######## design 1 ########
==> design_1/class_map.png <==
Drawn at 6 px/um.
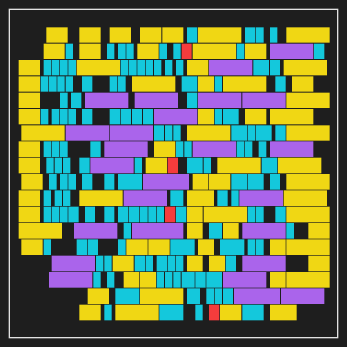

===== src/rtl/data_mem_arb_pkg.sv =====
// Shared types and sizes for the two-requester data memory arbiter.
package data_mem_arb_pkg;

  localparam int DEPTH  = 8;
  localparam int DEF_AW = $clog2(DEPTH);
  localparam int DEF_W  = 8;

  typedef enum logic {
    ARB_IDLE,
    ARB_ACCESS
  } arb_state_e;

  typedef struct packed {
    logic              we;
    logic [DEF_AW-1:0] addr;
    logic [DEF_W-1:0]  wdata;
    logic              id;
  } mem_req_t;

endpackage


===== src/rtl/data_mem_arb_if.sv =====
// Request/response and memory-port bundle; slave is the arbiter's view, master the far side.
// DATA_MEM_ARB_LOCK_EN adds the per-requester req_lock bits.
interface data_mem_arb_if
  import data_mem_arb_pkg::*;
#(
  parameter int W  = DEF_W,
  parameter int AW = DEF_AW
);
  logic [1:0]         req_valid;
  logic [1:0]         req_ready;
  logic [1:0]         req_we;
  logic [1:0][AW-1:0] req_addr;
  logic [1:0][W-1:0]  req_wdata;
  logic [1:0]         rsp_valid;
  logic [W-1:0]       rsp_rdata;
  logic [AW-1:0]      mem_address;
  logic [W-1:0]       mem_data_in;
  logic               mem_w_en;
  logic [W-1:0]       mem_data_out;
`ifdef DATA_MEM_ARB_LOCK_EN
  logic [1:0]         req_lock;

  modport slave (
    input  req_valid, req_we, req_addr, req_wdata, req_lock, mem_data_out,
    output req_ready, rsp_valid, rsp_rdata, mem_address, mem_data_in, mem_w_en
  );
  modport master (
    output req_valid, req_we, req_addr, req_wdata, req_lock, mem_data_out,
    input  req_ready, rsp_valid, rsp_rdata, mem_address, mem_data_in, mem_w_en
  );
`else
  modport slave (
    input  req_valid, req_we, req_addr, req_wdata, mem_data_out,
    output req_ready, rsp_valid, rsp_rdata, mem_address, mem_data_in, mem_w_en
  );
  modport master (
    output req_valid, req_we, req_addr, req_wdata, mem_data_out,
    input  req_ready, rsp_valid, rsp_rdata, mem_address, mem_data_in, mem_w_en
  );
`endif
endinterface


===== src/rtl/data_mem_arb_rr_pick2.sv =====
// Combinational 2-way round-robin picker: zero latency, one-hot grant; a held lock
// overrides the pointer only while both requesters are valid.
module rr_pick2 (
  input  logic [1:0] i_valid,
  input  logic       i_last,
  input  logic       i_lock_vld,
  input  logic       i_lock_id,
  output logic [1:0] o_grant
);

  always_comb begin
    o_grant = 2'b00;
    case (i_valid)
      2'b01:   o_grant = 2'b01;
      2'b10:   o_grant = 2'b10;
      2'b11: begin
        if (i_lock_vld) o_grant = i_lock_id ? 2'b10 : 2'b01;
        else            o_grant = i_last    ? 2'b01 : 2'b10;
      end
      default: o_grant = 2'b00;
    endcase
  end

endmodule


===== src/rtl/data_mem_arb.sv =====
// Round-robin arbiter/sequencer for the 8x8 data memory: accept at T, access at T+1, response at T+2;
// one transaction per 2 cycles, req_ready held low while busy. DATA_MEM_ARB_LOCK_EN enables grant locking.
module data_mem_arb
  import data_mem_arb_pkg::*;
#(
  parameter int W  = DEF_W,
  parameter int AW = DEF_AW
) (
  input  logic          clk,
  input  logic          rst,
  data_mem_arb_if.slave bus
);

  arb_state_e   r_state;
  arb_state_e   w_state_nxt;
  mem_req_t     r_req;
  logic         r_last;
  logic [1:0]   r_rsp_valid;
  logic [W-1:0] r_rsp_rdata;
  logic [1:0]   w_grant;
  logic         w_win_id;
  logic         w_lock_vld;
  logic         w_lock_id;

`ifdef DATA_MEM_ARB_LOCK_EN
  logic r_lock_vld;
  logic r_lock_id;

  assign w_lock_vld = r_lock_vld;
  assign w_lock_id  = r_lock_id;
`else
  assign w_lock_vld = 1'b0;
  assign w_lock_id  = 1'b0;
`endif

  rr_pick2 u_pick (
    .i_valid    (bus.req_valid),
    .i_last     (r_last),
    .i_lock_vld (w_lock_vld),
    .i_lock_id  (w_lock_id),
    .o_grant    (w_grant)
  );

  assign w_win_id = w_grant[1];

  always_comb begin
    w_state_nxt   = r_state;
    bus.req_ready = 2'b00;
    bus.mem_w_en  = 1'b0;
    case (r_state)
      ARB_IDLE: begin
        bus.req_ready = w_grant & {2{~rst}};
        if (|w_grant) w_state_nxt = ARB_ACCESS;
      end
      ARB_ACCESS: begin
        // A reset landing on the access cycle must not corrupt memory.
        bus.mem_w_en = r_req.we & ~rst;
        w_state_nxt  = ARB_IDLE;
      end
      default: w_state_nxt = ARB_IDLE;
    endcase
  end

  assign bus.mem_address = r_req.addr;
  assign bus.mem_data_in = r_req.wdata;
  assign bus.rsp_valid   = r_rsp_valid;
  assign bus.rsp_rdata   = r_rsp_rdata;

  always_ff @(posedge clk) begin
    if (rst) begin
      r_state     <= ARB_IDLE;
      r_req       <= '0;
      r_last      <= 1'b1;
      r_rsp_valid <= 2'b00;
      r_rsp_rdata <= '0;
    end else begin
      r_state     <= w_state_nxt;
      r_rsp_valid <= 2'b00;
      if (r_state == ARB_IDLE && |w_grant) begin
        r_req.we    <= bus.req_we[w_win_id];
        r_req.addr  <= bus.req_addr[w_win_id];
        r_req.wdata <= bus.req_wdata[w_win_id];
        r_req.id    <= w_win_id;
        r_last      <= w_win_id;
      end
      if (r_state == ARB_ACCESS) begin
        r_rsp_valid[r_req.id] <= 1'b1;
        r_rsp_rdata           <= r_req.we ? r_req.wdata : bus.mem_data_out;
      end
    end
  end

`ifdef DATA_MEM_ARB_LOCK_EN
  always_ff @(posedge clk) begin
    if (rst) begin
      r_lock_vld <= 1'b0;
      r_lock_id  <= 1'b0;
    end else if (r_state == ARB_IDLE) begin
      // Owner walking away in IDLE releases the lock; a later grant may re-establish it.
      if (r_lock_vld && !bus.req_valid[r_lock_id]) r_lock_vld <= 1'b0;
      if (|w_grant) begin
        if (bus.req_lock[w_win_id]) begin
          r_lock_vld <= 1'b1;
          r_lock_id  <= w_win_id;
        end else if (r_lock_id == w_win_id) begin
          r_lock_vld <= 1'b0;
        end
      end
    end
  end
`endif

endmodule


===== src/flat_wrapper.sv =====
// flat-port wrapper written by rule: the top's interface ports become plain ports
module data_mem_arb_flat import data_mem_arb_pkg::*;
#(
  parameter int W  = DEF_W,
  parameter int AW = DEF_AW
)
  (clk, rst, bus_req_valid, bus_req_we, bus_req_addr, bus_req_wdata, bus_mem_data_out, bus_req_ready, bus_rsp_valid, bus_rsp_rdata, bus_mem_address, bus_mem_data_in, bus_mem_w_en);
  data_mem_arb_if #(.W(W), .AW(AW)) bus_i ();
  input  logic clk;
  input  logic rst;
  input wire logic [$bits(bus_i.req_valid)-1:0] bus_req_valid;
  input wire logic [$bits(bus_i.req_we)-1:0] bus_req_we;
  input wire logic [$bits(bus_i.req_addr)-1:0] bus_req_addr;
  input wire logic [$bits(bus_i.req_wdata)-1:0] bus_req_wdata;
  input wire logic [$bits(bus_i.mem_data_out)-1:0] bus_mem_data_out;
  output wire logic [$bits(bus_i.req_ready)-1:0] bus_req_ready;
  output wire logic [$bits(bus_i.rsp_valid)-1:0] bus_rsp_valid;
  output wire logic [$bits(bus_i.rsp_rdata)-1:0] bus_rsp_rdata;
  output wire logic [$bits(bus_i.mem_address)-1:0] bus_mem_address;
  output wire logic [$bits(bus_i.mem_data_in)-1:0] bus_mem_data_in;
  output wire logic [$bits(bus_i.mem_w_en)-1:0] bus_mem_w_en;
  assign bus_i.req_valid = bus_req_valid;
  assign bus_i.req_we = bus_req_we;
  assign bus_i.req_addr = bus_req_addr;
  assign bus_i.req_wdata = bus_req_wdata;
  assign bus_i.mem_data_out = bus_mem_data_out;
  assign bus_req_ready = bus_i.req_ready;
  assign bus_rsp_valid = bus_i.rsp_valid;
  assign bus_rsp_rdata = bus_i.rsp_rdata;
  assign bus_mem_address = bus_i.mem_address;
  assign bus_mem_data_in = bus_i.mem_data_in;
  assign bus_mem_w_en = bus_i.mem_w_en;
  data_mem_arb #(.W(W), .AW(AW)) u_core (.clk(clk), .rst(rst), .bus(bus_i));
endmodule

===== config.mk =====
export PLATFORM = sky130hd
export DESIGN_NAME = data_mem_arb_flat
export DESIGN_NICKNAME = d
export VERILOG_FILES = /design/src/rtl/data_mem_arb_pkg.sv /design/src/rtl/data_mem_arb_if.sv /design/src/rtl/data_mem_arb_rr_pick2.sv /design/src/rtl/data_mem_arb.sv /design/src/flat_wrapper.sv
export SDC_FILE = /design/constraint.sdc
export NUM_CORES = 1
export LEC_CHECK = 0
export ABC_AREA = 1
export CORE_UTILIZATION = 45
export CTS_BUF_LIST = sky130_fd_sc_hd__clkbuf_2
export DETAILED_ROUTE_END_ITERATION = 6
export GPL_ROUTABILITY_DRIVEN = 1
export PLACE_DENSITY = 0.88
export SKIP_CTS_REPAIR_TIMING = 1
export SLEW_MARGIN = 20
export SYNTH_ARGS = -nofsm -noshare
export SYNTH_HDL_FRONTEND = slang
export SYNTH_SLANG_ARGS = --single-unit

===== constraint.sdc =====
create_clock -name clk -period 1.67 [get_ports clk]
set_input_delay 0.334 -clock clk [delete_from_list [all_inputs] [get_ports clk]]
set_output_delay 0.334 -clock clk [all_outputs]
set_load 0.1 [all_outputs]

######## design 2 ########
===== config.mk =====
export PLATFORM = sky130hd
export DESIGN_NAME = ram_loader
export DESIGN_NICKNAME = d
export VERILOG_FILES = /design/src/rtl/ram_loader_pkg.sv /design/src/rtl/ram_loader.sv
export SDC_FILE = /design/constraint.sdc
export NUM_CORES = 1
export LEC_CHECK = 0
export ABC_CLOCK_PERIOD_IN_PS = 3000
export CAP_MARGIN = 20
export CORE_AREA = 2 2 105 148
export DETAILED_ROUTE_END_ITERATION = 16
export DIE_AREA = 0 0 107 150
export GPL_TIMING_DRIVEN = 1
export SYNTH_ARGS = -nofsm -noshare
export SYNTH_HDL_FRONTEND = slang
export SYNTH_SLANG_ARGS = --single-unit

===== constraint.sdc =====
create_clock -name CLK -period 3 [get_ports CLK]
set_input_delay 0.6 -clock CLK [delete_from_list [all_inputs] [get_ports CLK]]
set_output_delay 0.6 -clock CLK [all_outputs]
set_load 0.03 [all_outputs]

===== src/rtl/ram_loader_pkg.sv =====
// Shared definitions for the CPU blocks: RAM loader state encoding and the
// default polarity of the external RAM direction line.
package ram_loader_pkg;

   typedef enum logic [2:0] {
      ST_IDLE,
      ST_SETUP,
      ST_WAIT,
      ST_WRITE,
      ST_RELEASE,
      ST_DONE
   } state_t;

   localparam logic WRITE_LEVEL_DEFAULT = 1'b1;

endpackage


===== src/rtl/ram_loader.sv =====
// Streams program words into the external RAM while holding the core in HALT.
// Each accepted word costs one WAIT cycle plus one single-cycle WRITE strobe.
module ram_loader
   import ram_loader_pkg::*;
#(
   parameter int   ADDR_W      = 16,
   parameter int   DATA_W      = 16,
   parameter logic WRITE_LEVEL = WRITE_LEVEL_DEFAULT
) (
   input  logic              CLK,
   input  logic              RST,
   input  logic              START,
   input  logic [ADDR_W-1:0] BASE_ADDR,
   input  logic [15:0]       LENGTH,
   input  logic              ABORT,
   input  logic [DATA_W-1:0] WORD_DATA,
   input  logic              WORD_VALID,
   output logic              WORD_READY,
   output logic              HALT,
   output logic [ADDR_W-1:0] ADDRESS,
   output logic [DATA_W-1:0] DATA,
   output logic              EXT_RAM_RW,
   output logic              EXT_RAM_EN,
   output logic              BUSY,
   output logic              DONE,
   output logic              ERR,
   output logic [DATA_W-1:0] CHECKSUM
);

   state_t            state, state_nx;
   logic [ADDR_W-1:0] base_q;
   logic [15:0]       len_q;
   logic [15:0]       idx_q;
   logic [ADDR_W-1:0] addr_q;
   logic [DATA_W-1:0] data_q;
   logic [DATA_W-1:0] csum_q;
   logic              err_q;
   logic              last_word;

   assign last_word = ((idx_q + 16'd1) == len_q);

   // NOTE: registered state uses non-blocking assignments so every flop samples
   // pre-edge values regardless of statement order.
   always_ff @(posedge CLK) begin
      if (!RST) begin
         state  <= ST_IDLE;
         base_q <= '0;
         len_q  <= '0;
         idx_q  <= '0;
         addr_q <= '0;
         data_q <= '0;
         csum_q <= '0;
         err_q  <= 1'b0;
      end else begin
         state <= state_nx;
         unique case (state)
            ST_IDLE: begin
               if (START) begin
                  base_q <= BASE_ADDR;
                  len_q  <= LENGTH;
                  idx_q  <= '0;
                  csum_q <= '0;
                  err_q  <= 1'b0;
               end
            end
            ST_SETUP: begin
               if (ABORT) err_q <= 1'b1;
            end
            ST_WAIT: begin
               // ABORT takes priority: a word offered alongside it is dropped.
               if (ABORT) begin
                  err_q <= 1'b1;
               end else if (WORD_VALID) begin
                  data_q <= WORD_DATA;
                  addr_q <= base_q + ADDR_W'(idx_q);
               end
            end
            ST_WRITE: begin
               csum_q <= csum_q + data_q;
               idx_q  <= idx_q + 16'd1;
               if (ABORT) err_q <= 1'b1;
            end
            default: ;
         endcase
      end
   end

   // NOTE: defaults first so every path assigns state_nx and no latch is inferred.
   always_comb begin
      state_nx = state;
      unique case (state)
         ST_IDLE:    if (START) state_nx = (LENGTH == 16'd0) ? ST_DONE : ST_SETUP;
         ST_SETUP:   state_nx = ABORT ? ST_RELEASE : ST_WAIT;
         ST_WAIT: begin
            if (ABORT)           state_nx = ST_RELEASE;
            else if (WORD_VALID) state_nx = ST_WRITE;
         end
         ST_WRITE:   state_nx = (ABORT || last_word) ? ST_RELEASE : ST_WAIT;
         ST_RELEASE: state_nx = ST_DONE;
         ST_DONE:    state_nx = ST_IDLE;
         default:    state_nx = ST_IDLE;
      endcase
   end

   // Control outputs decode straight from the state register, so they are glitch-free.
   assign WORD_READY = (state == ST_WAIT);
   assign HALT       = (state == ST_SETUP) || (state == ST_WAIT) ||
                       (state == ST_WRITE) || (state == ST_RELEASE);
   assign EXT_RAM_EN = (state == ST_WRITE);
   assign EXT_RAM_RW = (state == ST_WRITE) ? WRITE_LEVEL : ~WRITE_LEVEL;
   assign BUSY       = (state != ST_IDLE);
   assign DONE       = (state == ST_DONE);
   assign ADDRESS    = addr_q;
   assign DATA       = data_q;
   assign ERR        = err_q;
   assign CHECKSUM   = csum_q;

endmodule


######## design 3 ########
`src/rtl/alu_result_collector_pkg.sv`:
```
// Shared definitions for the ALU result collector.
// Holds the result source unit codes and the default operand/result widths
// that the ALU top reuses when it instantiates the collector.
package alu_result_collector_pkg;

  localparam int ARITH_OUT_WIDTH_DEF = 32;
  localparam int LOGIC_OUT_WIDTH_DEF = 16;
  localparam int SHIFT_OUT_WIDTH_DEF = 16;
  localparam int CMP_OUT_WIDTH_DEF   = 2;
  localparam int FIFO_DEPTH_DEF      = 4;

  localparam int UNIT_W = 2;

  typedef enum logic [UNIT_W-1:0] {
    UNIT_ARITH = 2'b00,
    UNIT_LOGIC = 2'b01,
    UNIT_CMP   = 2'b10,
    UNIT_SHIFT = 2'b11
  } unit_e;

endpackage

```
`src/rtl/alu_result_collector_result_fifo.sv`:
```
// result_fifo: first-word-fall-through buffer for collected ALU results.
// Ports:
//   clk_i, rst_ni  clock, asynchronous active-low reset
//   push_i, wdata_i  write request and data (taken when not full, or when a
//                    pop happens on the same edge)
//   pop_i          remove head (ignored when empty)
//   rdata_o        head entry, zero when empty
//   full_o, empty_o, count_o  occupancy status
module result_fifo #(
  parameter int WIDTH = 34,
  parameter int DEPTH = 4
) (
  input  logic                     clk_i,
  input  logic                     rst_ni,
  input  logic                     push_i,
  input  logic [WIDTH-1:0]         wdata_i,
  input  logic                     pop_i,
  output logic [WIDTH-1:0]         rdata_o,
  output logic                     full_o,
  output logic                     empty_o,
  output logic [$clog2(DEPTH):0]   count_o
);

  localparam int PTR_W = $clog2(DEPTH);
  localparam int CNT_W = PTR_W + 1;
  localparam logic [CNT_W-1:0] DEPTH_C = CNT_W'(DEPTH);

  logic [WIDTH-1:0] mem_q [DEPTH];
  logic [PTR_W-1:0] wr_ptr_q, wr_ptr_d;
  logic [PTR_W-1:0] rd_ptr_q, rd_ptr_d;
  logic [CNT_W-1:0] count_q, count_d;
  logic             do_push, do_pop;

  assign empty_o = (count_q == '0);
  assign full_o  = (count_q == DEPTH_C);
  assign count_o = count_q;

  // A full buffer still accepts a write when the head leaves on the same edge.
  assign do_pop  = pop_i && !empty_o;
  assign do_push = push_i && (!full_o || do_pop);

  always_comb begin
    wr_ptr_d = wr_ptr_q;
    rd_ptr_d = rd_ptr_q;
    count_d  = count_q;
    // Depth is a power of two, so pointer overflow is the modulo wrap.
    if (do_push) wr_ptr_d = wr_ptr_q + PTR_W'(1);
    if (do_pop)  rd_ptr_d = rd_ptr_q + PTR_W'(1);
    case ({do_push, do_pop})
      2'b10:   count_d = count_q + CNT_W'(1);
      2'b01:   count_d = count_q - CNT_W'(1);
      default: count_d = count_q;
    endcase
  end

  always_ff @(posedge clk_i or negedge rst_ni) begin
    if (!rst_ni) begin
      wr_ptr_q <= '0;
      rd_ptr_q <= '0;
      count_q  <= '0;
    end else begin
      wr_ptr_q <= wr_ptr_d;
      rd_ptr_q <= rd_ptr_d;
      count_q  <= count_d;
    end
  end

  // Storage is not reset; the occupancy counter alone decides what is live.
  always_ff @(posedge clk_i) begin
    if (do_push) mem_q[wr_ptr_q] <= wdata_i;
  end

  assign rdata_o = empty_o ? '0 : mem_q[rd_ptr_q];

endmodule

```
`src/rtl/alu_result_collector.sv`:
```
// alu_result_collector: gathers results from the arithmetic, logic, compare
// and shift units into one tagged stream for a downstream consumer.
// Ports:
//   CLK, RST                  clock, asynchronous active-low reset
//   *_OUT / *_Flag            per-unit result and its valid strobe
//   res_valid/res_ready       head handshake; res_data/res_unit head entry
//   res_count                 buffered entries
//   ovf_err, multi_err        sticky errors (drop on full, >1 strobe per cycle)
//   err_clr                   synchronous clear of both sticky errors
module alu_result_collector
  import alu_result_collector_pkg::*;
#(
  parameter int ARITH_OUT_WIDTH = ARITH_OUT_WIDTH_DEF,
  parameter int LOGIC_OUT_WIDTH = LOGIC_OUT_WIDTH_DEF,
  parameter int SHIFT_OUT_WIDTH = SHIFT_OUT_WIDTH_DEF,
  parameter int CMP_OUT_WIDTH   = CMP_OUT_WIDTH_DEF,
  parameter int FIFO_DEPTH      = FIFO_DEPTH_DEF
) (
  input  logic                          CLK,
  input  logic                          RST,
  input  logic [ARITH_OUT_WIDTH-1:0]    Arith_OUT,
  input  logic                          Arith_Flag,
  input  logic [LOGIC_OUT_WIDTH-1:0]    Logic_OUT,
  input  logic                          Logic_Flag,
  input  logic [CMP_OUT_WIDTH-1:0]      CMP_OUT,
  input  logic                          CMP_Flag,
  input  logic [SHIFT_OUT_WIDTH-1:0]    SHIFT_OUT,
  input  logic                          SHIFT_Flag,
  output logic                          res_valid,
  input  logic                          res_ready,
  output logic [ARITH_OUT_WIDTH-1:0]    res_data,
  output logic [1:0]                    res_unit,
  output logic [$clog2(FIFO_DEPTH):0]   res_count,
  output logic                          ovf_err,
  output logic                          multi_err,
  input  logic                          err_clr
);

  localparam int ENTRY_W = UNIT_W + ARITH_OUT_WIDTH;

  logic [ARITH_OUT_WIDTH-1:0] sel_data;
  unit_e                      sel_unit;
  logic                       cap_valid;
  logic [2:0]                 flag_cnt;
  logic                       ovf_evt, multi_evt;
  logic                       ovf_q, ovf_d, multi_q, multi_d;
  logic                       pop;
  logic                       fifo_full, fifo_empty;
  logic [ENTRY_W-1:0]         fifo_rdata;

  assign cap_valid = Arith_Flag | Logic_Flag | CMP_Flag | SHIFT_Flag;
  assign flag_cnt  = 3'(Arith_Flag) + 3'(Logic_Flag) + 3'(CMP_Flag) + 3'(SHIFT_Flag);

  // Fixed priority when several units report together; narrow results are
  // zero-extended so the consumer sees them as unsigned.
  always_comb begin
    sel_data = '0;
    sel_unit = UNIT_ARITH;
    if (Arith_Flag) begin
      sel_data = Arith_OUT;
    end else if (Logic_Flag) begin
      sel_data[LOGIC_OUT_WIDTH-1:0] = Logic_OUT;
      sel_unit = UNIT_LOGIC;
    end else if (CMP_Flag) begin
      sel_data[CMP_OUT_WIDTH-1:0] = CMP_OUT;
      sel_unit = UNIT_CMP;
    end else if (SHIFT_Flag) begin
      sel_data[SHIFT_OUT_WIDTH-1:0] = SHIFT_OUT;
      sel_unit = UNIT_SHIFT;
    end
  end

  assign pop       = !fifo_empty && res_ready;
  assign ovf_evt   = cap_valid && fifo_full && !pop;
  assign multi_evt = (flag_cnt > 3'd1);

  // A fresh error on the clearing edge keeps the bit set.
  assign ovf_d   = (ovf_q   && !err_clr) || ovf_evt;
  assign multi_d = (multi_q && !err_clr) || multi_evt;

  always_ff @(posedge CLK or negedge RST) begin
    if (!RST) begin
      ovf_q   <= 1'b0;
      multi_q <= 1'b0;
    end else begin
      ovf_q   <= ovf_d;
      multi_q <= multi_d;
    end
  end

  result_fifo #(
    .WIDTH (ENTRY_W),
    .DEPTH (FIFO_DEPTH)
  ) u_fifo (
    .clk_i   (CLK),
    .rst_ni  (RST),
    .push_i  (cap_valid),
    .wdata_i ({sel_unit, sel_data}),
    .pop_i   (pop),
    .rdata_o (fifo_rdata),
    .full_o  (fifo_full),
    .empty_o (fifo_empty),
    .count_o (res_count)
  );

  assign res_valid = !fifo_empty;
  assign res_data  = fifo_rdata[ARITH_OUT_WIDTH-1:0];
  assign res_unit  = fifo_rdata[ENTRY_W-1:ARITH_OUT_WIDTH];
  assign ovf_err   = ovf_q;
  assign multi_err = multi_q;

endmodule
```
`config.mk`:
```
export PLATFORM = sky130hd
export DESIGN_NAME = alu_result_collector
export DESIGN_NICKNAME = d
export VERILOG_FILES = /design/src/rtl/alu_result_collector_pkg.sv /design/src/rtl/alu_result_collector_result_fifo.sv /design/src/rtl/alu_result_collector.sv
export SDC_FILE = /design/constraint.sdc
export NUM_CORES = 1
export LEC_CHECK = 0
export CORE_MARGIN = 2
export CORE_UTILIZATION = 52
export DETAILED_ROUTE_END_ITERATION = 8
export PLACE_DENSITY = 0.79
export SYNTH_ARGS = -nofsm -noshare
export SYNTH_HDL_FRONTEND = slang
export SYNTH_SLANG_ARGS = --single-unit
```
`constraint.sdc`:
```
create_clock -name CLK -period 2.59 [get_ports CLK]
set_input_delay 0.518 -clock CLK [delete_from_list [all_inputs] [get_ports CLK]]
set_output_delay 0.518 -clock CLK [all_outputs]
set_load 0.01 [all_outputs]
```
######## design 4 ########
[config.mk]
export PLATFORM = sky130hd
export DESIGN_NAME = axi_lite_cfg_master_flat
export DESIGN_NICKNAME = d
export VERILOG_FILES = /design/src/rtl/axi_lite_cfg_master_if.sv /design/src/rtl/axi_lite_cfg_master.sv /design/src/flat_wrapper.sv
export SDC_FILE = /design/constraint.sdc
export NUM_CORES = 1
export LEC_CHECK = 0
export CORE_MARGIN = 10
export CORE_UTILIZATION = 49
export CTS_CLUSTER_SIZE = 40
export DETAILED_ROUTE_END_ITERATION = 6
export PLACE_DENSITY_LB_ADDON = 0.1
export SYNTH_ARGS = -nofsm -noshare
export SYNTH_HDL_FRONTEND = slang
export SYNTH_SLANG_ARGS = --single-unit
[constraint.sdc]
create_clock -name clk -period 4.1 [get_ports clk]
set_input_delay 1.025 -clock clk [delete_from_list [all_inputs] [get_ports clk]]
set_output_delay 1.025 -clock clk [all_outputs]
set_load 0.05 [all_outputs]
[src/rtl/axi_lite_cfg_master_if.sv]
// axi_lite_if: AXI-Lite write/read channels between a configuration master and a slave
interface axi_lite_if #(
  parameter int ADDR_W = 16,
  parameter int DATA_W = 16
);
  logic [ADDR_W-1:0] awaddr;
  logic              awvalid;
  logic              awready;
  logic [DATA_W-1:0] wdata;
  logic              wvalid;
  logic              wready;
  logic [1:0]        bresp;
  logic              bvalid;
  logic              bready;
  logic [ADDR_W-1:0] araddr;
  logic              arvalid;
  logic              arready;
  logic [DATA_W-1:0] rdata;
  logic [1:0]        rresp;
  logic              rvalid;
  logic              rready;
  modport master (
    output awaddr, awvalid, wdata, wvalid, bready, araddr, arvalid, rready,
    input  awready, wready, bresp, bvalid, arready, rdata, rresp, rvalid
  );
  modport slave (
    input  awaddr, awvalid, wdata, wvalid, bready, araddr, arvalid, rready,
    output awready, wready, bresp, bvalid, arready, rdata, rresp, rvalid
  );
endinterface

[src/rtl/axi_lite_cfg_master.sv]
// axi_lite_cfg_master: runs one AXI-Lite write or read per command and returns status/data on a response port
module axi_lite_cfg_master #(
  parameter int ADDR_W      = 16,
  parameter int DATA_W      = 16,
  parameter int TIMEOUT_CYC = 256
) (
  input  logic              clk,
  input  logic              rst,
  input  logic              cmd_valid,
  output logic              cmd_ready,
  input  logic              cmd_write,
  input  logic [ADDR_W-1:0] cmd_addr,
  input  logic [DATA_W-1:0] cmd_wdata,
  output logic              rsp_valid,
  input  logic              rsp_ready,
  output logic              rsp_write,
  output logic [DATA_W-1:0] rsp_rdata,
  output logic [1:0]        rsp_resp,
  output logic              busy,
  output logic              timeout,
  axi_lite_if.master        axi
);
  typedef enum logic [2:0] {IDLE, WR_AW_W, WR_B, RD_AR, RD_R, RSP} state_t;
  state_t      state;
  logic [15:0] cnt;
  logic        aw_ok, w_ok, stall, hit;
  // A write channel counts as done once its valid has dropped or is handshaking now
  always_comb begin
    aw_ok = !axi.awvalid || axi.awready;
    w_ok  = !axi.wvalid || axi.wready;
    stall = (state == WR_AW_W && !(aw_ok && w_ok)) || (state == WR_B && !axi.bvalid) ||
            (state == RD_AR && !axi.arready) || (state == RD_R && !axi.rvalid);
    hit   = (TIMEOUT_CYC != 0) && ({1'b0, cnt} + 17'd1 >= 17'(TIMEOUT_CYC));
  end
  always_ff @(posedge clk) begin
    if (rst) begin
      state       <= IDLE;
      cnt         <= '0;
      cmd_ready   <= 1'b0;
      rsp_valid   <= 1'b0;
      rsp_write   <= 1'b0;
      rsp_rdata   <= '0;
      rsp_resp    <= '0;
      busy        <= 1'b0;
      timeout     <= 1'b0;
      axi.awaddr  <= '0;
      axi.awvalid <= 1'b0;
      axi.wdata   <= '0;
      axi.wvalid  <= 1'b0;
      axi.bready  <= 1'b0;
      axi.araddr  <= '0;
      axi.arvalid <= 1'b0;
      axi.rready  <= 1'b0;
    end else begin
      if (stall) begin
        if (cnt != 16'hffff) cnt <= cnt + 16'd1;
        if (hit) timeout <= 1'b1;
      end
      case (state)
        IDLE: begin
          if (cmd_valid && cmd_ready) begin
            cmd_ready <= 1'b0;
            busy      <= 1'b1;
            timeout   <= 1'b0;
            cnt       <= '0;
            if (cmd_write) begin
              axi.awaddr  <= cmd_addr;
              axi.wdata   <= cmd_wdata;
              axi.awvalid <= 1'b1;
              axi.wvalid  <= 1'b1;
              state       <= WR_AW_W;
            end else begin
              axi.araddr  <= cmd_addr;
              axi.arvalid <= 1'b1;
              state       <= RD_AR;
            end
          end else cmd_ready <= 1'b1;
        end
        WR_AW_W: begin
          axi.awvalid <= axi.awvalid && !axi.awready;
          axi.wvalid  <= axi.wvalid && !axi.wready;
          if (aw_ok && w_ok) begin
            axi.bready <= 1'b1;
            cnt        <= '0;
            state      <= WR_B;
          end
        end
        WR_B: begin
          if (axi.bvalid) begin
            axi.bready <= 1'b0;
            rsp_valid  <= 1'b1;
            rsp_write  <= 1'b1;
            rsp_rdata  <= '0;
            rsp_resp   <= axi.bresp;
            state      <= RSP;
          end
        end
        RD_AR: begin
          if (axi.arready) begin
            axi.arvalid <= 1'b0;
            axi.rready  <= 1'b1;
            cnt         <= '0;
            state       <= RD_R;
          end
        end
        RD_R: begin
          if (axi.rvalid) begin
            axi.rready <= 1'b0;
            rsp_valid  <= 1'b1;
            rsp_write  <= 1'b0;
            rsp_rdata  <= axi.rdata;
            rsp_resp   <= axi.rresp;
            state      <= RSP;
          end
        end
        RSP: begin
          if (rsp_ready) begin
            rsp_valid <= 1'b0;
            busy      <= 1'b0;
            cmd_ready <= 1'b1;
            state     <= IDLE;
          end
        end
        default: state <= IDLE;
      endcase
    end
  end
endmodule

[src/flat_wrapper.sv]
// flat-port wrapper written by rule: the top's interface ports become plain ports
module axi_lite_cfg_master_flat 
#(
  parameter int ADDR_W      = 16,
  parameter int DATA_W      = 16,
  parameter int TIMEOUT_CYC = 256
)
  (clk, rst, cmd_valid, cmd_ready, cmd_write, cmd_addr, cmd_wdata, rsp_valid, rsp_ready, rsp_write, rsp_rdata, rsp_resp, busy, timeout, axi_awaddr, axi_awvalid, axi_wdata, axi_wvalid, axi_bready, axi_araddr, axi_arvalid, axi_rready, axi_awready, axi_wready, axi_bresp, axi_bvalid, axi_arready, axi_rdata, axi_rresp, axi_rvalid);
  axi_lite_if #(.ADDR_W(ADDR_W), .DATA_W(DATA_W)) axi_i ();
  input  logic clk;
  input  logic rst;
  input  logic cmd_valid;
  output logic cmd_ready;
  input  logic cmd_write;
  input  logic [ADDR_W-1:0] cmd_addr;
  input  logic [DATA_W-1:0] cmd_wdata;
  output logic rsp_valid;
  input  logic rsp_ready;
  output logic rsp_write;
  output logic [DATA_W-1:0] rsp_rdata;
  output logic [1:0] rsp_resp;
  output logic busy;
  output logic timeout;
  output wire logic [$bits(axi_i.awaddr)-1:0] axi_awaddr;
  output wire logic [$bits(axi_i.awvalid)-1:0] axi_awvalid;
  output wire logic [$bits(axi_i.wdata)-1:0] axi_wdata;
  output wire logic [$bits(axi_i.wvalid)-1:0] axi_wvalid;
  output wire logic [$bits(axi_i.bready)-1:0] axi_bready;
  output wire logic [$bits(axi_i.araddr)-1:0] axi_araddr;
  output wire logic [$bits(axi_i.arvalid)-1:0] axi_arvalid;
  output wire logic [$bits(axi_i.rready)-1:0] axi_rready;
  input wire logic [$bits(axi_i.awready)-1:0] axi_awready;
  input wire logic [$bits(axi_i.wready)-1:0] axi_wready;
  input wire logic [$bits(axi_i.bresp)-1:0] axi_bresp;
  input wire logic [$bits(axi_i.bvalid)-1:0] axi_bvalid;
  input wire logic [$bits(axi_i.arready)-1:0] axi_arready;
  input wire logic [$bits(axi_i.rdata)-1:0] axi_rdata;
  input wire logic [$bits(axi_i.rresp)-1:0] axi_rresp;
  input wire logic [$bits(axi_i.rvalid)-1:0] axi_rvalid;
  assign axi_awaddr = axi_i.awaddr;
  assign axi_awvalid = axi_i.awvalid;
  assign axi_wdata = axi_i.wdata;
  assign axi_wvalid = axi_i.wvalid;
  assign axi_bready = axi_i.bready;
  assign axi_araddr = axi_i.araddr;
  assign axi_arvalid = axi_i.arvalid;
  assign axi_rready = axi_i.rready;
  assign axi_i.awready = axi_awready;
  assign axi_i.wready = axi_wready;
  assign axi_i.bresp = axi_bresp;
  assign axi_i.bvalid = axi_bvalid;
  assign axi_i.arready = axi_arready;
  assign axi_i.rdata = axi_rdata;
  assign axi_i.rresp = axi_rresp;
  assign axi_i.rvalid = axi_rvalid;
  axi_lite_cfg_master #(.ADDR_W(ADDR_W), .DATA_W(DATA_W), .TIMEOUT_CYC(TIMEOUT_CYC)) u_core (.clk(clk), .rst(rst), .cmd_valid(cmd_valid), .cmd_ready(cmd_ready), .cmd_write(cmd_write), .cmd_addr(cmd_addr), .cmd_wdata(cmd_wdata), .rsp_valid(rsp_valid), .rsp_ready(rsp_ready), .rsp_write(rsp_write), .rsp_rdata(rsp_rdata), .rsp_resp(rsp_resp), .busy(busy), .timeout(timeout), .axi(axi_i));
endmodule

==> gallery <==
Cells by drive strength.
image #1
Drawn at 2 px/um.
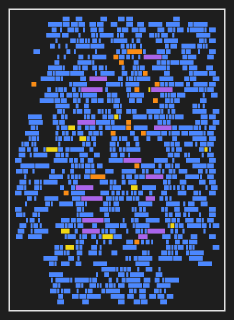
image #2
Drawn at 3 px/um.
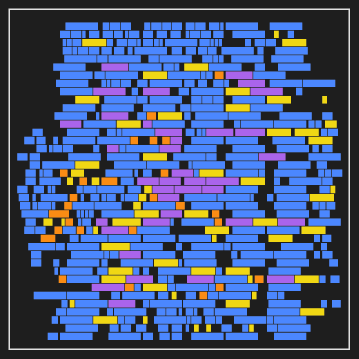
image #3
Drawn at 3 px/um.
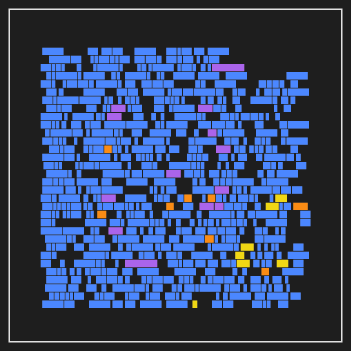
image #4
Drawn at 6 px/um.
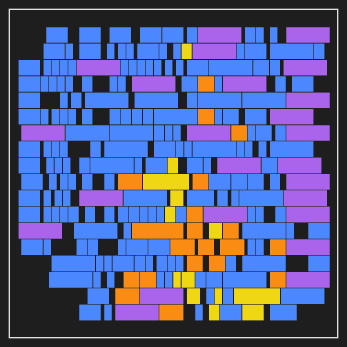
- largest die: image #1
- smallest die: image #4
For design 4, see image #3.
For design 3, see image #2.
For design 2, see image #1.
For design 1, see image #4.

Key to image #4:
x3 and x4 -> orange  # cells 20, share 8.3%
x2 -> yellow  # cells 13, share 5.4%
x6 and larger -> purple  # cells 24, share 10%
x1 and smaller -> blue  # cells 183, share 76%

==> design_4/class_map.png <==
Drawn at 3 px/um.
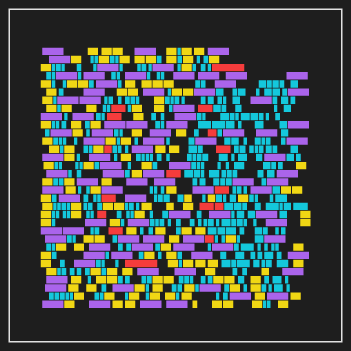
registers -> purple  # cells 95, share of their area 35%
clock drivers and dummy loads -> red  # cells 16, share of their area 4.2%
remaining logic cells -> cyan  # cells 376, share of their area 35%
remaining buffers and delay cells -> yellow  # cells 141, share of their area 26%

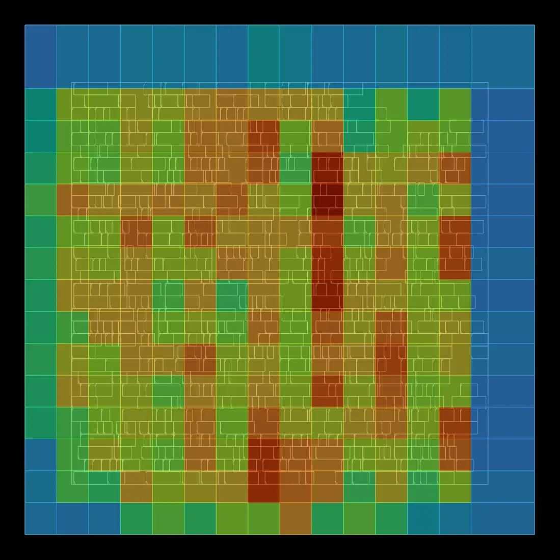
(design_4/congestion_map.png)
M3 GR Usage: 8.82%
fin util: 71.0%

==> flow_metrics.env, design 4 <==
# physical design summary
export IMPL_dpl_hpwl_um=8740
export IMPL_required_ns=4.35
export IMPL_hold_buffers=0
export IMPL_crit_path_end_kind="flip-flop"
export IMPL_status="complete, no violations"
export IMPL_final_common_cell="nand2_1"
export IMPL_finalSetupViolCount=0
export IMPL_slowest_stage="and2_1"
export IMPL_vias=3949
export IMPL_clock_latency_ns=0.36
export IMPL_clock_sinks=95
export IMPL_biggestCellCategory="flip-flops and latches"
export IMPL_combPwrFrac_pct=34.2
export IMPL_ir_drop_mv=0.251
export IMPL_max_freq_mhz=351
export IMPL_grt_overflow=0
export IMPL_yosys_area_top_type="dfxtp_1"
export IMPL_p_switching_mw=1.08
export IMPL_tool_warnings=28
export IMPL_total_power_mw=2.77
export IMPL_reg2reg_slack_ns=1.64
export IMPL_final_cells=730
export IMPL_met3_length_um=1200
export IMPL_cts_tree="done"
==> design 4: Yosys cell counts (3+ instances only) <==
cell / instances
nand4_1: 3
nor3_1: 8
inv_1: 7
a211oi_1: 3
buf_4: 4
nor2_1: 14
o211ai_1: 3
nand3_1: 33
o21ai_0: 5
nand2_1: 137
nor4_1: 4
a31oi_1: 4
nand2b_1: 3
buf_2: 7
nor2b_1: 5
o31ai_1: 9
a21oi_1: 86
clkbuf_1: 24
and3_1: 3
dfxtp_1: 95
or4_1: 9
o21ai_1: 4
a311oi_1: 6
and2_1: 3
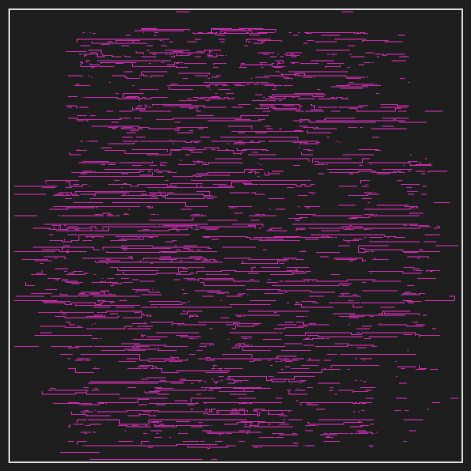
(design_3/m1.png)
Drawn at 4 px/um.
share of all routed wire = 40%
wire length on this layer = 5500 um

==> flow_metrics.env, design 3 <==
# physical design summary
export IMPL_status="finished, violations left"
export IMPL_violations="design-rule violations"
export IMPL_synthTopCellsByArea="edfxtp_1 (66%), mux4_2 (12%), and2_1 (5.6%)"
export IMPL_routed_top_layer="met4"
export IMPL_buffer_area_share_pct=17.7
export IMPL_ys_chip_area_sq_um=6160
export IMPL_critPathLaunchType="flip-flop"
export IMPL_die_x_um=113
export IMPL_cts_tree="done"
export IMPL_dr_pass1_iters=7
export IMPL_r2r_end="u_fifo.count_o[2]$_DFFE_PN0P_"
export IMPL_dpl_hpwl_um=8450
export IMPL_flops=145
export IMPL_p_clk_mw=2.53
export IMPL_regMostFlops="u_fifo.mem_q"
export IMPL_r2r_start="u_fifo.count_o[0]$_DFFE_PN0P_"
export IMPL_hold_slack_ns=0.409
export IMPL_cts_inserted_buffers=17
export IMPL_maxSlewViolCount=0
export IMPL_flop_cell="edfxtp_1"
export IMPL_ys_cells=348
export IMPL_syn_avg_cell_area_sq_um=17.7
export IMPL_drc=4
export IMPL_netlist_area_sq_um=6160
export IMPL_p_switching_mw=3.05
export IMPL_ios=114
export IMPL_met3_length_um=687
export IMPL_rr_worst_depth=9
export IMPL_grt_usage_pct=22.9
export IMPL_finalSetupViolCount=0
export IMPL_cts_htree_levels=4
export IMPL_core_rowCount=39
export IMPL_synthToLayoutAreaGrowth_pct=35.3
export IMPL_tightest_slew_ns=1.09
export IMPL_drive_above_1_share_pct=24.1
export IMPL_swShare_pct=29.5
export IMPL_seq_share_pct=51.7
design 3: worst max-delay path: cells and delay by family (launching register included):
kind	cells	cell delay (ns)
multiplexers	1	0.49
flip-flops	1	0.40
AND/OR/NAND/NOR	1	0.19
buffers and inverters	3	0.53
design 3: what timing repair did:
| action | in CTS | in global routing |
|---|---|---|
| pin swaps | 0 | 0 |
| gates cloned | 1 | 0 |
| setup endpoints to repair | 34 | 16 |
| buffers inserted | 7 | 0 |
| gates resized | 69 | 14 |
| hold endpoints to repair | 0 | 0 |
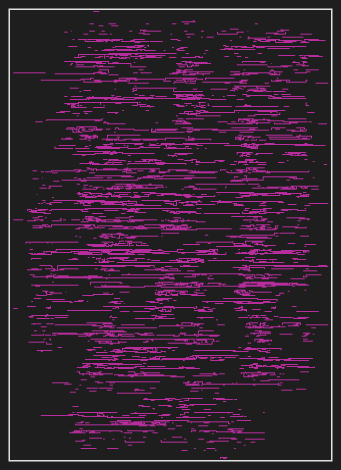
(design_2/m1.png)
Drawn at 3 px/um.
main direction = horizontal
longest straight run = 40.0 um
Via Count: 5339
met1 Track Usage GR: 23.6%

==> flow_metrics.env, design 2 <==
# physical design summary
export IMPL_critPathMaxStageDelay_ns=0.68
export IMPL_nNonClkBuffers=121
export IMPL_ys_cells=712
export IMPL_hold_buffers=0
export IMPL_wl_per_cell_um=16.2
export IMPL_clock_buffers=11
export IMPL_swShare_pct=22.5
export IMPL_worst_slack_ns=0.376
export IMPL_r2r_end="ADDRESS[12]$_SDFFE_PN0P_"
export IMPL_period_used_pct=87.5
export IMPL_power_internal_mw=2.46
export IMPL_grt_pass1_vias=5215
export IMPL_post_cts_setup_buffers=0
export IMPL_synth_cell_types=67
export IMPL_status="complete, no violations"
export IMPL_p_leak_nw=2.82
export IMPL_drt_initial_drc_count=198
export IMPL_port_buffers=107
export IMPL_power_group_top="clock"
export IMPL_clockBufferDepth=2
export IMPL_biggestCellCategory="logic gates"
export IMPL_ir_drop_mv=0.229
export IMPL_stdcell_area_sq_um=7410
export IMPL_yosysSeqAreaShare_pct=34.6
export IMPL_chip_area_sq_um=16100
export IMPL_syn_avg_cell_area_sq_um=8.14
export IMPL_core_rowCount=53
export IMPL_rsz0062_at_grt="false"
export IMPL_slew_headroom_pct=50.0
export IMPL_grt_max_degree=33
export IMPL_placed_cells=986
export IMPL_hold_class="flip-flop to flip-flop"
export IMPL_ios=108
export IMPL_r2r_start="idx_q[0]$_SDFFE_PN0P_"
export IMPL_cts_htree_levels=3
export IMPL_powerDensity_nw_per_um2=428
==> design 2: cells by family (layout without fill, tap and decap cells) <==
family / Yosys count / count (layout) / share of synthesized area (%)
XOR/XNOR: 49 / 49 / 7.54
adder cells (fa/ha/maj): 33 / 33 / 7.39
AND/OR/NAND/NOR: 282 / 282 / 23.5
flip-flops: 100 / 100 / 34.6
multiplexers: 2 / 2 / 0.346
AND-OR/OR-AND: 195 / 195 / 22.8
buffers and inverters: 51 / 148 / 3.84
==> design 2: critical path: cells and delay by family, from the launching register on <==
kind	cells	cell delay, ns
buffers and inverters	2	0.77
and+or+nand+nor	2	0.36
DFF	1	0.54
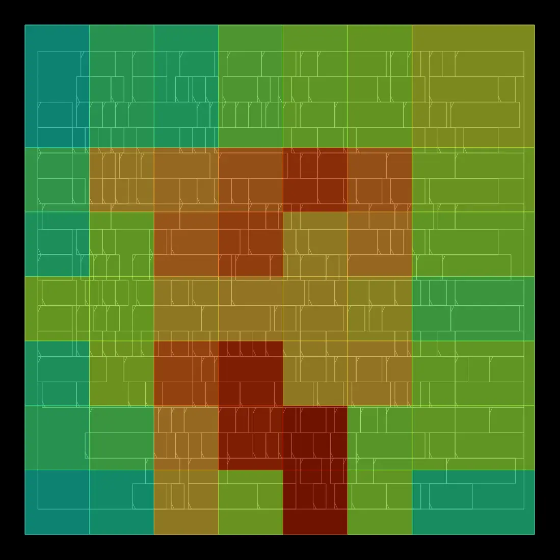
(design_1/congestion_map.png)
met1 Track Usage GR: 31.9%
fin util: 84.7%
met2 global-route usage: 40.9%

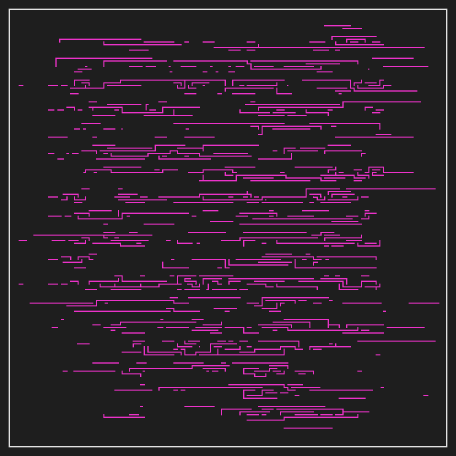
(design_1/m1.png)
Drawn at 8 px/um.
nets with wire on the layer = 236
main direction = horizontal
longest straight run = 26.2 um
share of all routed wire = 41%
wire length on this layer = 1490 um
Via Count: 1375
final wirelength: 3620 um

## Picture notes: design_1/class_map.png
registers -> purple  # cells 25, share of their area 24%
clock drivers and dummy loads -> red  # cells 4, share of their area 0.95%
remaining buffers and delay cells -> yellow  # cells 72, share of their area 44%
remaining logic cells -> cyan  # cells 139, share of their area 31%
Seq/total area: 23.5%
num rows: 18
Final Instance Area: 2150 sq um

==> flow_metrics.env, design 1 <==
# physical design summary
export IMPL_violations="negative setup slack"
export IMPL_cts_htree_levels=1
export IMPL_rr_worst_depth=3
export IMPL_ys_chip_area_sq_um=1240
export IMPL_finalSetupViolCount=1
export IMPL_maxCapViolCount=0
export IMPL_cts_inserted_buffers=3
export IMPL_status="finished, violations left"
export IMPL_initial_utilization_pct=48.7
export IMPL_total_power_mw=1.79
export IMPL_worst_slack_ns=-0.000274
export IMPL_required_ns=1.34
export IMPL_inv_count=29
export IMPL_clock_buffers=4
export IMPL_drc=0
export IMPL_flops=25
export IMPL_final_cells=270
export IMPL_critPathKind="input port to output pin"
export IMPL_cp_max_fo=4
export IMPL_diodes=0
## design 1: metal layers
| layer | wire [um] | global-route usage (%) |
|---|---|---|
| met3 | 187 | 5.28 |
| met2 | 1820 | 40.9 |
| met5 | 0 | 0 |
| met4 | 123 | 12.0 |
| met1 | 1490 | 31.9 |
## design 1: critical path, stage by stage
cell             delay [ns]
clkdlybuf4s50_1        0.45
inv_2                  0.12
nand2_1                0.12
nor2_4                 0.13
buf_12                 0.18

######## design 5 ########
==> design_5/class_map.png <==
Drawn at 4 px/um.
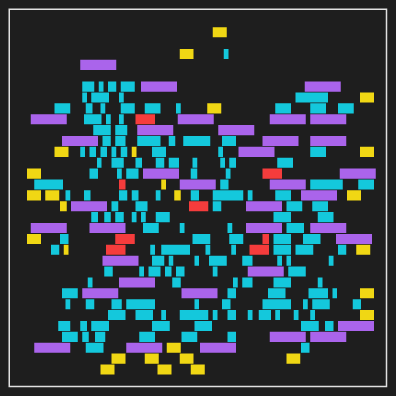

## src/rtl/crossing_cmd_if.sv

```systemverilog
// Command handshake between the move scheduler (master) and the game core (slave).
interface crossing_cmd_if;
    logic       cmd_valid;
    logic [1:0] cmd_sel;
    logic       cmd_ack;
    logic       core_busy;

    modport master (
        output cmd_valid,
        output cmd_sel,
        input  cmd_ack,
        input  core_busy
    );

    modport slave (
        input  cmd_valid,
        input  cmd_sel,
        output cmd_ack,
        output core_busy
    );
endinterface

```

## src/rtl/crossing_cmd_scheduler.sv

```systemverilog
// Edge-detects the four move buttons, arbitrates by fixed priority, queues moves and
// hands them to the game core one at a time with an ack timeout and a post-crossing gap.
//
// state         | meaning
// ST_IDLE       | nothing outstanding; issue the head when enabled and the queue is not empty
// ST_ISSUE      | cmd_valid high, waiting for cmd_ack or the ack timeout
// ST_WAIT_BUSY  | command accepted, waiting for the core to finish the crossing
// ST_GAP        | settle gap after the crossing before the next issue
module crossing_cmd_scheduler #(
    parameter int DEPTH       = 4,
    parameter int ACK_TIMEOUT = 8,
    parameter int GAP_CYCLES  = 2
) (
    input  logic                   clk_4Hz,
    input  logic                   rst,
    input  logic                   sw6,
    input  logic                   sw5,
    input  logic                   game_active,
    input  logic                   btn_7_out,
    input  logic                   btn_6_out,
    input  logic                   btn_5_out,
    input  logic                   btn_4_out,
    input  logic                   btn_0_out,
    crossing_cmd_if.master         cmd_bus,
    output logic [$clog2(DEPTH):0] queue_level,
    output logic                   queue_full,
    output logic [3:0]             drop_cnt
);

    localparam int PTR_W  = $clog2(DEPTH);
    localparam int LVL_W  = PTR_W + 1;
    localparam bit GAP_EN = (GAP_CYCLES != 0);

    typedef enum logic [1:0] {
        ST_IDLE,
        ST_ISSUE,
        ST_WAIT_BUSY,
        ST_GAP
    } state_t;

    state_t             state_q, state_d;
    logic [3:0]         cnt_q, cnt_d;
    logic               first_q, first_d;
    logic               no_gap_q, no_gap_d;
    logic               cmd_valid_q, cmd_valid_d;
    logic [1:0]         cmd_sel_q, cmd_sel_d;
    logic [3:0]         prev_btn_q, prev_btn_d;
    logic               prev_btn0_q, prev_btn0_d;
    logic [1:0]         mem_q [DEPTH];
    logic [1:0]         mem_d [DEPTH];
    logic [PTR_W-1:0]   rd_ptr_q, rd_ptr_d;
    logic [PTR_W-1:0]   wr_ptr_q, wr_ptr_d;
    logic [LVL_W-1:0]   level_q, level_d;
    logic               full_q, full_d;
    logic [3:0]         drop_cnt_q, drop_cnt_d;

    logic               enable;
    logic               flush_btn;
    logic               flush;
    logic [3:0]         btn_now;
    logic [3:0]         rise;
    logic               any_rise;
    logic [2:0]         rise_cnt;
    logic [2:0]         loser_cnt;
    logic [1:0]         cand_sel;
    logic               pop;
    logic               tmo_drop;
    logic               push_req;
    logic               push;
    logic               full_drop;
    logic [4:0]         drop_sum;

    always_comb begin
        enable      = sw6 & ~sw5 & game_active;
        btn_now     = {btn_7_out, btn_6_out, btn_5_out, btn_4_out};
        rise        = btn_now & ~prev_btn_q;
        any_rise    = |rise;
        flush_btn   = btn_0_out & ~prev_btn0_q;
        flush       = flush_btn | ~sw6;
        prev_btn_d  = btn_now;
        prev_btn0_d = btn_0_out;
        rise_cnt    = 3'(rise[3]) + 3'(rise[2]) + 3'(rise[1]) + 3'(rise[0]);
        loser_cnt   = (any_rise && enable && !flush) ? (rise_cnt - 3'd1) : 3'd0;
        // cat (btn7) wins over dog, mouse and canoe in that order
        if (rise[3]) begin
            cand_sel = 2'd0;
        end else if (rise[2]) begin
            cand_sel = 2'd1;
        end else if (rise[1]) begin
            cand_sel = 2'd2;
        end else begin
            cand_sel = 2'd3;
        end
    end

    always_comb begin
        state_d     = state_q;
        cnt_d       = cnt_q;
        first_d     = first_q;
        no_gap_d    = no_gap_q;
        cmd_valid_d = cmd_valid_q;
        cmd_sel_d   = cmd_sel_q;
        pop         = 1'b0;
        tmo_drop    = 1'b0;
        case (state_q)
            ST_IDLE: begin
                cmd_valid_d = 1'b0;
                if (enable && !flush && (level_q != '0)) begin
                    state_d     = ST_ISSUE;
                    cmd_valid_d = 1'b1;
                    cmd_sel_d   = mem_q[rd_ptr_q];
                    cnt_d       = 4'(ACK_TIMEOUT - 1);
                end
            end
            ST_ISSUE: begin
                if (flush) begin
                    cmd_valid_d = 1'b0;
                    state_d     = ST_IDLE;
                end else if (cmd_bus.cmd_ack) begin
                    pop         = 1'b1;
                    cmd_valid_d = 1'b0;
                    state_d     = ST_WAIT_BUSY;
                    first_d     = 1'b1;
                    no_gap_d    = 1'b0;
                end else if (!enable) begin
                    cmd_valid_d = 1'b0;
                    state_d     = ST_IDLE;
                end else if (cnt_q == 4'd0) begin
                    pop         = 1'b1;
                    tmo_drop    = 1'b1;
                    cmd_valid_d = 1'b0;
                    state_d     = ST_IDLE;
                end else begin
                    cnt_d = cnt_q - 4'd1;
                end
            end
            ST_WAIT_BUSY: begin
                // a flush here only cancels the settle gap; the crossing itself must finish
                if (flush) begin
                    no_gap_d = 1'b1;
                end
                if (first_q) begin
                    first_d = 1'b0;
                end else if (!cmd_bus.core_busy) begin
                    if (no_gap_q || flush || !GAP_EN) begin
                        state_d = ST_IDLE;
                    end else begin
                        state_d = ST_GAP;
                        cnt_d   = 4'(GAP_CYCLES);
                    end
                end
            end
            ST_GAP: begin
                if (flush || (cnt_q <= 4'd1)) begin
                    state_d = ST_IDLE;
                end else begin
                    cnt_d = cnt_q - 4'd1;
                end
            end
            default: begin
                state_d     = ST_IDLE;
                cmd_valid_d = 1'b0;
            end
        endcase
    end

    always_comb begin
        push_req  = enable & ~flush & any_rise;
        push      = push_req & (~full_q | pop);
        full_drop = push_req & full_q & ~pop;
        mem_d     = mem_q;
        rd_ptr_d  = rd_ptr_q;
        wr_ptr_d  = wr_ptr_q;
        level_d   = level_q;
        if (flush) begin
            rd_ptr_d = '0;
            wr_ptr_d = '0;
            level_d  = '0;
        end else begin
            if (push) begin
                mem_d[wr_ptr_q] = cand_sel;
                wr_ptr_d        = wr_ptr_q + PTR_W'(1);
            end
            if (pop) begin
                rd_ptr_d = rd_ptr_q + PTR_W'(1);
            end
            level_d = level_q + LVL_W'(push) - LVL_W'(pop);
        end
        full_d   = (level_d == LVL_W'(DEPTH));
        drop_sum = 5'(drop_cnt_q) + 5'(loser_cnt) + 5'(full_drop) + 5'(tmo_drop);
        if (flush_btn) begin
            drop_cnt_d = 4'd0;
        end else if (flush) begin
            drop_cnt_d = drop_cnt_q;
        end else if (drop_sum > 5'd15) begin
            drop_cnt_d = 4'd15;
        end else begin
            drop_cnt_d = drop_sum[3:0];
        end
    end

    always_ff @(posedge clk_4Hz or posedge rst) begin
        if (rst) begin
            state_q     <= ST_IDLE;
            cnt_q       <= 4'd0;
            first_q     <= 1'b0;
            no_gap_q    <= 1'b0;
            cmd_valid_q <= 1'b0;
            cmd_sel_q   <= 2'd0;
            prev_btn_q  <= 4'd0;
            prev_btn0_q <= 1'b0;
            for (int i = 0; i < DEPTH; i++) begin
                mem_q[i] <= 2'd0;
            end
            rd_ptr_q    <= '0;
            wr_ptr_q    <= '0;
            level_q     <= '0;
            full_q      <= 1'b0;
            drop_cnt_q  <= 4'd0;
        end else begin
            state_q     <= state_d;
            cnt_q       <= cnt_d;
            first_q     <= first_d;
            no_gap_q    <= no_gap_d;
            cmd_valid_q <= cmd_valid_d;
            cmd_sel_q   <= cmd_sel_d;
            prev_btn_q  <= prev_btn_d;
            prev_btn0_q <= prev_btn0_d;
            mem_q       <= mem_d;
            rd_ptr_q    <= rd_ptr_d;
            wr_ptr_q    <= wr_ptr_d;
            level_q     <= level_d;
            full_q      <= full_d;
            drop_cnt_q  <= drop_cnt_d;
        end
    end

    assign cmd_bus.cmd_valid = cmd_valid_q;
    assign cmd_bus.cmd_sel   = cmd_sel_q;
    assign queue_level       = level_q;
    assign queue_full        = full_q;
    assign drop_cnt          = drop_cnt_q;

endmodule
```

## src/flat_wrapper.sv

```systemverilog
// flat-port wrapper written by rule: the top's interface ports become plain ports
module crossing_cmd_scheduler_flat 
#(
    parameter int DEPTH       = 4,
    parameter int ACK_TIMEOUT = 8,
    parameter int GAP_CYCLES  = 2
)
  (clk_4Hz, rst, sw6, sw5, game_active, btn_7_out, btn_6_out, btn_5_out, btn_4_out, btn_0_out, queue_level, queue_full, drop_cnt, cmd_bus_cmd_valid, cmd_bus_cmd_sel, cmd_bus_cmd_ack, cmd_bus_core_busy);
  crossing_cmd_if cmd_bus_i ();
  input  logic clk_4Hz;
  input  logic rst;
  input  logic sw6;
  input  logic sw5;
  input  logic game_active;
  input  logic btn_7_out;
  input  logic btn_6_out;
  input  logic btn_5_out;
  input  logic btn_4_out;
  input  logic btn_0_out;
  output logic [$clog2(DEPTH):0] queue_level;
  output logic queue_full;
  output logic [3:0] drop_cnt;
  output wire logic [$bits(cmd_bus_i.cmd_valid)-1:0] cmd_bus_cmd_valid;
  output wire logic [$bits(cmd_bus_i.cmd_sel)-1:0] cmd_bus_cmd_sel;
  input wire logic [$bits(cmd_bus_i.cmd_ack)-1:0] cmd_bus_cmd_ack;
  input wire logic [$bits(cmd_bus_i.core_busy)-1:0] cmd_bus_core_busy;
  assign cmd_bus_cmd_valid = cmd_bus_i.cmd_valid;
  assign cmd_bus_cmd_sel = cmd_bus_i.cmd_sel;
  assign cmd_bus_i.cmd_ack = cmd_bus_cmd_ack;
  assign cmd_bus_i.core_busy = cmd_bus_core_busy;
  crossing_cmd_scheduler #(.DEPTH(DEPTH), .ACK_TIMEOUT(ACK_TIMEOUT), .GAP_CYCLES(GAP_CYCLES)) u_core (.clk_4Hz(clk_4Hz), .rst(rst), .sw6(sw6), .sw5(sw5), .game_active(game_active), .btn_7_out(btn_7_out), .btn_6_out(btn_6_out), .btn_5_out(btn_5_out), .btn_4_out(btn_4_out), .btn_0_out(btn_0_out), .cmd_bus(cmd_bus_i), .queue_level(queue_level), .queue_full(queue_full), .drop_cnt(drop_cnt));
endmodule
```

## config.mk

```make
export PLATFORM = sky130hd
export DESIGN_NAME = crossing_cmd_scheduler_flat
export DESIGN_NICKNAME = d
export VERILOG_FILES = /design/src/rtl/crossing_cmd_if.sv /design/src/rtl/crossing_cmd_scheduler.sv /design/src/flat_wrapper.sv
export SDC_FILE = /design/constraint.sdc
export NUM_CORES = 1
export LEC_CHECK = 0
export CAP_MARGIN = 20
export CELL_PAD_IN_SITES_DETAIL_PLACEMENT = 1
export CELL_PAD_IN_SITES_GLOBAL_PLACEMENT = 1
export CORE_MARGIN = 2
export CORE_UTILIZATION = 27
export CTS_CLUSTER_DIAMETER = 30
export DETAILED_ROUTE_END_ITERATION = 8
export GPL_TIMING_DRIVEN = 0
export PLACE_DENSITY_LB_ADDON = 0.2
export SYNTH_ARGS = -nofsm -noshare
export SYNTH_HDL_FRONTEND = slang
export SYNTH_SLANG_ARGS = --single-unit
```

## constraint.sdc

```tcl
create_clock -name clk_4Hz -period 4.6 [get_ports clk_4Hz]
set_input_delay 0.46 -clock clk_4Hz [delete_from_list [all_inputs] [get_ports clk_4Hz]]
set_output_delay 0.46 -clock clk_4Hz [all_outputs]
set_load 0.01 [all_outputs]
```

######## design 6 ########
## config.mk

```make
export PLATFORM = sky130hd
export DESIGN_NAME = mem_wb_stage_reg
export DESIGN_NICKNAME = d
export VERILOG_FILES = /design/src/rtl/rv_pkg.sv /design/src/rtl/load_extend.sv /design/src/rtl/mem_wb_stage_reg.sv
export SDC_FILE = /design/constraint.sdc
export NUM_CORES = 1
export LEC_CHECK = 0
export CORE_UTILIZATION = 45
export DETAILED_ROUTE_END_ITERATION = 16
export PLACE_DENSITY_LB_ADDON = 0.15
export SLEW_MARGIN = 20
export SYNTH_ARGS = -nofsm -noshare
export SYNTH_HDL_FRONTEND = slang
export SYNTH_SLANG_ARGS = --single-unit
```

## constraint.sdc

```tcl
create_clock -name clk -period 2.62 [get_ports clk]
set_input_delay 0.786 -clock clk [delete_from_list [all_inputs] [get_ports clk]]
set_output_delay 0.786 -clock clk [all_outputs]
set_load 0.02 [all_outputs]
```

## src/rtl/rv_pkg.sv

```systemverilog
// Shared RISC-V core constants: datapath widths and load funct3 encodings.
package rv_pkg;

    localparam int unsigned XLEN       = 64;
    localparam int unsigned REG_ADDR_W = 5;
    localparam int unsigned CNT_W      = 32;

    // Load funct3 encodings
    localparam logic [2:0] F3_LB  = 3'b000;
    localparam logic [2:0] F3_LH  = 3'b001;
    localparam logic [2:0] F3_LW  = 3'b010;
    localparam logic [2:0] F3_LD  = 3'b011;
    localparam logic [2:0] F3_LBU = 3'b100;
    localparam logic [2:0] F3_LHU = 3'b101;
    localparam logic [2:0] F3_LWU = 3'b110;

endpackage

```

## src/rtl/load_extend.sv

```systemverilog
// Load-data lane selection and sign/zero extension (combinational).
// Works internally on 64 bits and truncates to XLEN, so the XLEN=32
// variant falls out of the same datapath with narrower offsets.
module load_extend #(
    parameter int unsigned XLEN = rv_pkg::XLEN
) (
    input  logic [XLEN-1:0] readmem,
    input  logic [2:0]      offset,
    input  logic [2:0]      funct3,
    output logic [XLEN-1:0] extended
);
    import rv_pkg::*;

    logic [63:0] rm64;
    logic [2:0]  byte_lane;
    logic [1:0]  half_lane;
    logic        word_lane;
    logic [7:0]  byte_v;
    logic [15:0] half_v;
    logic [31:0] word_v;
    logic [63:0] res64;

    assign rm64 = 64'(readmem);

    // Lane indices; a 32-bit datapath only uses the low two offset bits
    always_comb begin
        byte_lane = offset;
        half_lane = offset[2:1];
        word_lane = offset[2];
        if (XLEN == 32) begin
            byte_lane = {1'b0, offset[1:0]};
            half_lane = {1'b0, offset[1]};
            word_lane = 1'b0;
        end
    end

    assign byte_v = rm64[{byte_lane, 3'b000} +: 8];
    assign half_v = rm64[{half_lane, 4'b0000} +: 16];
    assign word_v = rm64[{word_lane, 5'b00000} +: 32];

    // Extension per load type; LD and LWU collapse to LW on a 32-bit datapath
    always_comb begin
        res64 = '0;
        case (funct3)
            F3_LB:  res64 = {{56{byte_v[7]}}, byte_v};
            F3_LH:  res64 = {{48{half_v[15]}}, half_v};
            F3_LW:  res64 = {{32{word_v[31]}}, word_v};
            F3_LD:  res64 = (XLEN == 32) ? {{32{word_v[31]}}, word_v} : rm64;
            F3_LBU: res64 = {56'd0, byte_v};
            F3_LHU: res64 = {48'd0, half_v};
            F3_LWU: res64 = {32'd0, word_v};
            default: res64 = '0;
        endcase
    end

    assign extended = XLEN'(res64);

endmodule

```

## src/rtl/mem_wb_stage_reg.sv

```systemverilog
// MEM/WB pipeline register with valid, stall/flush, load extension,
// registered writeback select/enable and a retired-instruction counter.
// wbdata and wben are registered copies of their defining functions so
// the forwarding unit sees only flop outputs.
module mem_wb_stage_reg #(
    parameter int unsigned XLEN       = rv_pkg::XLEN,
    parameter int unsigned REG_ADDR_W = rv_pkg::REG_ADDR_W,
    parameter int unsigned CNT_W      = rv_pkg::CNT_W
) (
    input  logic                  clk,
    input  logic                  reset,
    input  logic                  stall,
    input  logic                  flush,
    input  logic                  valid,
    input  logic                  regwrite,
    input  logic                  memtoreg,
    input  logic [2:0]            funct3,
    input  logic [XLEN-1:0]       alures,
    input  logic [XLEN-1:0]       readmem,
    input  logic [REG_ADDR_W-1:0] RD,
    output logic                  validout,
    output logic                  regwriteout,
    output logic                  memtoregout,
    output logic [XLEN-1:0]       aluresout,
    output logic [XLEN-1:0]       readmemout,
    output logic [REG_ADDR_W-1:0] RDout,
    output logic [XLEN-1:0]       wbdata,
    output logic                  wben,
    output logic [CNT_W-1:0]      retired
);

    logic [XLEN-1:0] ext_data;
    logic [XLEN-1:0] load_data;
    logic            cap_regwrite;
    logic            cap_memtoreg;

    load_extend #(.XLEN(XLEN)) u_load_extend (
        .readmem  (readmem),
        .offset   (alures[2:0]),
        .funct3   (funct3),
        .extended (ext_data)
    );

    // Next-state values for a normal load; bubbles never write or load
    assign load_data    = memtoreg ? ext_data : readmem;
    assign cap_regwrite = valid & regwrite;
    assign cap_memtoreg = valid & memtoreg;

    // Stage register: reset > flush > stall > load
    always_ff @(posedge clk) begin
        if (reset || flush) begin
            validout    <= 1'b0;
            regwriteout <= 1'b0;
            memtoregout <= 1'b0;
            aluresout   <= '0;
            readmemout  <= '0;
            RDout       <= '0;
            wbdata      <= '0;
            wben        <= 1'b0;
        end else if (!stall) begin
            validout    <= valid;
            regwriteout <= cap_regwrite;
            memtoregout <= cap_memtoreg;
            aluresout   <= alures;
            readmemout  <= load_data;
            RDout       <= RD;
            wbdata      <= cap_memtoreg ? load_data : alures;
            wben        <= cap_regwrite & (RD != '0);
        end
    end

    // Retired counter: cleared only by reset, unaffected by flush, wraps
    always_ff @(posedge clk) begin
        if (reset) begin
            retired <= '0;
        end else if (!flush && !stall && valid) begin
            retired <= retired + CNT_W'(1);
        end
    end

endmodule

```

######## design 7 ########
### src/rtl/button_event_pkg.sv
// rtl/button_event_pkg.sv - shared types and elaboration helpers for the button event decoder
package button_event_pkg;

  typedef enum logic [2:0] {
    IDLE   = 3'd0,
    PRESS1 = 3'd1,
    WAIT2  = 3'd2,
    PRESS2 = 3'd3,
    HOLD   = 3'd4
  } btn_state_t;

  function automatic int ms_to_cycles(input int clk_freq_hz, input int ms);
    return clk_freq_hz / 1000 * ms;
  endfunction

  function automatic int timer_width(input int long_cyc, input int gap_cyc);
    int max_cyc;
    max_cyc = (long_cyc > gap_cyc) ? long_cyc : gap_cyc;
    return $clog2(max_cyc + 1);
  endfunction

endpackage

### src/rtl/button_event_decoder_debouncer.sv
// rtl/button_event_decoder_debouncer.sv - synchronizer, polarity handling and debounce counter
module button_debouncer #(
  parameter int DEB_CYC   = 200000,
  parameter bit IS_PULLUP = 1'b0
) (
  input  logic clk,
  input  logic rst,
  input  logic push_button,
  output logic btn_level
);

  localparam int CW = $clog2(DEB_CYC + 1);

  logic [1:0]    sync;
  logic          sample;
  logic [CW-1:0] cnt;

  // Synchronizer resets to the raw "released" level so the first sample is not a press.
  assign sample = sync[1] ^ IS_PULLUP;

  always_ff @(posedge clk or negedge rst) begin
    if (!rst) begin
      sync      <= {2{IS_PULLUP}};
      cnt       <= '0;
      btn_level <= 1'b0;
    end else begin
      sync <= {sync[0], push_button};
      if (sample == btn_level) begin
        cnt <= '0;
      end else if (cnt == CW'(DEB_CYC - 1)) begin
        cnt       <= '0;
        btn_level <= sample;
      end else begin
        cnt <= cnt + 1'b1;
      end
    end
  end

endmodule

### src/rtl/button_event_decoder.sv
// rtl/button_event_decoder.sv - classifies debounced presses into short, long and double events
module button_event_decoder
  import button_event_pkg::*;
#(
  parameter int CLK_FREQ_HZ   = 10_000_000,
  parameter int DEBOUNCE_MS   = 20,
  parameter int LONG_PRESS_MS = 1000,
  parameter int DOUBLE_GAP_MS = 300,
  parameter int IS_PULLUP     = 0
) (
  input  logic clk,
  input  logic rst,
  input  logic push_button,
  output logic btn_level,
  output logic short_press,
  output logic long_press,
  output logic double_press,
  output logic busy
);

  localparam int DEB_CYC  = ms_to_cycles(CLK_FREQ_HZ, DEBOUNCE_MS);
  localparam int LONG_CYC = ms_to_cycles(CLK_FREQ_HZ, LONG_PRESS_MS);
  localparam int GAP_CYC  = ms_to_cycles(CLK_FREQ_HZ, DOUBLE_GAP_MS);
  localparam int TW       = timer_width(LONG_CYC, GAP_CYC);

  // The FSM enters a state one cycle after btn_level moves and the event is registered,
  // so the timer compare sits two below the threshold to land the pulse on time.
  localparam logic [TW-1:0] LONG_HIT = TW'((LONG_CYC >= 2) ? LONG_CYC - 2 : 0);
  localparam logic [TW-1:0] GAP_HIT  = TW'((GAP_CYC >= 2) ? GAP_CYC - 2 : 0);

  if (DEB_CYC < 1 || LONG_CYC < 1 || GAP_CYC < 1) begin : g_bad_params
    $error("button_event_decoder: derived cycle counts must be at least 1");
  end

  btn_state_t    state, state_next;
  logic [TW-1:0] timer;
  logic          level_q;
  logic          rise, fall;
  logic          short_next, long_next, double_next;

  button_debouncer #(
    .DEB_CYC  (DEB_CYC),
    .IS_PULLUP(IS_PULLUP != 0)
  ) u_debouncer (
    .clk        (clk),
    .rst        (rst),
    .push_button(push_button),
    .btn_level  (btn_level)
  );

  assign rise = btn_level & ~level_q;
  assign fall = ~btn_level & level_q;

  always_ff @(posedge clk or negedge rst) begin
    if (!rst) begin
      state        <= IDLE;
      timer        <= '0;
      level_q      <= 1'b0;
      short_press  <= 1'b0;
      long_press   <= 1'b0;
      double_press <= 1'b0;
      busy         <= 1'b0;
    end else begin
      state        <= state_next;
      level_q      <= btn_level;
      short_press  <= short_next;
      long_press   <= long_next;
      double_press <= double_next;
      busy         <= (state_next != IDLE);
      if (state_next != state) begin
        timer <= '0;
      end else if (timer != {TW{1'b1}}) begin
        timer <= timer + 1'b1;
      end
    end
  end

  // Edge checks come before timer checks so a coincident release/press wins the race.
  always_comb begin
    state_next  = state;
    short_next  = 1'b0;
    long_next   = 1'b0;
    double_next = 1'b0;
    case (state)
      IDLE: begin
        if (rise) state_next = PRESS1;
      end
      PRESS1: begin
        if (fall) begin
          state_next = WAIT2;
        end else if (timer == LONG_HIT) begin
          long_next  = 1'b1;
          state_next = HOLD;
        end
      end
      WAIT2: begin
        if (rise) begin
          state_next = PRESS2;
        end else if (timer == GAP_HIT) begin
          short_next = 1'b1;
          state_next = IDLE;
        end
      end
      PRESS2: begin
        if (fall) begin
          double_next = 1'b1;
          state_next  = IDLE;
        end else if (timer == LONG_HIT) begin
          double_next = 1'b1;
          state_next  = HOLD;
        end
      end
      HOLD: begin
        if (fall) state_next = IDLE;
      end
      default: state_next = IDLE;
    endcase
  end

endmodule

### config.mk
export PLATFORM = sky130hd
export DESIGN_NAME = button_event_decoder
export DESIGN_NICKNAME = d
export VERILOG_FILES = /design/src/rtl/button_event_pkg.sv /design/src/rtl/button_event_decoder_debouncer.sv /design/src/rtl/button_event_decoder.sv
export SDC_FILE = /design/constraint.sdc
export NUM_CORES = 1
export LEC_CHECK = 0
export ABC_AREA = 1
export CELL_PAD_IN_SITES_DETAIL_PLACEMENT = 1
export CELL_PAD_IN_SITES_GLOBAL_PLACEMENT = 1
export CORE_ASPECT_RATIO = 0.6
export CORE_MARGIN = 1
export CORE_UTILIZATION = 28
export DETAILED_ROUTE_END_ITERATION = 16
export GPL_TIMING_DRIVEN = 0
export PLACE_DENSITY = 0.61
export SLEW_MARGIN = 20
export SYNTH_ARGS = -nofsm -noshare
export SYNTH_HDL_FRONTEND = slang
export SYNTH_SLANG_ARGS = --single-unit
### constraint.sdc
create_clock -name clk -period 3.1 [get_ports clk]
set_input_delay 0.62 -clock clk [delete_from_list [all_inputs] [get_ports clk]]
set_output_delay 0.62 -clock clk [all_outputs]
set_load 0.03 [all_outputs]
==> design_5/closeup.png <==
Region (11, 58) to (36, 83) um. Cells in grey, sequential cells in the stronger grey; small squares are vias.
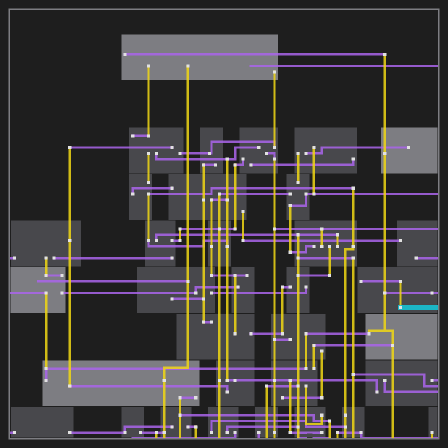
M3 -> cyan
M1 -> purple
M2 -> yellow
sequential cells in the window = 2
netlist names of flops here include = u_core.cnt_q (1), u_core.state_q (1)
cells with their middle in the window = 30
most frequent = nand2_1 (4), ha_1 (3)

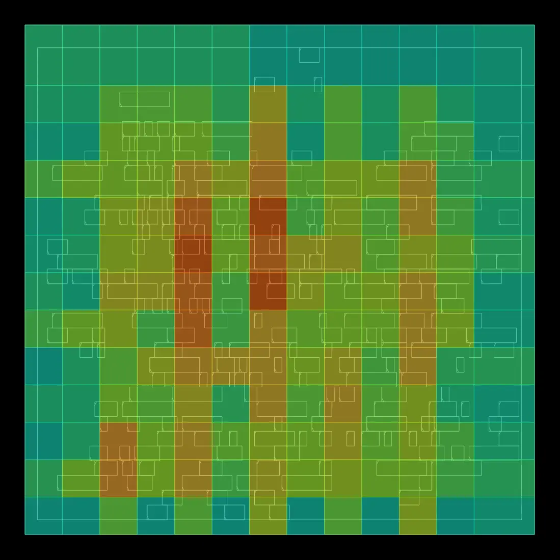
(design_5/congestion_map.png)
fin util: 33.8%
grt peak-use layer: met2
met2 global-route usage: 19.1%
routed len/inst: 14.7 um

## Picture notes: design_5/class_map.png
remaining buffers and delay cells -> yellow  # cells 27, share of their area 9.7%
registers -> purple  # cells 36, share of their area 36%
clock drivers and dummy loads -> red  # cells 8, share of their area 3.7%
remaining logic cells -> cyan  # cells 156, share of their area 51%

==> flow_metrics.env, design 5 <==
# physical design summary
export IMPL_place_worst_setup_slack_ns=0.350
export IMPL_routed_top_layer="met4"
export IMPL_syn_avg_cell_area_sq_um=11.1
export IMPL_seq_share_pct=34.3
export IMPL_cp_max_fo=4
export IMPL_status="complete, no violations"
export IMPL_grt_max_degree=37
export IMPL_synth_cell_types=46
export IMPL_max_freq_mhz=255
export IMPL_placed_cells=321
export IMPL_final_cells=329
export IMPL_p_switching_mw=0.244
export IMPL_ys_top_logic_family="simple AND/OR/NAND/NOR gates"
export IMPL_worstPathArrival_ns=4.12
export IMPL_edf_count=0
export IMPL_core_area_sq_um=7770
export IMPL_die_x_um=94.0
export IMPL_clk_pin_slew_ns=0.08
export IMPL_post_cts_setup_buffers=0
-- design 5: cell families after synthesis --
kind of cell | Yosys count
xor gates and xnor gates | 5
buffers and inverters | 24
muxes | 16
adders and majority gates | 22
and+or+nand+nor | 66
AOI/OAI and AO/OA | 28
DFF | 36
-- design 5: state kept, by name (all words and copies together), names as in the netlist, 2 cells and up --
name	flops
u_core.state_q	2
u_core.cnt_q	4
u_core.wr_ptr_q	2
u_core.drop_cnt	4
u_core.rd_ptr_q	2
u_core.prev_btn_q	4
u_core.cmd_bus.cmd_sel	2
u_core.mem_q	8
u_core.queue_level	3
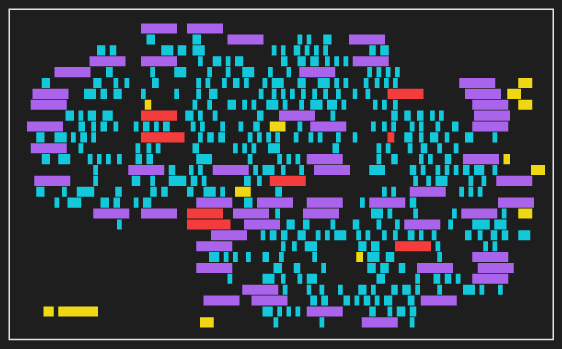
(design_7/class_map.png)
Drawn at 4 px/um.
registers -> purple  # cells 53, share of their area 40%
clock drivers and dummy loads -> red  # cells 8, share of their area 5.8%
remaining logic cells -> cyan  # cells 338, share of their area 50%
remaining buffers and delay cells -> yellow  # cells 13, share of their area 4.0%
Final Instance Area: 3450 sq um
fin util: 34.1%
Seq/total area: 38.4%
num rows: 28

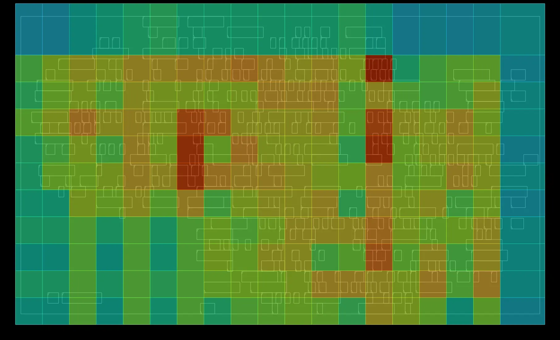
(design_7/congestion_map.png)
overall global routing resource usage: 16.1%
met1 Track Usage GR: 25.6%
met2 global-route usage: 20.9%

==> flow_metrics.env, design 7 <==
# physical design summary
export IMPL_status="complete, no violations"
export IMPL_flops=53
export IMPL_critPathLaunchType="flip-flop"
export IMPL_clock_skew_ns=0.0114
export IMPL_comb_cells=281
export IMPL_seqPwrFrac_pct=48.1
export IMPL_maxCapViolCount=0
export IMPL_top_cells_by_count="nand2_1 (83), nor2_1 (60), inv_1 (56)"
export IMPL_initial_utilization_pct=29.6
export IMPL_edf_count=0
export IMPL_max_freq_mhz=463
export IMPL_synthCells=396
export IMPL_routedLengthMet1_um=4640
export IMPL_cp_startpoint="u_debouncer.cnt[0]$_DFF_PN0_"
export IMPL_synthSimpleGateAreaFrac_pct=35.9
export IMPL_r2r_start="u_debouncer.cnt[0]$_DFF_PN0_"
export IMPL_comb_area_sq_um=1420
export IMPL_nWellTaps=135
export IMPL_die_y_um=82.2
export IMPL_wl_met2_um=2740
export IMPL_cts_tree="done"
export IMPL_swShare_pct=19.7
export IMPL_grt_overflow=0
export IMPL_tns_ns=0
export IMPL_final_cell_mix="nand2_1 (83), nor2_1 (60), inv_1 (56), dfrtp_1 (53), nand3_1 (32)"
export IMPL_place_congestion=0.790
export IMPL_yosysSeqAreaShare_pct=44.2
export IMPL_maxSlewViolCount=0
export IMPL_synth_cell_types=28
export IMPL_biggestCellCategory="logic gates"
export IMPL_tool_warnings=27
export IMPL_largest_register_ff_count=24
==> design 7: critical path, delay by kind of cell (launching register included) <==
| family | cells | cell delay [ns] |
|---|---|---|
| flip-flops | 1 | 0.45 |
| XOR/XNOR | 1 | 0.15 |
| buffers and inverters | 1 | 0.13 |
| AND/OR/NAND/NOR | 7 | 1.10 |
| adder cells (fa/ha/maj) | 1 | 0.22 |
==> design 7: layer usage <==
metal / track usage, % / vias to the layer above
met4: 4.49 / 0
li1: - / 1280
met5: 0 / -
met1: 25.6 / 1208
met2: 20.9 / 26
met3: 3.30 / 8
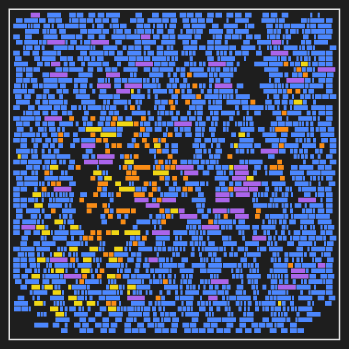
(design_6/sizing.png)
Drawn at 2 px/um.
x6 and larger -> purple  # cells 59, share 3.2%
x3 and x4 -> orange  # cells 120, share 6.4%
x1 and smaller -> blue  # cells 1627, share 87%
x2 -> yellow  # cells 55, share 3.0%

==> flow_metrics.env, design 6 <==
# physical design summary
export IMPL_status="complete, no violations"
export IMPL_seqPwrFrac_pct=40.1
export IMPL_hold_buffers=0
export IMPL_final_core_util_pct=67.7
export IMPL_routed_top_layer="met4"
export IMPL_clockBufferDepth=3
export IMPL_grt_pass1_vias=12400
export IMPL_maxSlewViolCount=0
export IMPL_comb_area_sq_um=6590
export IMPL_mux_share_pct=8.20
export IMPL_core_area_sq_um=26000
export IMPL_cts_root_buf="clkbuf_16"
export IMPL_critPathKind="input port to flip-flop"
export IMPL_p_switching_mw=2.68
export IMPL_final_seq_area_sq_um=4660
export IMPL_tns_ns=0
export IMPL_hold_path_startpoint="aluresout[57]$_SDFFE_PP0N_"
export IMPL_initial_utilization_pct=45.7
export IMPL_most_common_cell="dfxtp_1"
export IMPL_synthCells=1444
export IMPL_top_cells_by_count="dfxtp_1 (233), nand2_1 (184), a21oi_1 (168)"
export IMPL_synth_cell_types=63
export IMPL_ys_top_logic_family="AND-OR/OR-AND gates"
export IMPL_max_freq_mhz=401
export IMPL_yosys_warnings=0
export IMPL_drive_above_1_share_pct=12.6
export IMPL_synthAdderAreaFrac_pct=0.105
export IMPL_tightest_slew_ns=0.572
export IMPL_tool_warnings=29
design 6: layout by cell type (no fill, tap or decap), types with 10 or more instances in the layout:
cell type	n
o21ai_0	114
a21oi_1	167
o22ai_1	10
nor2_1	113
a22oi_1	29
a2bb2oi_1	15
buf_12	23
nor2b_1	10
buf_4	109
nand4_1	12
nand2_1	183
xor2_1	20
a211oi_1	11
clkbuf_16	27
a221oi_1	15
a211oi_2	30
clkdlybuf4s50_1	373
mux2i_1	76
o221ai_1	19
nand3_1	18
a31oi_1	78
and2_1	42
dfxtp_1	233

==> gallery <==
M1 wires.
Plate I
Drawn at 4 px/um.
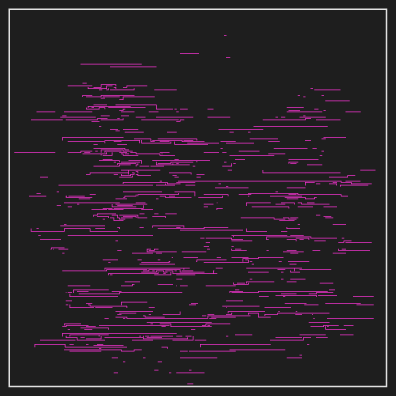
Plate II
Drawn at 4 px/um.
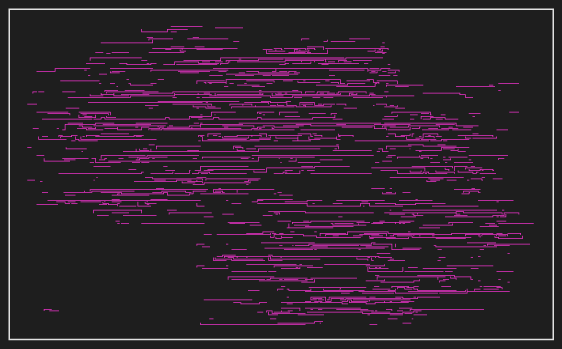
Plate III
Drawn at 3 px/um.
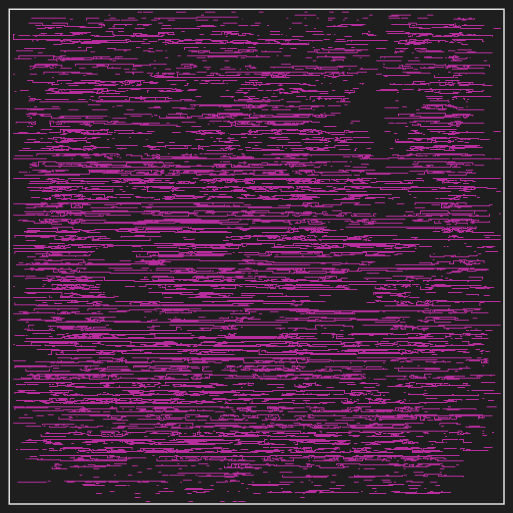
| picture | from |
|---|---|
| Plate I | design 5 |
| Plate III | design 6 |
| Plate II | design 7 |
- largest die: Plate III
- smallest die: Plate I

Key to Plate II:
main direction = horizontal
wire length on this layer = 4640 um
share of all routed wire = 60%
nets with wire on the layer = 395


######## design 8 ########
==> design_8/class_map.png <==
Drawn at 1 px/um.
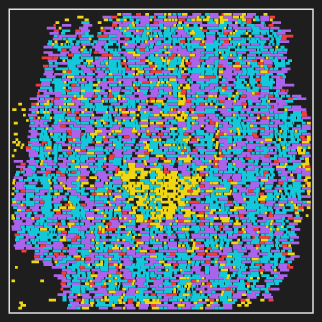

### src/rtl/rv32i_register_file.sv
// rv32i_register_file -- RV32I integer register file.
//   32 x 32-bit general-purpose registers, x0 hardwired to zero.
//   Two combinational read ports (rs1/rs2), one write port on rising clk_i.
//   Asynchronous active-low reset clears every register immediately.
//   Optional feature macro: REGFILE_BYPASS_EN
//     defined   -> each read port forwards rd_i when it addresses the
//                  register being written in the same cycle.
//     undefined -> reads always reflect the stored register contents.

package rv32i_regfile_pkg;
    localparam int DATA_WIDTH   = 32;
    localparam int NUM_REGISTER = 32;
endpackage

module rv32i_register_file #(
    parameter  int DATA_WIDTH   = rv32i_regfile_pkg::DATA_WIDTH,
    parameter  int NUM_REGISTER = rv32i_regfile_pkg::NUM_REGISTER,
    localparam int AW           = $clog2(NUM_REGISTER)
) (
    input  logic                  clk_i,
    input  logic                  rst_n_i,
    input  logic                  we_i,
    input  logic [AW-1:0]         rd_addr_i,
    input  logic [DATA_WIDTH-1:0] rd_i,
    input  logic [AW-1:0]         rs1_addr_i,
    input  logic [AW-1:0]         rs2_addr_i,
    output logic [DATA_WIDTH-1:0] rs1_o,
    output logic [DATA_WIDTH-1:0] rs2_o
);

    // Read-side view of every register; entry 0 is the constant zero.
    logic [DATA_WIDTH-1:0] reg_val [NUM_REGISTER];

    assign reg_val[0] = '0;

    // x0 has no storage; x1..x(N-1) each get their own flop bank so the
    // write decode is a simple per-register enable.
    generate
        for (genvar gi = 1; gi < NUM_REGISTER; gi++) begin : g_reg
            logic [DATA_WIDTH-1:0] data_reg;
            logic                  wr_en;

            assign wr_en = we_i && (rd_addr_i == AW'(gi));

            // Async clear dominates; otherwise capture rd_i when selected.
            always_ff @(posedge clk_i or negedge rst_n_i) begin
                if (!rst_n_i) begin
                    data_reg <= '0;
                end else if (wr_en) begin
                    data_reg <= rd_i;
                end
            end

            assign reg_val[gi] = data_reg;
        end
    endgenerate

`ifdef REGFILE_BYPASS_EN
    // A write is forwardable only when it would actually commit at the edge.
    logic wr_fwd;
    assign wr_fwd = we_i && rst_n_i && (rd_addr_i != '0);
`endif

    // Read port 1: combinational lookup, optionally forwarding write data.
    always_comb begin
        rs1_o = reg_val[rs1_addr_i];
`ifdef REGFILE_BYPASS_EN
        if (wr_fwd && (rd_addr_i == rs1_addr_i)) begin
            rs1_o = rd_i;
        end
`endif
    end

    // Read port 2: combinational lookup, optionally forwarding write data.
    always_comb begin
        rs2_o = reg_val[rs2_addr_i];
`ifdef REGFILE_BYPASS_EN
        if (wr_fwd && (rd_addr_i == rs2_addr_i)) begin
            rs2_o = rd_i;
        end
`endif
    end

endmodule

### config.mk
export PLATFORM = sky130hd
export DESIGN_NAME = rv32i_register_file
export DESIGN_NICKNAME = d
export VERILOG_FILES = /design/src/rtl/rv32i_register_file.sv
export SDC_FILE = /design/constraint.sdc
export NUM_CORES = 2
export LEC_CHECK = 0
export ABC_AREA = 0
export CAP_MARGIN = 20
export CORE_MARGIN = 1
export CORE_UTILIZATION = 59
export CTS_BUF_LIST = sky130_fd_sc_hd__clkbuf_8
export DETAILED_ROUTE_END_ITERATION = 8
export PLACE_DENSITY = 0.8
export SYNTH_ARGS = -nofsm -noshare
export SYNTH_HDL_FRONTEND = slang
export SYNTH_SLANG_ARGS = --single-unit
### constraint.sdc
create_clock -name clk_i -period 1.9 [get_ports clk_i]
set_clock_uncertainty 0.15 [all_clocks]
set_input_delay 0.19 -clock clk_i [delete_from_list [all_inputs] [get_ports clk_i]]
set_output_delay 0.19 -clock clk_i [all_outputs]
set_load 0.02 [all_outputs]
######## design 9 ########
[config.mk]
export PLATFORM = sky130hd
export DESIGN_NAME = weight_loader_flat
export DESIGN_NICKNAME = d
export VERILOG_FILES = /design/src/rtl/weight_loader_if.sv /design/src/rtl/weight_loader.sv /design/src/flat_wrapper.sv
export SDC_FILE = /design/constraint.sdc
export NUM_CORES = 1
export LEC_CHECK = 0
export ABC_AREA = 0
export CAP_MARGIN = 5
export CORE_ASPECT_RATIO = 1.25
export CORE_UTILIZATION = 45
export CTS_CLUSTER_DIAMETER = 100
export DETAILED_ROUTE_END_ITERATION = 7
export GPL_ROUTABILITY_DRIVEN = 0
export PLACE_DENSITY_LB_ADDON = 0.12
export SLEW_MARGIN = 20
export SYNTH_ARGS = -nofsm -noshare
export SYNTH_HDL_FRONTEND = slang
export SYNTH_SLANG_ARGS = --single-unit
[constraint.sdc]
create_clock -name clk -period 2.8 [get_ports clk]
set_input_delay 0.56 -clock clk [delete_from_list [all_inputs] [get_ports clk]]
set_output_delay 0.56 -clock clk [all_outputs]
set_load 0.03 [all_outputs]
[src/rtl/weight_loader_if.sv]
// weight_loader_if
//   Groups the byte-stream handshake and the shared weight-memory write bus.
//   master : the loader (consumes bytes, drives the write bus)
//   slave  : the environment (byte source, weight memories)
//   Signals:
//     in_valid, in_data[7:0]  byte from the host / UART front-end
//     in_ready                loader accepts a byte this cycle
//     w_en, w_add, w_in       write strobe, address and assembled weight
//     n_sel                   target neuron memory index
interface weight_loader_if #(
    parameter int address_width = 2,
    parameter int data_width    = 16,
    parameter int neuron_width  = 1
);
    logic                     in_valid;
    logic [7:0]               in_data;
    logic                     in_ready;
    logic                     w_en;
    logic [address_width-1:0] w_add;
    logic [data_width-1:0]    w_in;
    logic [neuron_width-1:0]  n_sel;

    modport master (
        input  in_valid, in_data,
        output in_ready, w_en, w_add, w_in, n_sel
    );

    modport slave (
        output in_valid, in_data,
        input  in_ready, w_en, w_add, w_in, n_sel
    );
endinterface

[src/rtl/weight_loader.sv]
// weight_loader
//   Receives a little-endian byte stream and writes the assembled weights of
//   one layer into its weight memories, neuron by neuron, address by address.
//   Ports:
//     clk, rst_n   clock (rising edge), synchronous active-low reset
//     start        single-cycle pulse, starts a layer load from IDLE
//     abort        drops the load in progress
//     bus          weight_loader_if.master (byte stream in, write bus out)
//     busy         load in progress
//     done         one-cycle pulse when the whole layer has been written
//
//   state   | meaning
//   --------+--------------------------------------------------
//   IDLE    | waiting for start, byte stream not accepted
//   COLLECT | accepting bytes into the word register
//   WRITE   | w_en high for one cycle, indices advance after it
//   DONE    | one-cycle done pulse, then back to IDLE
module weight_loader #(
    parameter int num_weight    = 3,
    parameter int address_width = 2,
    parameter int data_width    = 16,
    parameter int num_neuron    = 2,
    parameter int neuron_width  = 1
) (
    input  logic              clk,
    input  logic              rst_n,
    input  logic              start,
    input  logic              abort,
    weight_loader_if.master   bus,
    output logic              busy,
    output logic              done
);
    localparam int BYTES = data_width / 8;
    localparam int BW    = (BYTES > 1) ? $clog2(BYTES) : 1;

    localparam logic [BW-1:0]            LAST_BYTE   = BW'(BYTES - 1);
    localparam logic [address_width-1:0] LAST_ADD    = address_width'(num_weight - 1);
    localparam logic [neuron_width-1:0]  LAST_NEURON = neuron_width'(num_neuron - 1);

    localparam logic [1:0] IDLE    = 2'd0;
    localparam logic [1:0] COLLECT = 2'd1;
    localparam logic [1:0] WRITE   = 2'd2;
    localparam logic [1:0] DONE    = 2'd3;

    logic [1:0]               state_q,    state_d;
    logic [BW-1:0]            byte_cnt_q, byte_cnt_d;
    logic [data_width-1:0]    word_q,     word_d;
    logic [address_width-1:0] w_add_q,    w_add_d;
    logic [neuron_width-1:0]  n_sel_q,    n_sel_d;
    logic                     in_ready_q, in_ready_d;
    logic                     w_en_q,     w_en_d;
    logic                     busy_q,     busy_d;
    logic                     done_q,     done_d;
    logic                     hs;

    // in_ready_q is high exactly while in COLLECT, so it qualifies the handshake
    assign hs = bus.in_valid & in_ready_q;

    always_comb begin
        state_d    = state_q;
        byte_cnt_d = byte_cnt_q;
        word_d     = word_q;
        w_add_d    = w_add_q;
        n_sel_d    = n_sel_q;
        case (state_q)
            IDLE: begin
                if (start) begin
                    state_d    = COLLECT;
                    byte_cnt_d = '0;
                    w_add_d    = '0;
                    n_sel_d    = '0;
                end
            end
            COLLECT: begin
                // abort wins over a simultaneous last-byte handshake
                if (abort) begin
                    state_d    = IDLE;
                    byte_cnt_d = '0;
                    w_add_d    = '0;
                    n_sel_d    = '0;
                end else if (hs) begin
                    word_d[{byte_cnt_q, 3'b000} +: 8] = bus.in_data;
                    if (byte_cnt_q == LAST_BYTE) begin
                        state_d = WRITE;
                    end else begin
                        byte_cnt_d = byte_cnt_q + 1'b1;
                    end
                end
            end
            WRITE: begin
                // the write itself is already on the bus; abort only stops what follows
                byte_cnt_d = '0;
                if (abort) begin
                    state_d = IDLE;
                    w_add_d = '0;
                    n_sel_d = '0;
                end else if (w_add_q == LAST_ADD) begin
                    w_add_d = '0;
                    if (n_sel_q == LAST_NEURON) begin
                        n_sel_d = '0;
                        state_d = DONE;
                    end else begin
                        n_sel_d = n_sel_q + 1'b1;
                        state_d = COLLECT;
                    end
                end else begin
                    w_add_d = w_add_q + 1'b1;
                    state_d = COLLECT;
                end
            end
            DONE: begin
                state_d = IDLE;
                w_add_d = '0;
                n_sel_d = '0;
            end
            default: begin
                state_d    = IDLE;
                byte_cnt_d = '0;
                w_add_d    = '0;
                n_sel_d    = '0;
            end
        endcase
    end

    // status outputs are registered copies of the next-state decode
    always_comb begin
        in_ready_d = (state_d == COLLECT);
        w_en_d     = (state_d == WRITE);
        busy_d     = (state_d == COLLECT) || (state_d == WRITE);
        done_d     = (state_d == DONE);
    end

    always_ff @(posedge clk) begin
        if (!rst_n) begin
            state_q    <= IDLE;
            byte_cnt_q <= '0;
            word_q     <= '0;
            w_add_q    <= '0;
            n_sel_q    <= '0;
            in_ready_q <= 1'b0;
            w_en_q     <= 1'b0;
            busy_q     <= 1'b0;
            done_q     <= 1'b0;
        end else begin
            state_q    <= state_d;
            byte_cnt_q <= byte_cnt_d;
            word_q     <= word_d;
            w_add_q    <= w_add_d;
            n_sel_q    <= n_sel_d;
            in_ready_q <= in_ready_d;
            w_en_q     <= w_en_d;
            busy_q     <= busy_d;
            done_q     <= done_d;
        end
    end

    assign bus.in_ready = in_ready_q;
    assign bus.w_en     = w_en_q;
    assign bus.w_add    = w_add_q;
    assign bus.w_in     = word_q;
    assign bus.n_sel    = n_sel_q;
    assign busy         = busy_q;
    assign done         = done_q;
endmodule
[src/flat_wrapper.sv]
// flat-port wrapper written by rule: the top's interface ports become plain ports
module weight_loader_flat 
#(
    parameter int num_weight    = 3,
    parameter int address_width = 2,
    parameter int data_width    = 16,
    parameter int num_neuron    = 2,
    parameter int neuron_width  = 1
)
  (clk, rst_n, start, abort, busy, done, bus_in_valid, bus_in_data, bus_in_ready, bus_w_en, bus_w_add, bus_w_in, bus_n_sel);
  weight_loader_if #(.address_width(address_width), .data_width(data_width), .neuron_width(neuron_width)) bus_i ();
  input  logic clk;
  input  logic rst_n;
  input  logic start;
  input  logic abort;
  output logic busy;
  output logic done;
  input wire logic [$bits(bus_i.in_valid)-1:0] bus_in_valid;
  input wire logic [$bits(bus_i.in_data)-1:0] bus_in_data;
  output wire logic [$bits(bus_i.in_ready)-1:0] bus_in_ready;
  output wire logic [$bits(bus_i.w_en)-1:0] bus_w_en;
  output wire logic [$bits(bus_i.w_add)-1:0] bus_w_add;
  output wire logic [$bits(bus_i.w_in)-1:0] bus_w_in;
  output wire logic [$bits(bus_i.n_sel)-1:0] bus_n_sel;
  assign bus_i.in_valid = bus_in_valid;
  assign bus_i.in_data = bus_in_data;
  assign bus_in_ready = bus_i.in_ready;
  assign bus_w_en = bus_i.w_en;
  assign bus_w_add = bus_i.w_add;
  assign bus_w_in = bus_i.w_in;
  assign bus_n_sel = bus_i.n_sel;
  weight_loader #(.num_weight(num_weight), .address_width(address_width), .data_width(data_width), .num_neuron(num_neuron), .neuron_width(neuron_width)) u_core (.clk(clk), .rst_n(rst_n), .start(start), .abort(abort), .bus(bus_i), .busy(busy), .done(done));
endmodule
######## design 10 ########
File: config.mk
export PLATFORM = sky130hd
export DESIGN_NAME = bt_uart_rx
export DESIGN_NICKNAME = d
export VERILOG_FILES = /design/src/rtl/bt_uart_pkg.sv /design/src/rtl/bt_byte_fifo.sv /design/src/rtl/bt_uart_rx.sv
export SDC_FILE = /design/constraint.sdc
export NUM_CORES = 1
export LEC_CHECK = 0
export CAP_MARGIN = 20
export CORE_AREA = 2 2 92 94
export CTS_CLUSTER_SIZE = 8
export DETAILED_ROUTE_END_ITERATION = 6
export DIE_AREA = 0 0 94 96
export PLACE_DENSITY = 0.77
export SLEW_MARGIN = 20
export SYNTH_ARGS = -nofsm -noshare
export SYNTH_HDL_FRONTEND = slang
export SYNTH_SLANG_ARGS = --single-unit
File: constraint.sdc
create_clock -name clock -period 2.45 [get_ports clock]
set_clock_uncertainty 0.2 [all_clocks]
set_input_delay 0.735 -clock clock [delete_from_list [all_inputs] [get_ports clock]]
set_output_delay 0.735 -clock clock [all_outputs]
set_load 0.01 [all_outputs]
File: src/rtl/bt_uart_pkg.sv
// Shared types and defaults for the Bluetooth UART receiver.
// Holds the receiver FSM state encoding.
package bt_uart_pkg;

  localparam int DATA_BITS_DEF  = 8;
  localparam int FIFO_DEPTH_DEF = 4;

  typedef enum logic [2:0] {
    IDLE,
    START,
    DATA,
    STOP,
    WAIT_HIGH
  } rx_state_e;

endpackage

File: src/rtl/bt_byte_fifo.sv
// Small receive byte buffer with valid/ready read side.
// A write into a full buffer is dropped unless a pop frees a slot.
module bt_byte_fifo
  import bt_uart_pkg::*;
#(
  parameter int W     = DATA_BITS_DEF,
  parameter int DEPTH = FIFO_DEPTH_DEF
) (
  input  logic                   clock,
  input  logic                   resetn,
  input  logic                   wr_valid,
  input  logic [W-1:0]           wr_data,
  output logic                   drop,
  output logic [W-1:0]           rd_data,
  output logic                   rd_valid,
  input  logic                   rd_ready,
  output logic [$clog2(DEPTH):0] count
);

  localparam int AW = $clog2(DEPTH);

  logic [W-1:0]  mem [DEPTH];
  logic [AW-1:0] wr_ptr;
  logic [AW-1:0] rd_ptr;
  logic          full;
  logic          pop;
  logic          push;

  assign full     = count == ($clog2(DEPTH)+1)'(DEPTH);
  assign rd_valid = count != '0;
  assign rd_data  = mem[rd_ptr];
  assign pop      = rd_valid && rd_ready;
  assign drop     = wr_valid && full && !pop;
  assign push     = wr_valid && !drop;

  always_ff @(posedge clock or negedge resetn) begin
    if (!resetn) begin
      wr_ptr <= '0;
      rd_ptr <= '0;
      count  <= '0;
      for (int i = 0; i < DEPTH; i++) mem[i] <= '0;
    end else begin
      if (push) begin
        mem[wr_ptr] <= wr_data;
        wr_ptr      <= wr_ptr + 1'b1;
      end
      if (pop) rd_ptr <= rd_ptr + 1'b1;
      if (push && !pop) count <= count + 1'b1;
      else if (pop && !push) count <= count - 1'b1;
    end
  end

endmodule

File: src/rtl/bt_uart_rx.sv
// 8N1-style UART receiver for the Bluetooth module link.
// Mid-bit sampling with runtime clocks-per-bit, sticky error flags.
module bt_uart_rx
  import bt_uart_pkg::*;
#(
  parameter int DATA_BITS  = DATA_BITS_DEF,
  parameter int FIFO_DEPTH = FIFO_DEPTH_DEF,
  parameter int CPD_W      = 10
) (
  input  logic                        clock,
  input  logic                        resetn,
  input  logic                        fpga_rxd,
  input  logic [CPD_W-1:0]            uart_cpd,
  output logic [DATA_BITS-1:0]        rx_data,
  output logic                        rx_valid,
  input  logic                        rx_ready,
  output logic [$clog2(FIFO_DEPTH):0] fifo_count,
  output logic                        framing_error,
  output logic                        overrun,
  input  logic                        clear_errors
);

  localparam int BW = $clog2(DATA_BITS + 1);

  logic                 rst_q;
  logic                 rst_n_s;
  logic                 rxd_m;
  logic                 rxd_s;
  rx_state_e            state;
  logic [CPD_W-1:0]     cpd;
  logic [CPD_W-1:0]     cnt;
  logic [BW-1:0]        bit_cnt;
  logic [DATA_BITS-1:0] shift;
  logic                 tick;
  logic                 push;
  logic                 drop;

  // Assert asynchronously, release only on a clock edge.
  always_ff @(posedge clock or negedge resetn) begin
    if (!resetn) {rst_n_s, rst_q} <= 2'b00;
    else         {rst_n_s, rst_q} <= {rst_q, 1'b1};
  end

  always_ff @(posedge clock or negedge rst_n_s) begin
    if (!rst_n_s) {rxd_s, rxd_m} <= 2'b11;
    else          {rxd_s, rxd_m} <= {rxd_m, fpga_rxd};
  end

  assign tick = cnt == cpd - 1'b1;
  assign push = (state == STOP) && tick && rxd_s;

  always_ff @(posedge clock or negedge rst_n_s) begin
    if (!rst_n_s) begin
      state         <= IDLE;
      cpd           <= CPD_W'(2);
      cnt           <= '0;
      bit_cnt       <= '0;
      shift         <= '0;
      framing_error <= 1'b0;
    end else begin
      if (clear_errors) framing_error <= 1'b0;
      unique case (state)
        IDLE: begin
          cnt     <= '0;
          bit_cnt <= '0;
          cpd     <= (uart_cpd < CPD_W'(2)) ? CPD_W'(2) : uart_cpd;
          if (!rxd_s) state <= START;
        end
        START: begin
          if (cnt == (cpd >> 1)) begin
            cnt   <= '0;
            state <= rxd_s ? IDLE : DATA;
          end else begin
            cnt <= cnt + 1'b1;
          end
        end
        DATA: begin
          if (tick) begin
            cnt     <= '0;
            shift   <= {rxd_s, shift[DATA_BITS-1:1]};
            bit_cnt <= bit_cnt + 1'b1;
            if (bit_cnt == BW'(DATA_BITS - 1)) state <= STOP;
          end else begin
            cnt <= cnt + 1'b1;
          end
        end
        STOP: begin
          if (tick) begin
            cnt <= '0;
            if (rxd_s) begin
              state <= IDLE;
            end else begin
              framing_error <= 1'b1;
              state         <= WAIT_HIGH;
            end
          end else begin
            cnt <= cnt + 1'b1;
          end
        end
        WAIT_HIGH: if (rxd_s) state <= IDLE;
        default: state <= IDLE;
      endcase
    end
  end

  always_ff @(posedge clock or negedge rst_n_s) begin
    if (!rst_n_s)          overrun <= 1'b0;
    else if (drop)         overrun <= 1'b1;
    else if (clear_errors) overrun <= 1'b0;
  end

  bt_byte_fifo #(
    .W     (DATA_BITS),
    .DEPTH (FIFO_DEPTH)
  ) u_fifo (
    .clock    (clock),
    .resetn   (rst_n_s),
    .wr_valid (push),
    .wr_data  (shift),
    .drop     (drop),
    .rd_data  (rx_data),
    .rd_valid (rx_valid),
    .rd_ready (rx_ready),
    .count    (fifo_count)
  );

endmodule

######## design 11 ########
### config.mk
export PLATFORM = sky130hd
export DESIGN_NAME = ctrl_sequencer
export DESIGN_NICKNAME = d
export VERILOG_FILES = /design/src/rtl/ctrl_sequencer.sv
export SDC_FILE = /design/constraint.sdc
export NUM_CORES = 1
export LEC_CHECK = 0
export ABC_AREA = 0
export ABC_CLOCK_PERIOD_IN_PS = 1100
export CAP_MARGIN = 10
export CORE_MARGIN = 2
export CORE_UTILIZATION = 34
export DETAILED_ROUTE_END_ITERATION = 10
export PLACE_DENSITY = 0.78
export SKIP_LAST_GASP = 1
export SLEW_MARGIN = 10
export SYNTH_ARGS = -nofsm -noshare
export SYNTH_HDL_FRONTEND = slang
export SYNTH_SLANG_ARGS = --single-unit
### constraint.sdc
create_clock -name clk -period 1.1 [get_ports clk]
set_input_delay 0.33 -clock clk [delete_from_list [all_inputs] [get_ports clk]]
set_output_delay 0.33 -clock clk [all_outputs]
set_load 0.02 [all_outputs]
### src/rtl/ctrl_sequencer.sv
// rtl/ctrl_sequencer.sv - multi-cycle opcode sequencer (IDLE/DECODE/EXEC/WB), optional CTRL_SEQ_PERF_CNT_EN retire counter
module ctrl_sequencer #(
    parameter int OPCODE_W  = 4,
    parameter int R_LAST    = 8,
    parameter int JMP_OP    = 5,
    parameter int IMM_FIRST = 9,
    parameter int IMM_LAST  = 11,
    parameter int BR_FIRST  = 12,
    parameter int BR_LAST   = 15,
    parameter int CNT_W     = 16
) (
    input  logic                clk,
    input  logic                rst,
    input  logic                instr_valid,
    output logic                instr_ready,
    input  logic [OPCODE_W-1:0] opcode,
    input  logic                stall,
    input  logic                branch_cond,
    output logic                branch_en,
    output logic                jump_en,
    output logic                immediate_en,
    output logic                write_en,
    output logic                pc_load,
    output logic                flush,
    output logic                done,
    output logic [CNT_W-1:0]    retired_cnt
);

    typedef enum logic [1:0] {
        S_IDLE   = 2'd0,
        S_DECODE = 2'd1,
        S_EXEC   = 2'd2,
        S_WB     = 2'd3
    } state_t;

    typedef enum logic [2:0] {
        C_NOP    = 3'd0,
        C_RTYPE  = 3'd1,
        C_ITYPE  = 3'd2,
        C_JUMP   = 3'd3,
        C_BRANCH = 3'd4
    } class_t;

    localparam logic [31:0] JMP_U       = 32'(JMP_OP);
    localparam logic [31:0] IMM_FIRST_U = 32'(IMM_FIRST);
    localparam logic [31:0] IMM_LAST_U  = 32'(IMM_LAST);
    localparam logic [31:0] BR_FIRST_U  = 32'(BR_FIRST);
    localparam logic [31:0] BR_LAST_U   = 32'(BR_LAST);
    localparam logic [31:0] R_LAST_U    = 32'(R_LAST);

    state_t              state_q;
    state_t              state_d;
    logic [OPCODE_W-1:0] op_q;
    logic [31:0]         op_ext;
    class_t              cls;
    logic                accept;

    logic ready_d;
    logic branch_d;
    logic jump_d;
    logic imm_d;
    logic write_d;
    logic pc_load_d;
    logic flush_d;
    logic done_d;

    assign accept = instr_valid && instr_ready;
    assign op_ext = 32'(op_q);

    // Class always comes from the latched opcode; ranges resolve in priority order.
    always_comb begin
        cls = C_NOP;
        if (op_ext == JMP_U) begin
            cls = C_JUMP;
        end else if (op_ext >= IMM_FIRST_U && op_ext <= IMM_LAST_U) begin
            cls = C_ITYPE;
        end else if (op_ext >= BR_FIRST_U && op_ext <= BR_LAST_U) begin
            cls = C_BRANCH;
        end else if (op_ext <= R_LAST_U) begin
            cls = C_RTYPE;
        end
    end

    always_ff @(posedge clk) begin
        if (rst) begin
            state_q <= S_IDLE;
            op_q    <= '0;
        end else begin
            state_q <= state_d;
            if (accept) begin
                op_q <= opcode;
            end
        end
    end

    always_comb begin
        state_d = state_q;
        case (state_q)
            S_IDLE: begin
                if (accept) begin
                    state_d = S_DECODE;
                end
            end
            S_DECODE: state_d = S_EXEC;
            S_EXEC: begin
                if (!stall) begin
                    if (cls == C_RTYPE || cls == C_ITYPE) begin
                        state_d = S_WB;
                    end else begin
                        state_d = S_IDLE;
                    end
                end
            end
            S_WB:     state_d = S_IDLE;
            default:  state_d = S_IDLE;
        endcase
    end

    // Outputs are computed against the next state so the registered copy lines up with it.
    always_comb begin
        ready_d   = (state_d == S_IDLE);
        branch_d  = (state_d == S_EXEC) && (cls == C_BRANCH);
        jump_d    = (state_d == S_EXEC) && (cls == C_JUMP);
        imm_d     = (state_d == S_EXEC || state_d == S_WB) && (cls == C_ITYPE);
        write_d   = 1'b0;
        pc_load_d = 1'b0;
        flush_d   = 1'b0;
        done_d    = 1'b0;
        if (state_q == S_EXEC && !stall) begin
            done_d = 1'b1;
            case (cls)
                C_RTYPE, C_ITYPE: write_d = 1'b1;
                C_JUMP: begin
                    pc_load_d = 1'b1;
                    flush_d   = 1'b1;
                end
                C_BRANCH: begin
                    pc_load_d = branch_cond;
                    flush_d   = branch_cond;
                end
                default: ;
            endcase
        end
    end

    always_ff @(posedge clk) begin
        if (rst) begin
            instr_ready  <= 1'b1;
            branch_en    <= 1'b0;
            jump_en      <= 1'b0;
            immediate_en <= 1'b0;
            write_en     <= 1'b0;
            pc_load      <= 1'b0;
            flush        <= 1'b0;
            done         <= 1'b0;
        end else begin
            instr_ready  <= ready_d;
            branch_en    <= branch_d;
            jump_en      <= jump_d;
            immediate_en <= imm_d;
            write_en     <= write_d;
            pc_load      <= pc_load_d;
            flush        <= flush_d;
            done         <= done_d;
        end
    end

`ifdef CTRL_SEQ_PERF_CNT_EN
    logic [CNT_W-1:0] cnt_q;

    always_ff @(posedge clk) begin
        if (rst) begin
            cnt_q <= '0;
        end else if (done_d) begin
            cnt_q <= cnt_q + CNT_W'(1);
        end
    end

    assign retired_cnt = cnt_q;
`else
    assign retired_cnt = '0;
`endif

endmodule

==> design_11/sizing.png <==
Drawn at 8 px/um.
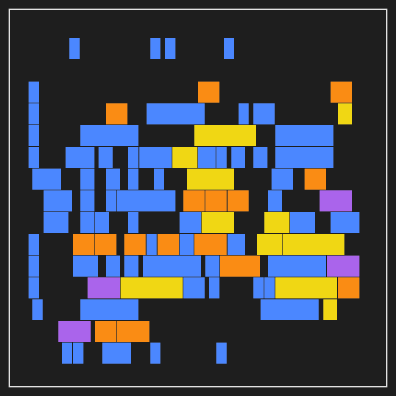
x1 and smaller -> blue  # cells 64, share 67%
x2 -> yellow  # cells 11, share 12%
x3 and x4 -> orange  # cells 16, share 17%
x6 and larger -> purple  # cells 4, share 4.2%
fin worst setup slack: 0.0225 ns
area grow syn2layout: 33.1%
Final Instance Area: 836 sq um
Plain + repair buffers: 24

==> flow_metrics.env, design 11 <==
# physical design summary
export IMPL_status="complete, no violations"
export IMPL_inv_count=2
export IMPL_dpl_cell_area_sq_um=783
export IMPL_synthCells=70
export IMPL_grtUsageMet1_pct=12.1
export IMPL_routedLengthMet1_um=465
export IMPL_ios=33
export IMPL_initial_utilization_pct=36.4
export IMPL_hold_violations=0
export IMPL_seq_power_mw=0.560
export IMPL_core_rowCount=15
export IMPL_r2r_end="state_q[0]$_SDFF_PP0_"
export IMPL_grt_busiest_layer="met2"
export IMPL_buffer_area_share_pct=24.7
export IMPL_top_cells_by_count="buf_4 (17), dfxtp_1 (13), nand2_1 (6)"
export IMPL_grt_pass1_wl_um=1710
export IMPL_dpl_hpwl_um=876
export IMPL_worstPathArrival_ns=0.75
export IMPL_diodes=0
export IMPL_antenna_left=0
export IMPL_comb_area_share_pct=35.8
export IMPL_met3_length_um=131
design 11: how the worst max path moves through the flow:
stage                      startpoint               endpoint  slack (ns)  cells past startpoint
6_report       instr_ready$_SDFF_PP1_            instr_ready        0.02                      1
5_1_grt        instr_ready$_SDFF_PP1_            instr_ready       -0.02                      1
4_1_cts        instr_ready$_SDFF_PP1_            instr_ready       -0.01                      1
3_5_place_dp                    stall  state_q[0]$_SDFF_PP0_       -0.41                      3
3_3_place_gp                    stall  state_q[0]$_SDFF_PP0_       -0.39                      3
2_1_floorplan                     rst  state_q[0]$_SDFF_PP0_       -0.02                      3
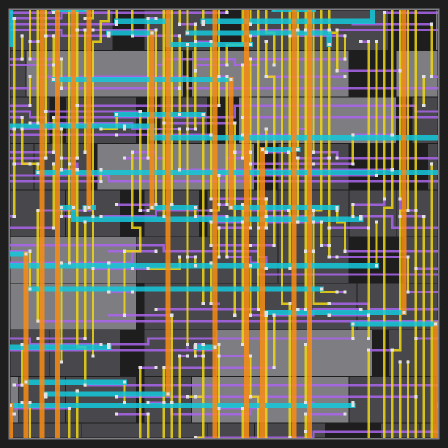
(design_8/closeup.png)
Region (63, 214) to (88, 239) um. Cells in grey, sequential cells in the stronger grey; small squares are vias.
M4 -> orange
M2 -> yellow
M1 -> purple
M3 -> cyan
sequential cells in the window = 8
netlist names of flops here include = g_reg.data_reg (8)
most frequent = mux2_2 (10), dfrtp_1 (8), buf_4 (5)
cells with their middle in the window = 36

## Picture notes: design_8/class_map.png
clock drivers and dummy loads -> red  # cells 295, share of their area 5.5%
registers -> purple  # cells 992, share of their area 38%
remaining buffers and delay cells -> yellow  # cells 841, share of their area 14%
remaining logic cells -> cyan  # cells 2239, share of their area 43%

==> flow_metrics.env, design 8 <==
# physical design summary
export IMPL_total_power_mw=66.2
export IMPL_yosysSeqAreaShare_pct=46.7
export IMPL_biggestCellCategory="logic gates"
export IMPL_cts_htree_levels=4
export IMPL_hold_slack_ns=0.113
export IMPL_buffer_area_share_pct=13.5
export IMPL_ios=114
export IMPL_largest_register_ff_count=992
export IMPL_syn_avg_cell_area_sq_um=14.6
export IMPL_r2r_end="g_reg[31].data_reg[11]$_DFFE_PN0P_"
export IMPL_netlist_area_sq_um=53200
export IMPL_top_cells_by_count="mux2_2 (1010), dfrtp_1 (992), mux4_2 (384)"
export IMPL_inv_count=2
export IMPL_final_seq_area_sq_um=24800
export IMPL_initial_utilization_pct=59.9
export IMPL_finalSetupViolCount=64
export IMPL_fin_nets=4290
export IMPL_die_x_um=302
export IMPL_grtUsageMet1_pct=52.5
export IMPL_diodes=1
export IMPL_cp_startpoint="g_reg[30].data_reg[18]$_DFFE_PN0P_"
export IMPL_top_area_share_pct=46.7
export IMPL_die_y_um=302
export IMPL_synthToLayoutAreaGrowth_pct=25.5
export IMPL_dr_pass1_iters=8
export IMPL_hold_class="input port to flip-flop"
export IMPL_ys_ff=992
export IMPL_r2r_start="g_reg[31].data_reg[11]$_DFFE_PN0P_"
export IMPL_chip_area_sq_um=91400
export IMPL_worst_slack_ns=-1.13
export IMPL_final_core_util_pct=75.2
export IMPL_crit_path_end_kind="output pin"
export IMPL_port_buffers=113
export IMPL_status="finished, violations left"
export IMPL_violations="negative setup slack"
export IMPL_path_depth=6
export IMPL_grt_use_met2_pct=59.5
export IMPL_grt_pass1_vias=41900
export IMPL_dpl_cell_area_sq_um=62300
export IMPL_nWellTaps=1165
export IMPL_clock_latency_ns=0.87
export IMPL_grt_pass1_wl_um=268000
export IMPL_ys_chip_area_sq_um=53200
export IMPL_hold_end="g_reg[29].data_reg[5]$_DFFE_PN0P_"
export IMPL_post_cts_resized=401
[design 8: placed cells by master (no fill, tap or decap), types with 8 or more instances in the layout]
cell type        count
o22ai_1             64
o31ai_2             20
and3_1              31
clkdlybuf4s50_1     38
a22o_1             192
mux2_1              46
clkinv_2            25
dfrtp_1            992
nor2b_4              8
nand2_2             13
buf_6               73
and2_1              31
buf_12             183
inv_1               35
a211oi_1            26
o21ai_2             59
mux2i_1            158
a211oi_2            37
nand2_1             66
o31ai_4             44
mux2_2            1010
bufinv_16            9
clkbuf_8           214
mux4_2             384
buf_4              538
nor2_4              14
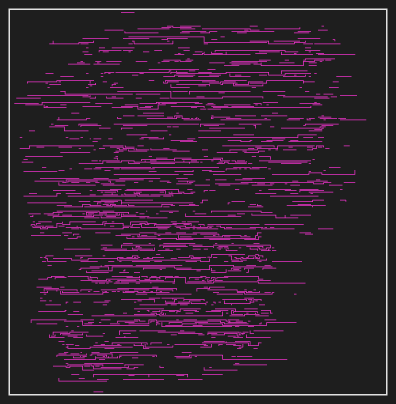
(design_10/m1.png)
Drawn at 4 px/um.
main direction = horizontal
nets with wire on the layer = 428
longest straight run = 24.8 um
share of all routed wire = 45%
wire length on this layer = 4320 um

==> flow_metrics.env, design 10 <==
# physical design summary
export IMPL_status="finished, violations left"
export IMPL_violations="negative setup slack"
export IMPL_core_rowCount=33
export IMPL_worst_slack_ns=-0.825
export IMPL_clock_buffers=10
export IMPL_syn_avg_cell_area_sq_um=11.7
export IMPL_endpoint="u_fifo.count[2]$_DFFE_PN0P_"
export IMPL_drt_initial_drc_count=177
export IMPL_maxSlewViolCount=0
export IMPL_finalSetupViolCount=72
export IMPL_netlist_area_sq_um=4140
export IMPL_core_area_sq_um=8050
export IMPL_synthCells=354
export IMPL_yosys_area_top_type="dfrtp_1"
export IMPL_crit_path_end_kind="flip-flop"
export IMPL_synthTopCellsByArea="dfrtp_1 (47%), mux2_2 (10%), xor2_1 (4.7%)"
export IMPL_synthSimpleGateAreaFrac_pct=14.7
export IMPL_maxCapViolCount=0
export IMPL_most_common_cell="dfrtp_1"
==> design 10: where the power goes <==
group	switching (mW)	total (mW)	internal (mW)
logic	1.05	2.11	1.06
registers	0.167	1.65	1.49
clock network	0.526	1.04	0.511
==> design 10: per-layer routing <==
metal	part of all wire [%]	vias to the layer above
met5	0	-
met4	2.0	0
met3	4.3	18
met2	49	96
met1	45	1548
li1	-	1440
==> design 10: cells in the final DEF, fill, tap and decap left out, types with 9 or more instances in the layout <==
master            n
nor2_1           19
dfrtp_1          76
buf_4            64
xor2_1           22
clkdlybuf4s50_1  26
nand3_1          11
inv_1             9
mux2_2           37
nand2_1          35
clkbuf_8         10
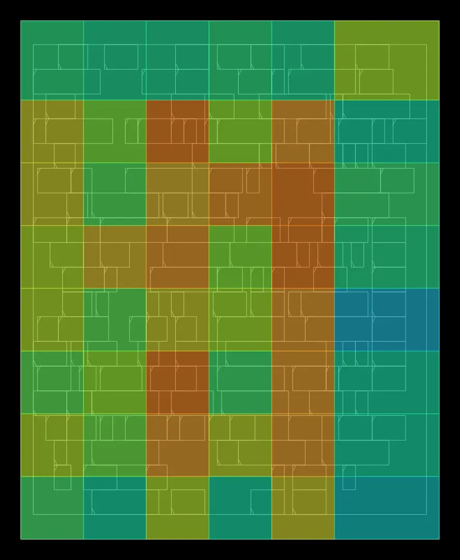
(design_9/congestion_map.png)
met1 Track Usage GR: 20.3%
met2 global-route usage: 33.0%
routed len/inst: 12.1 um
grt peak-use layer: met2

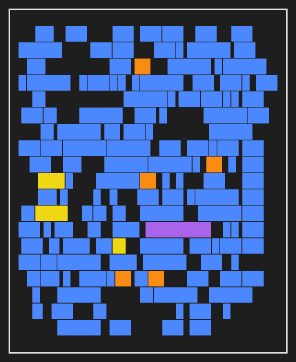
(design_9/sizing.png)
Drawn at 6 px/um.
x2 -> yellow  # cells 3, share 2.0%
x1 and smaller -> blue  # cells 138, share 94%
x6 and larger -> purple  # cells 1, share 0.68%
x3 and x4 -> orange  # cells 5, share 3.4%
Final Instance Area: 1510 sq um
Plain + repair buffers: 37
area grow syn2layout: 38.9%
fin worst setup slack: 0.808 ns

==> flow_metrics.env, design 9 <==
# physical design summary
export IMPL_status="complete, no violations"
export IMPL_tns_ns=0
export IMPL_hold_class="flip-flop to flip-flop"
export IMPL_seqPwrFrac_pct=55.0
export IMPL_cp_buffers_inverters=1
export IMPL_clk_pin_slew_ns=0.14
export IMPL_routedLengthMet1_um=916
export IMPL_syn_avg_cell_area_sq_um=9.73
export IMPL_final_cell_mix="clkdlybuf4s50_1 (35), nand2_1 (26), dfxtp_1 (26), mux2i_1 (16)"
export IMPL_vias=886
export IMPL_grt_pass1_wl_um=3540
export IMPL_diodes=0
export IMPL_clock_latency_ns=0.32
export IMPL_port_buffers=35
export IMPL_slowest_stage="clkdlybuf4s50_1"
export IMPL_p_clk_share_pct=36.4
export IMPL_swShare_pct=20.2
export IMPL_final_clk_cell_share_pct=3.47
export IMPL_max_freq_mhz=502
export IMPL_ys_top_logic_family="simple AND/OR/NAND/NOR gates"
export IMPL_flop_cell="dfxtp_1"
export IMPL_antenna_found_initial=0
export IMPL_cts_root_buf="clkbuf_4"
export IMPL_biggestCellCategory="logic gates"
export IMPL_combPwrFrac_pct=8.6
export IMPL_drt_wl_total_um=2150
export IMPL_crit_family="buffers and inverters"
-- design 9: through the flow --
stage | worst slack (ns) | util [%]
floorplan | 1.11 | -
global placement | 0.502 | 65.4
detailed placement | 0.467 | 65.4
CTS | 0.795 | 67.7
global route | 0.701 | 67.7
finish | 0.808 | 67.7
-- design 9: final timing paths --
path	end	slack (ns)	cells after the start
setup / recovery	bus_in_ready	0.81	1
hold / removal	u_core.bus.w_in[9]$_SDFFE_PN0P_	0.47	2
setup reg to reg	u_core.bus.w_en$_SDFF_PN0_	1.12	5
hold reg to reg	u_core.bus.w_in[9]$_SDFFE_PN0P_	0.47	2


==> screenshots <==
Routing congestion map.
picture 1
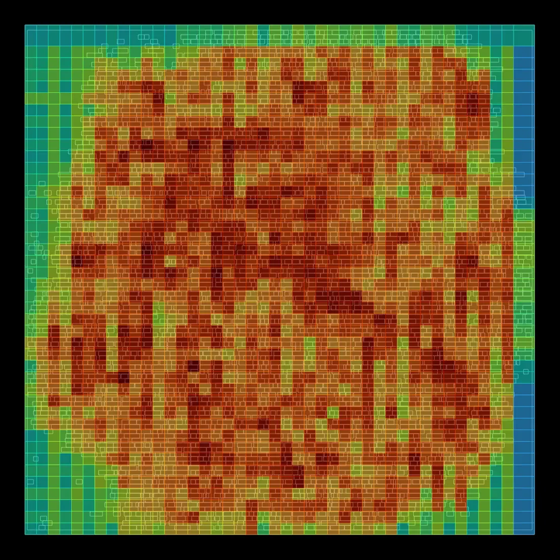
picture 2
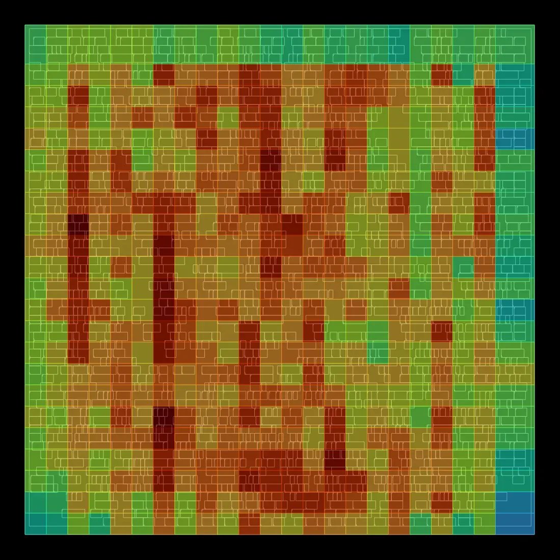
picture 3
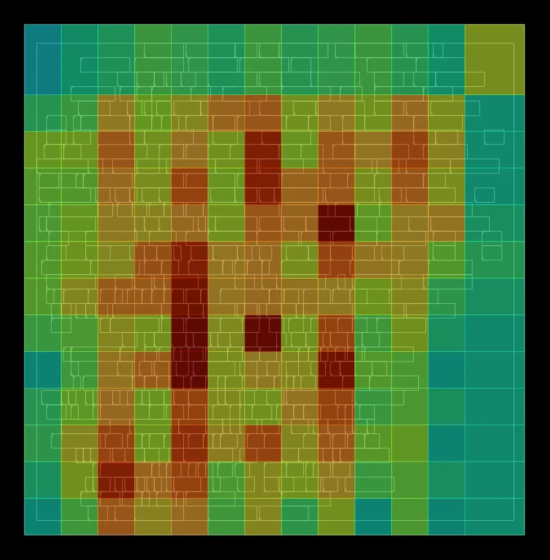
picture 4
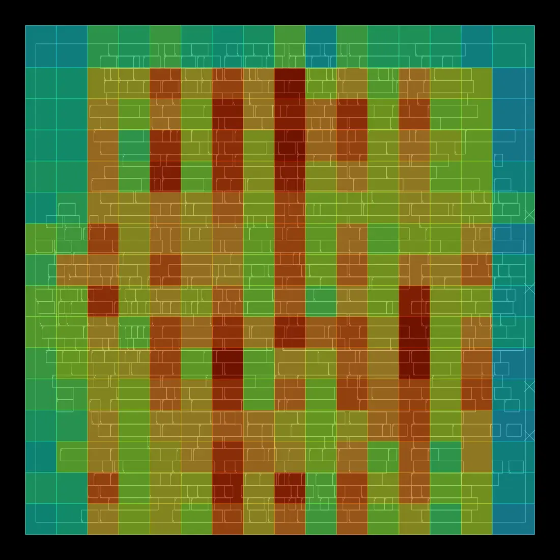
picture 5
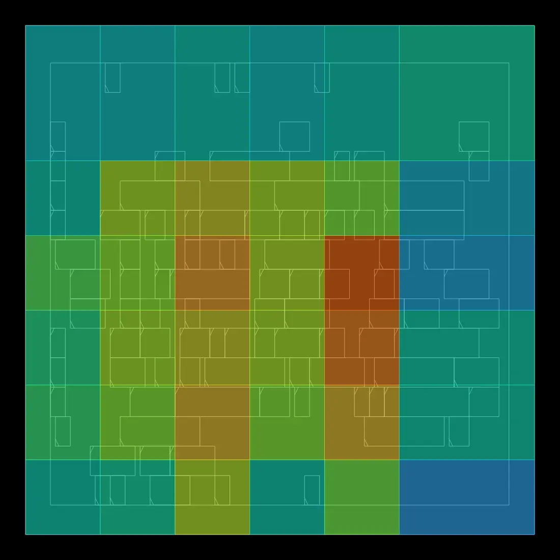
picture 6
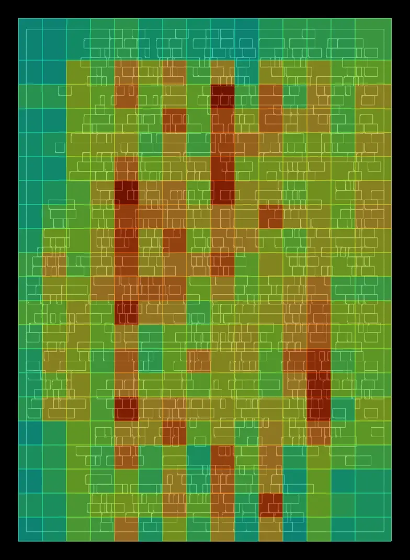
- design 6 = picture 2
- design 2 = picture 6
- design 3 = picture 4
- design 8 = picture 1
- design 10 = picture 3
- design 11 = picture 5
The one with the least wire per cell is picture 5.
The one with the most wire per cell is picture 1.


==> gallery <==
M1 wires.
panel A
Drawn at 8 px/um.
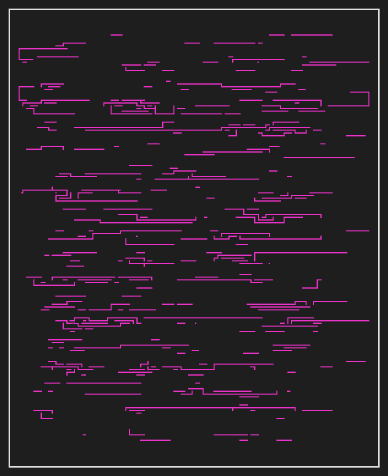
panel B
Drawn at 4 px/um.
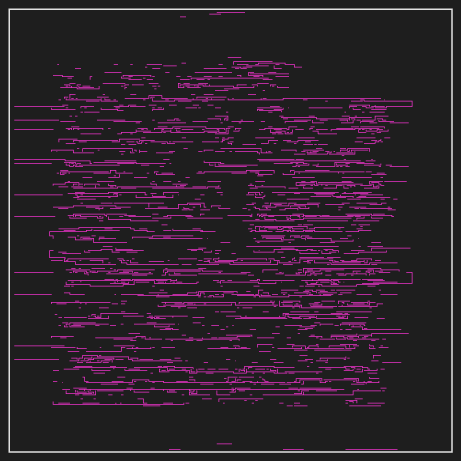
panel C
Drawn at 1.5 px/um.
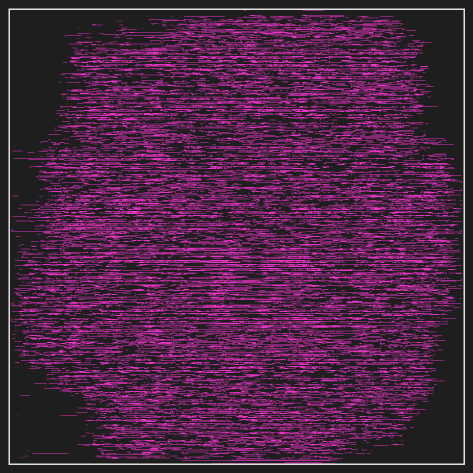
panel D
Drawn at 10 px/um.
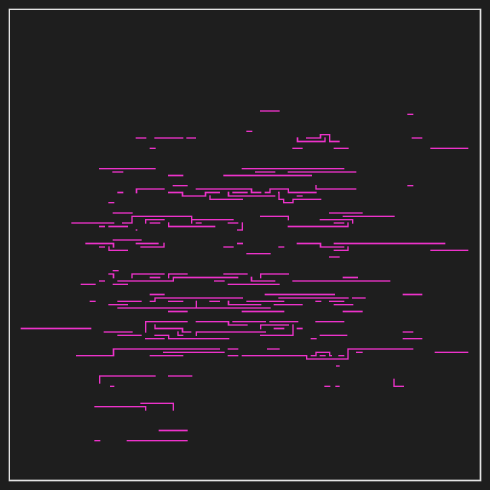
design 4 -> panel B
design 11 -> panel D
design 9 -> panel A
design 8 -> panel C
The one with the smallest die is panel D.
The one with the largest die is panel C.

Key to panel C:
main direction = horizontal
nets with wire on the layer = 4089

Power and IR drop assume default switching activity.
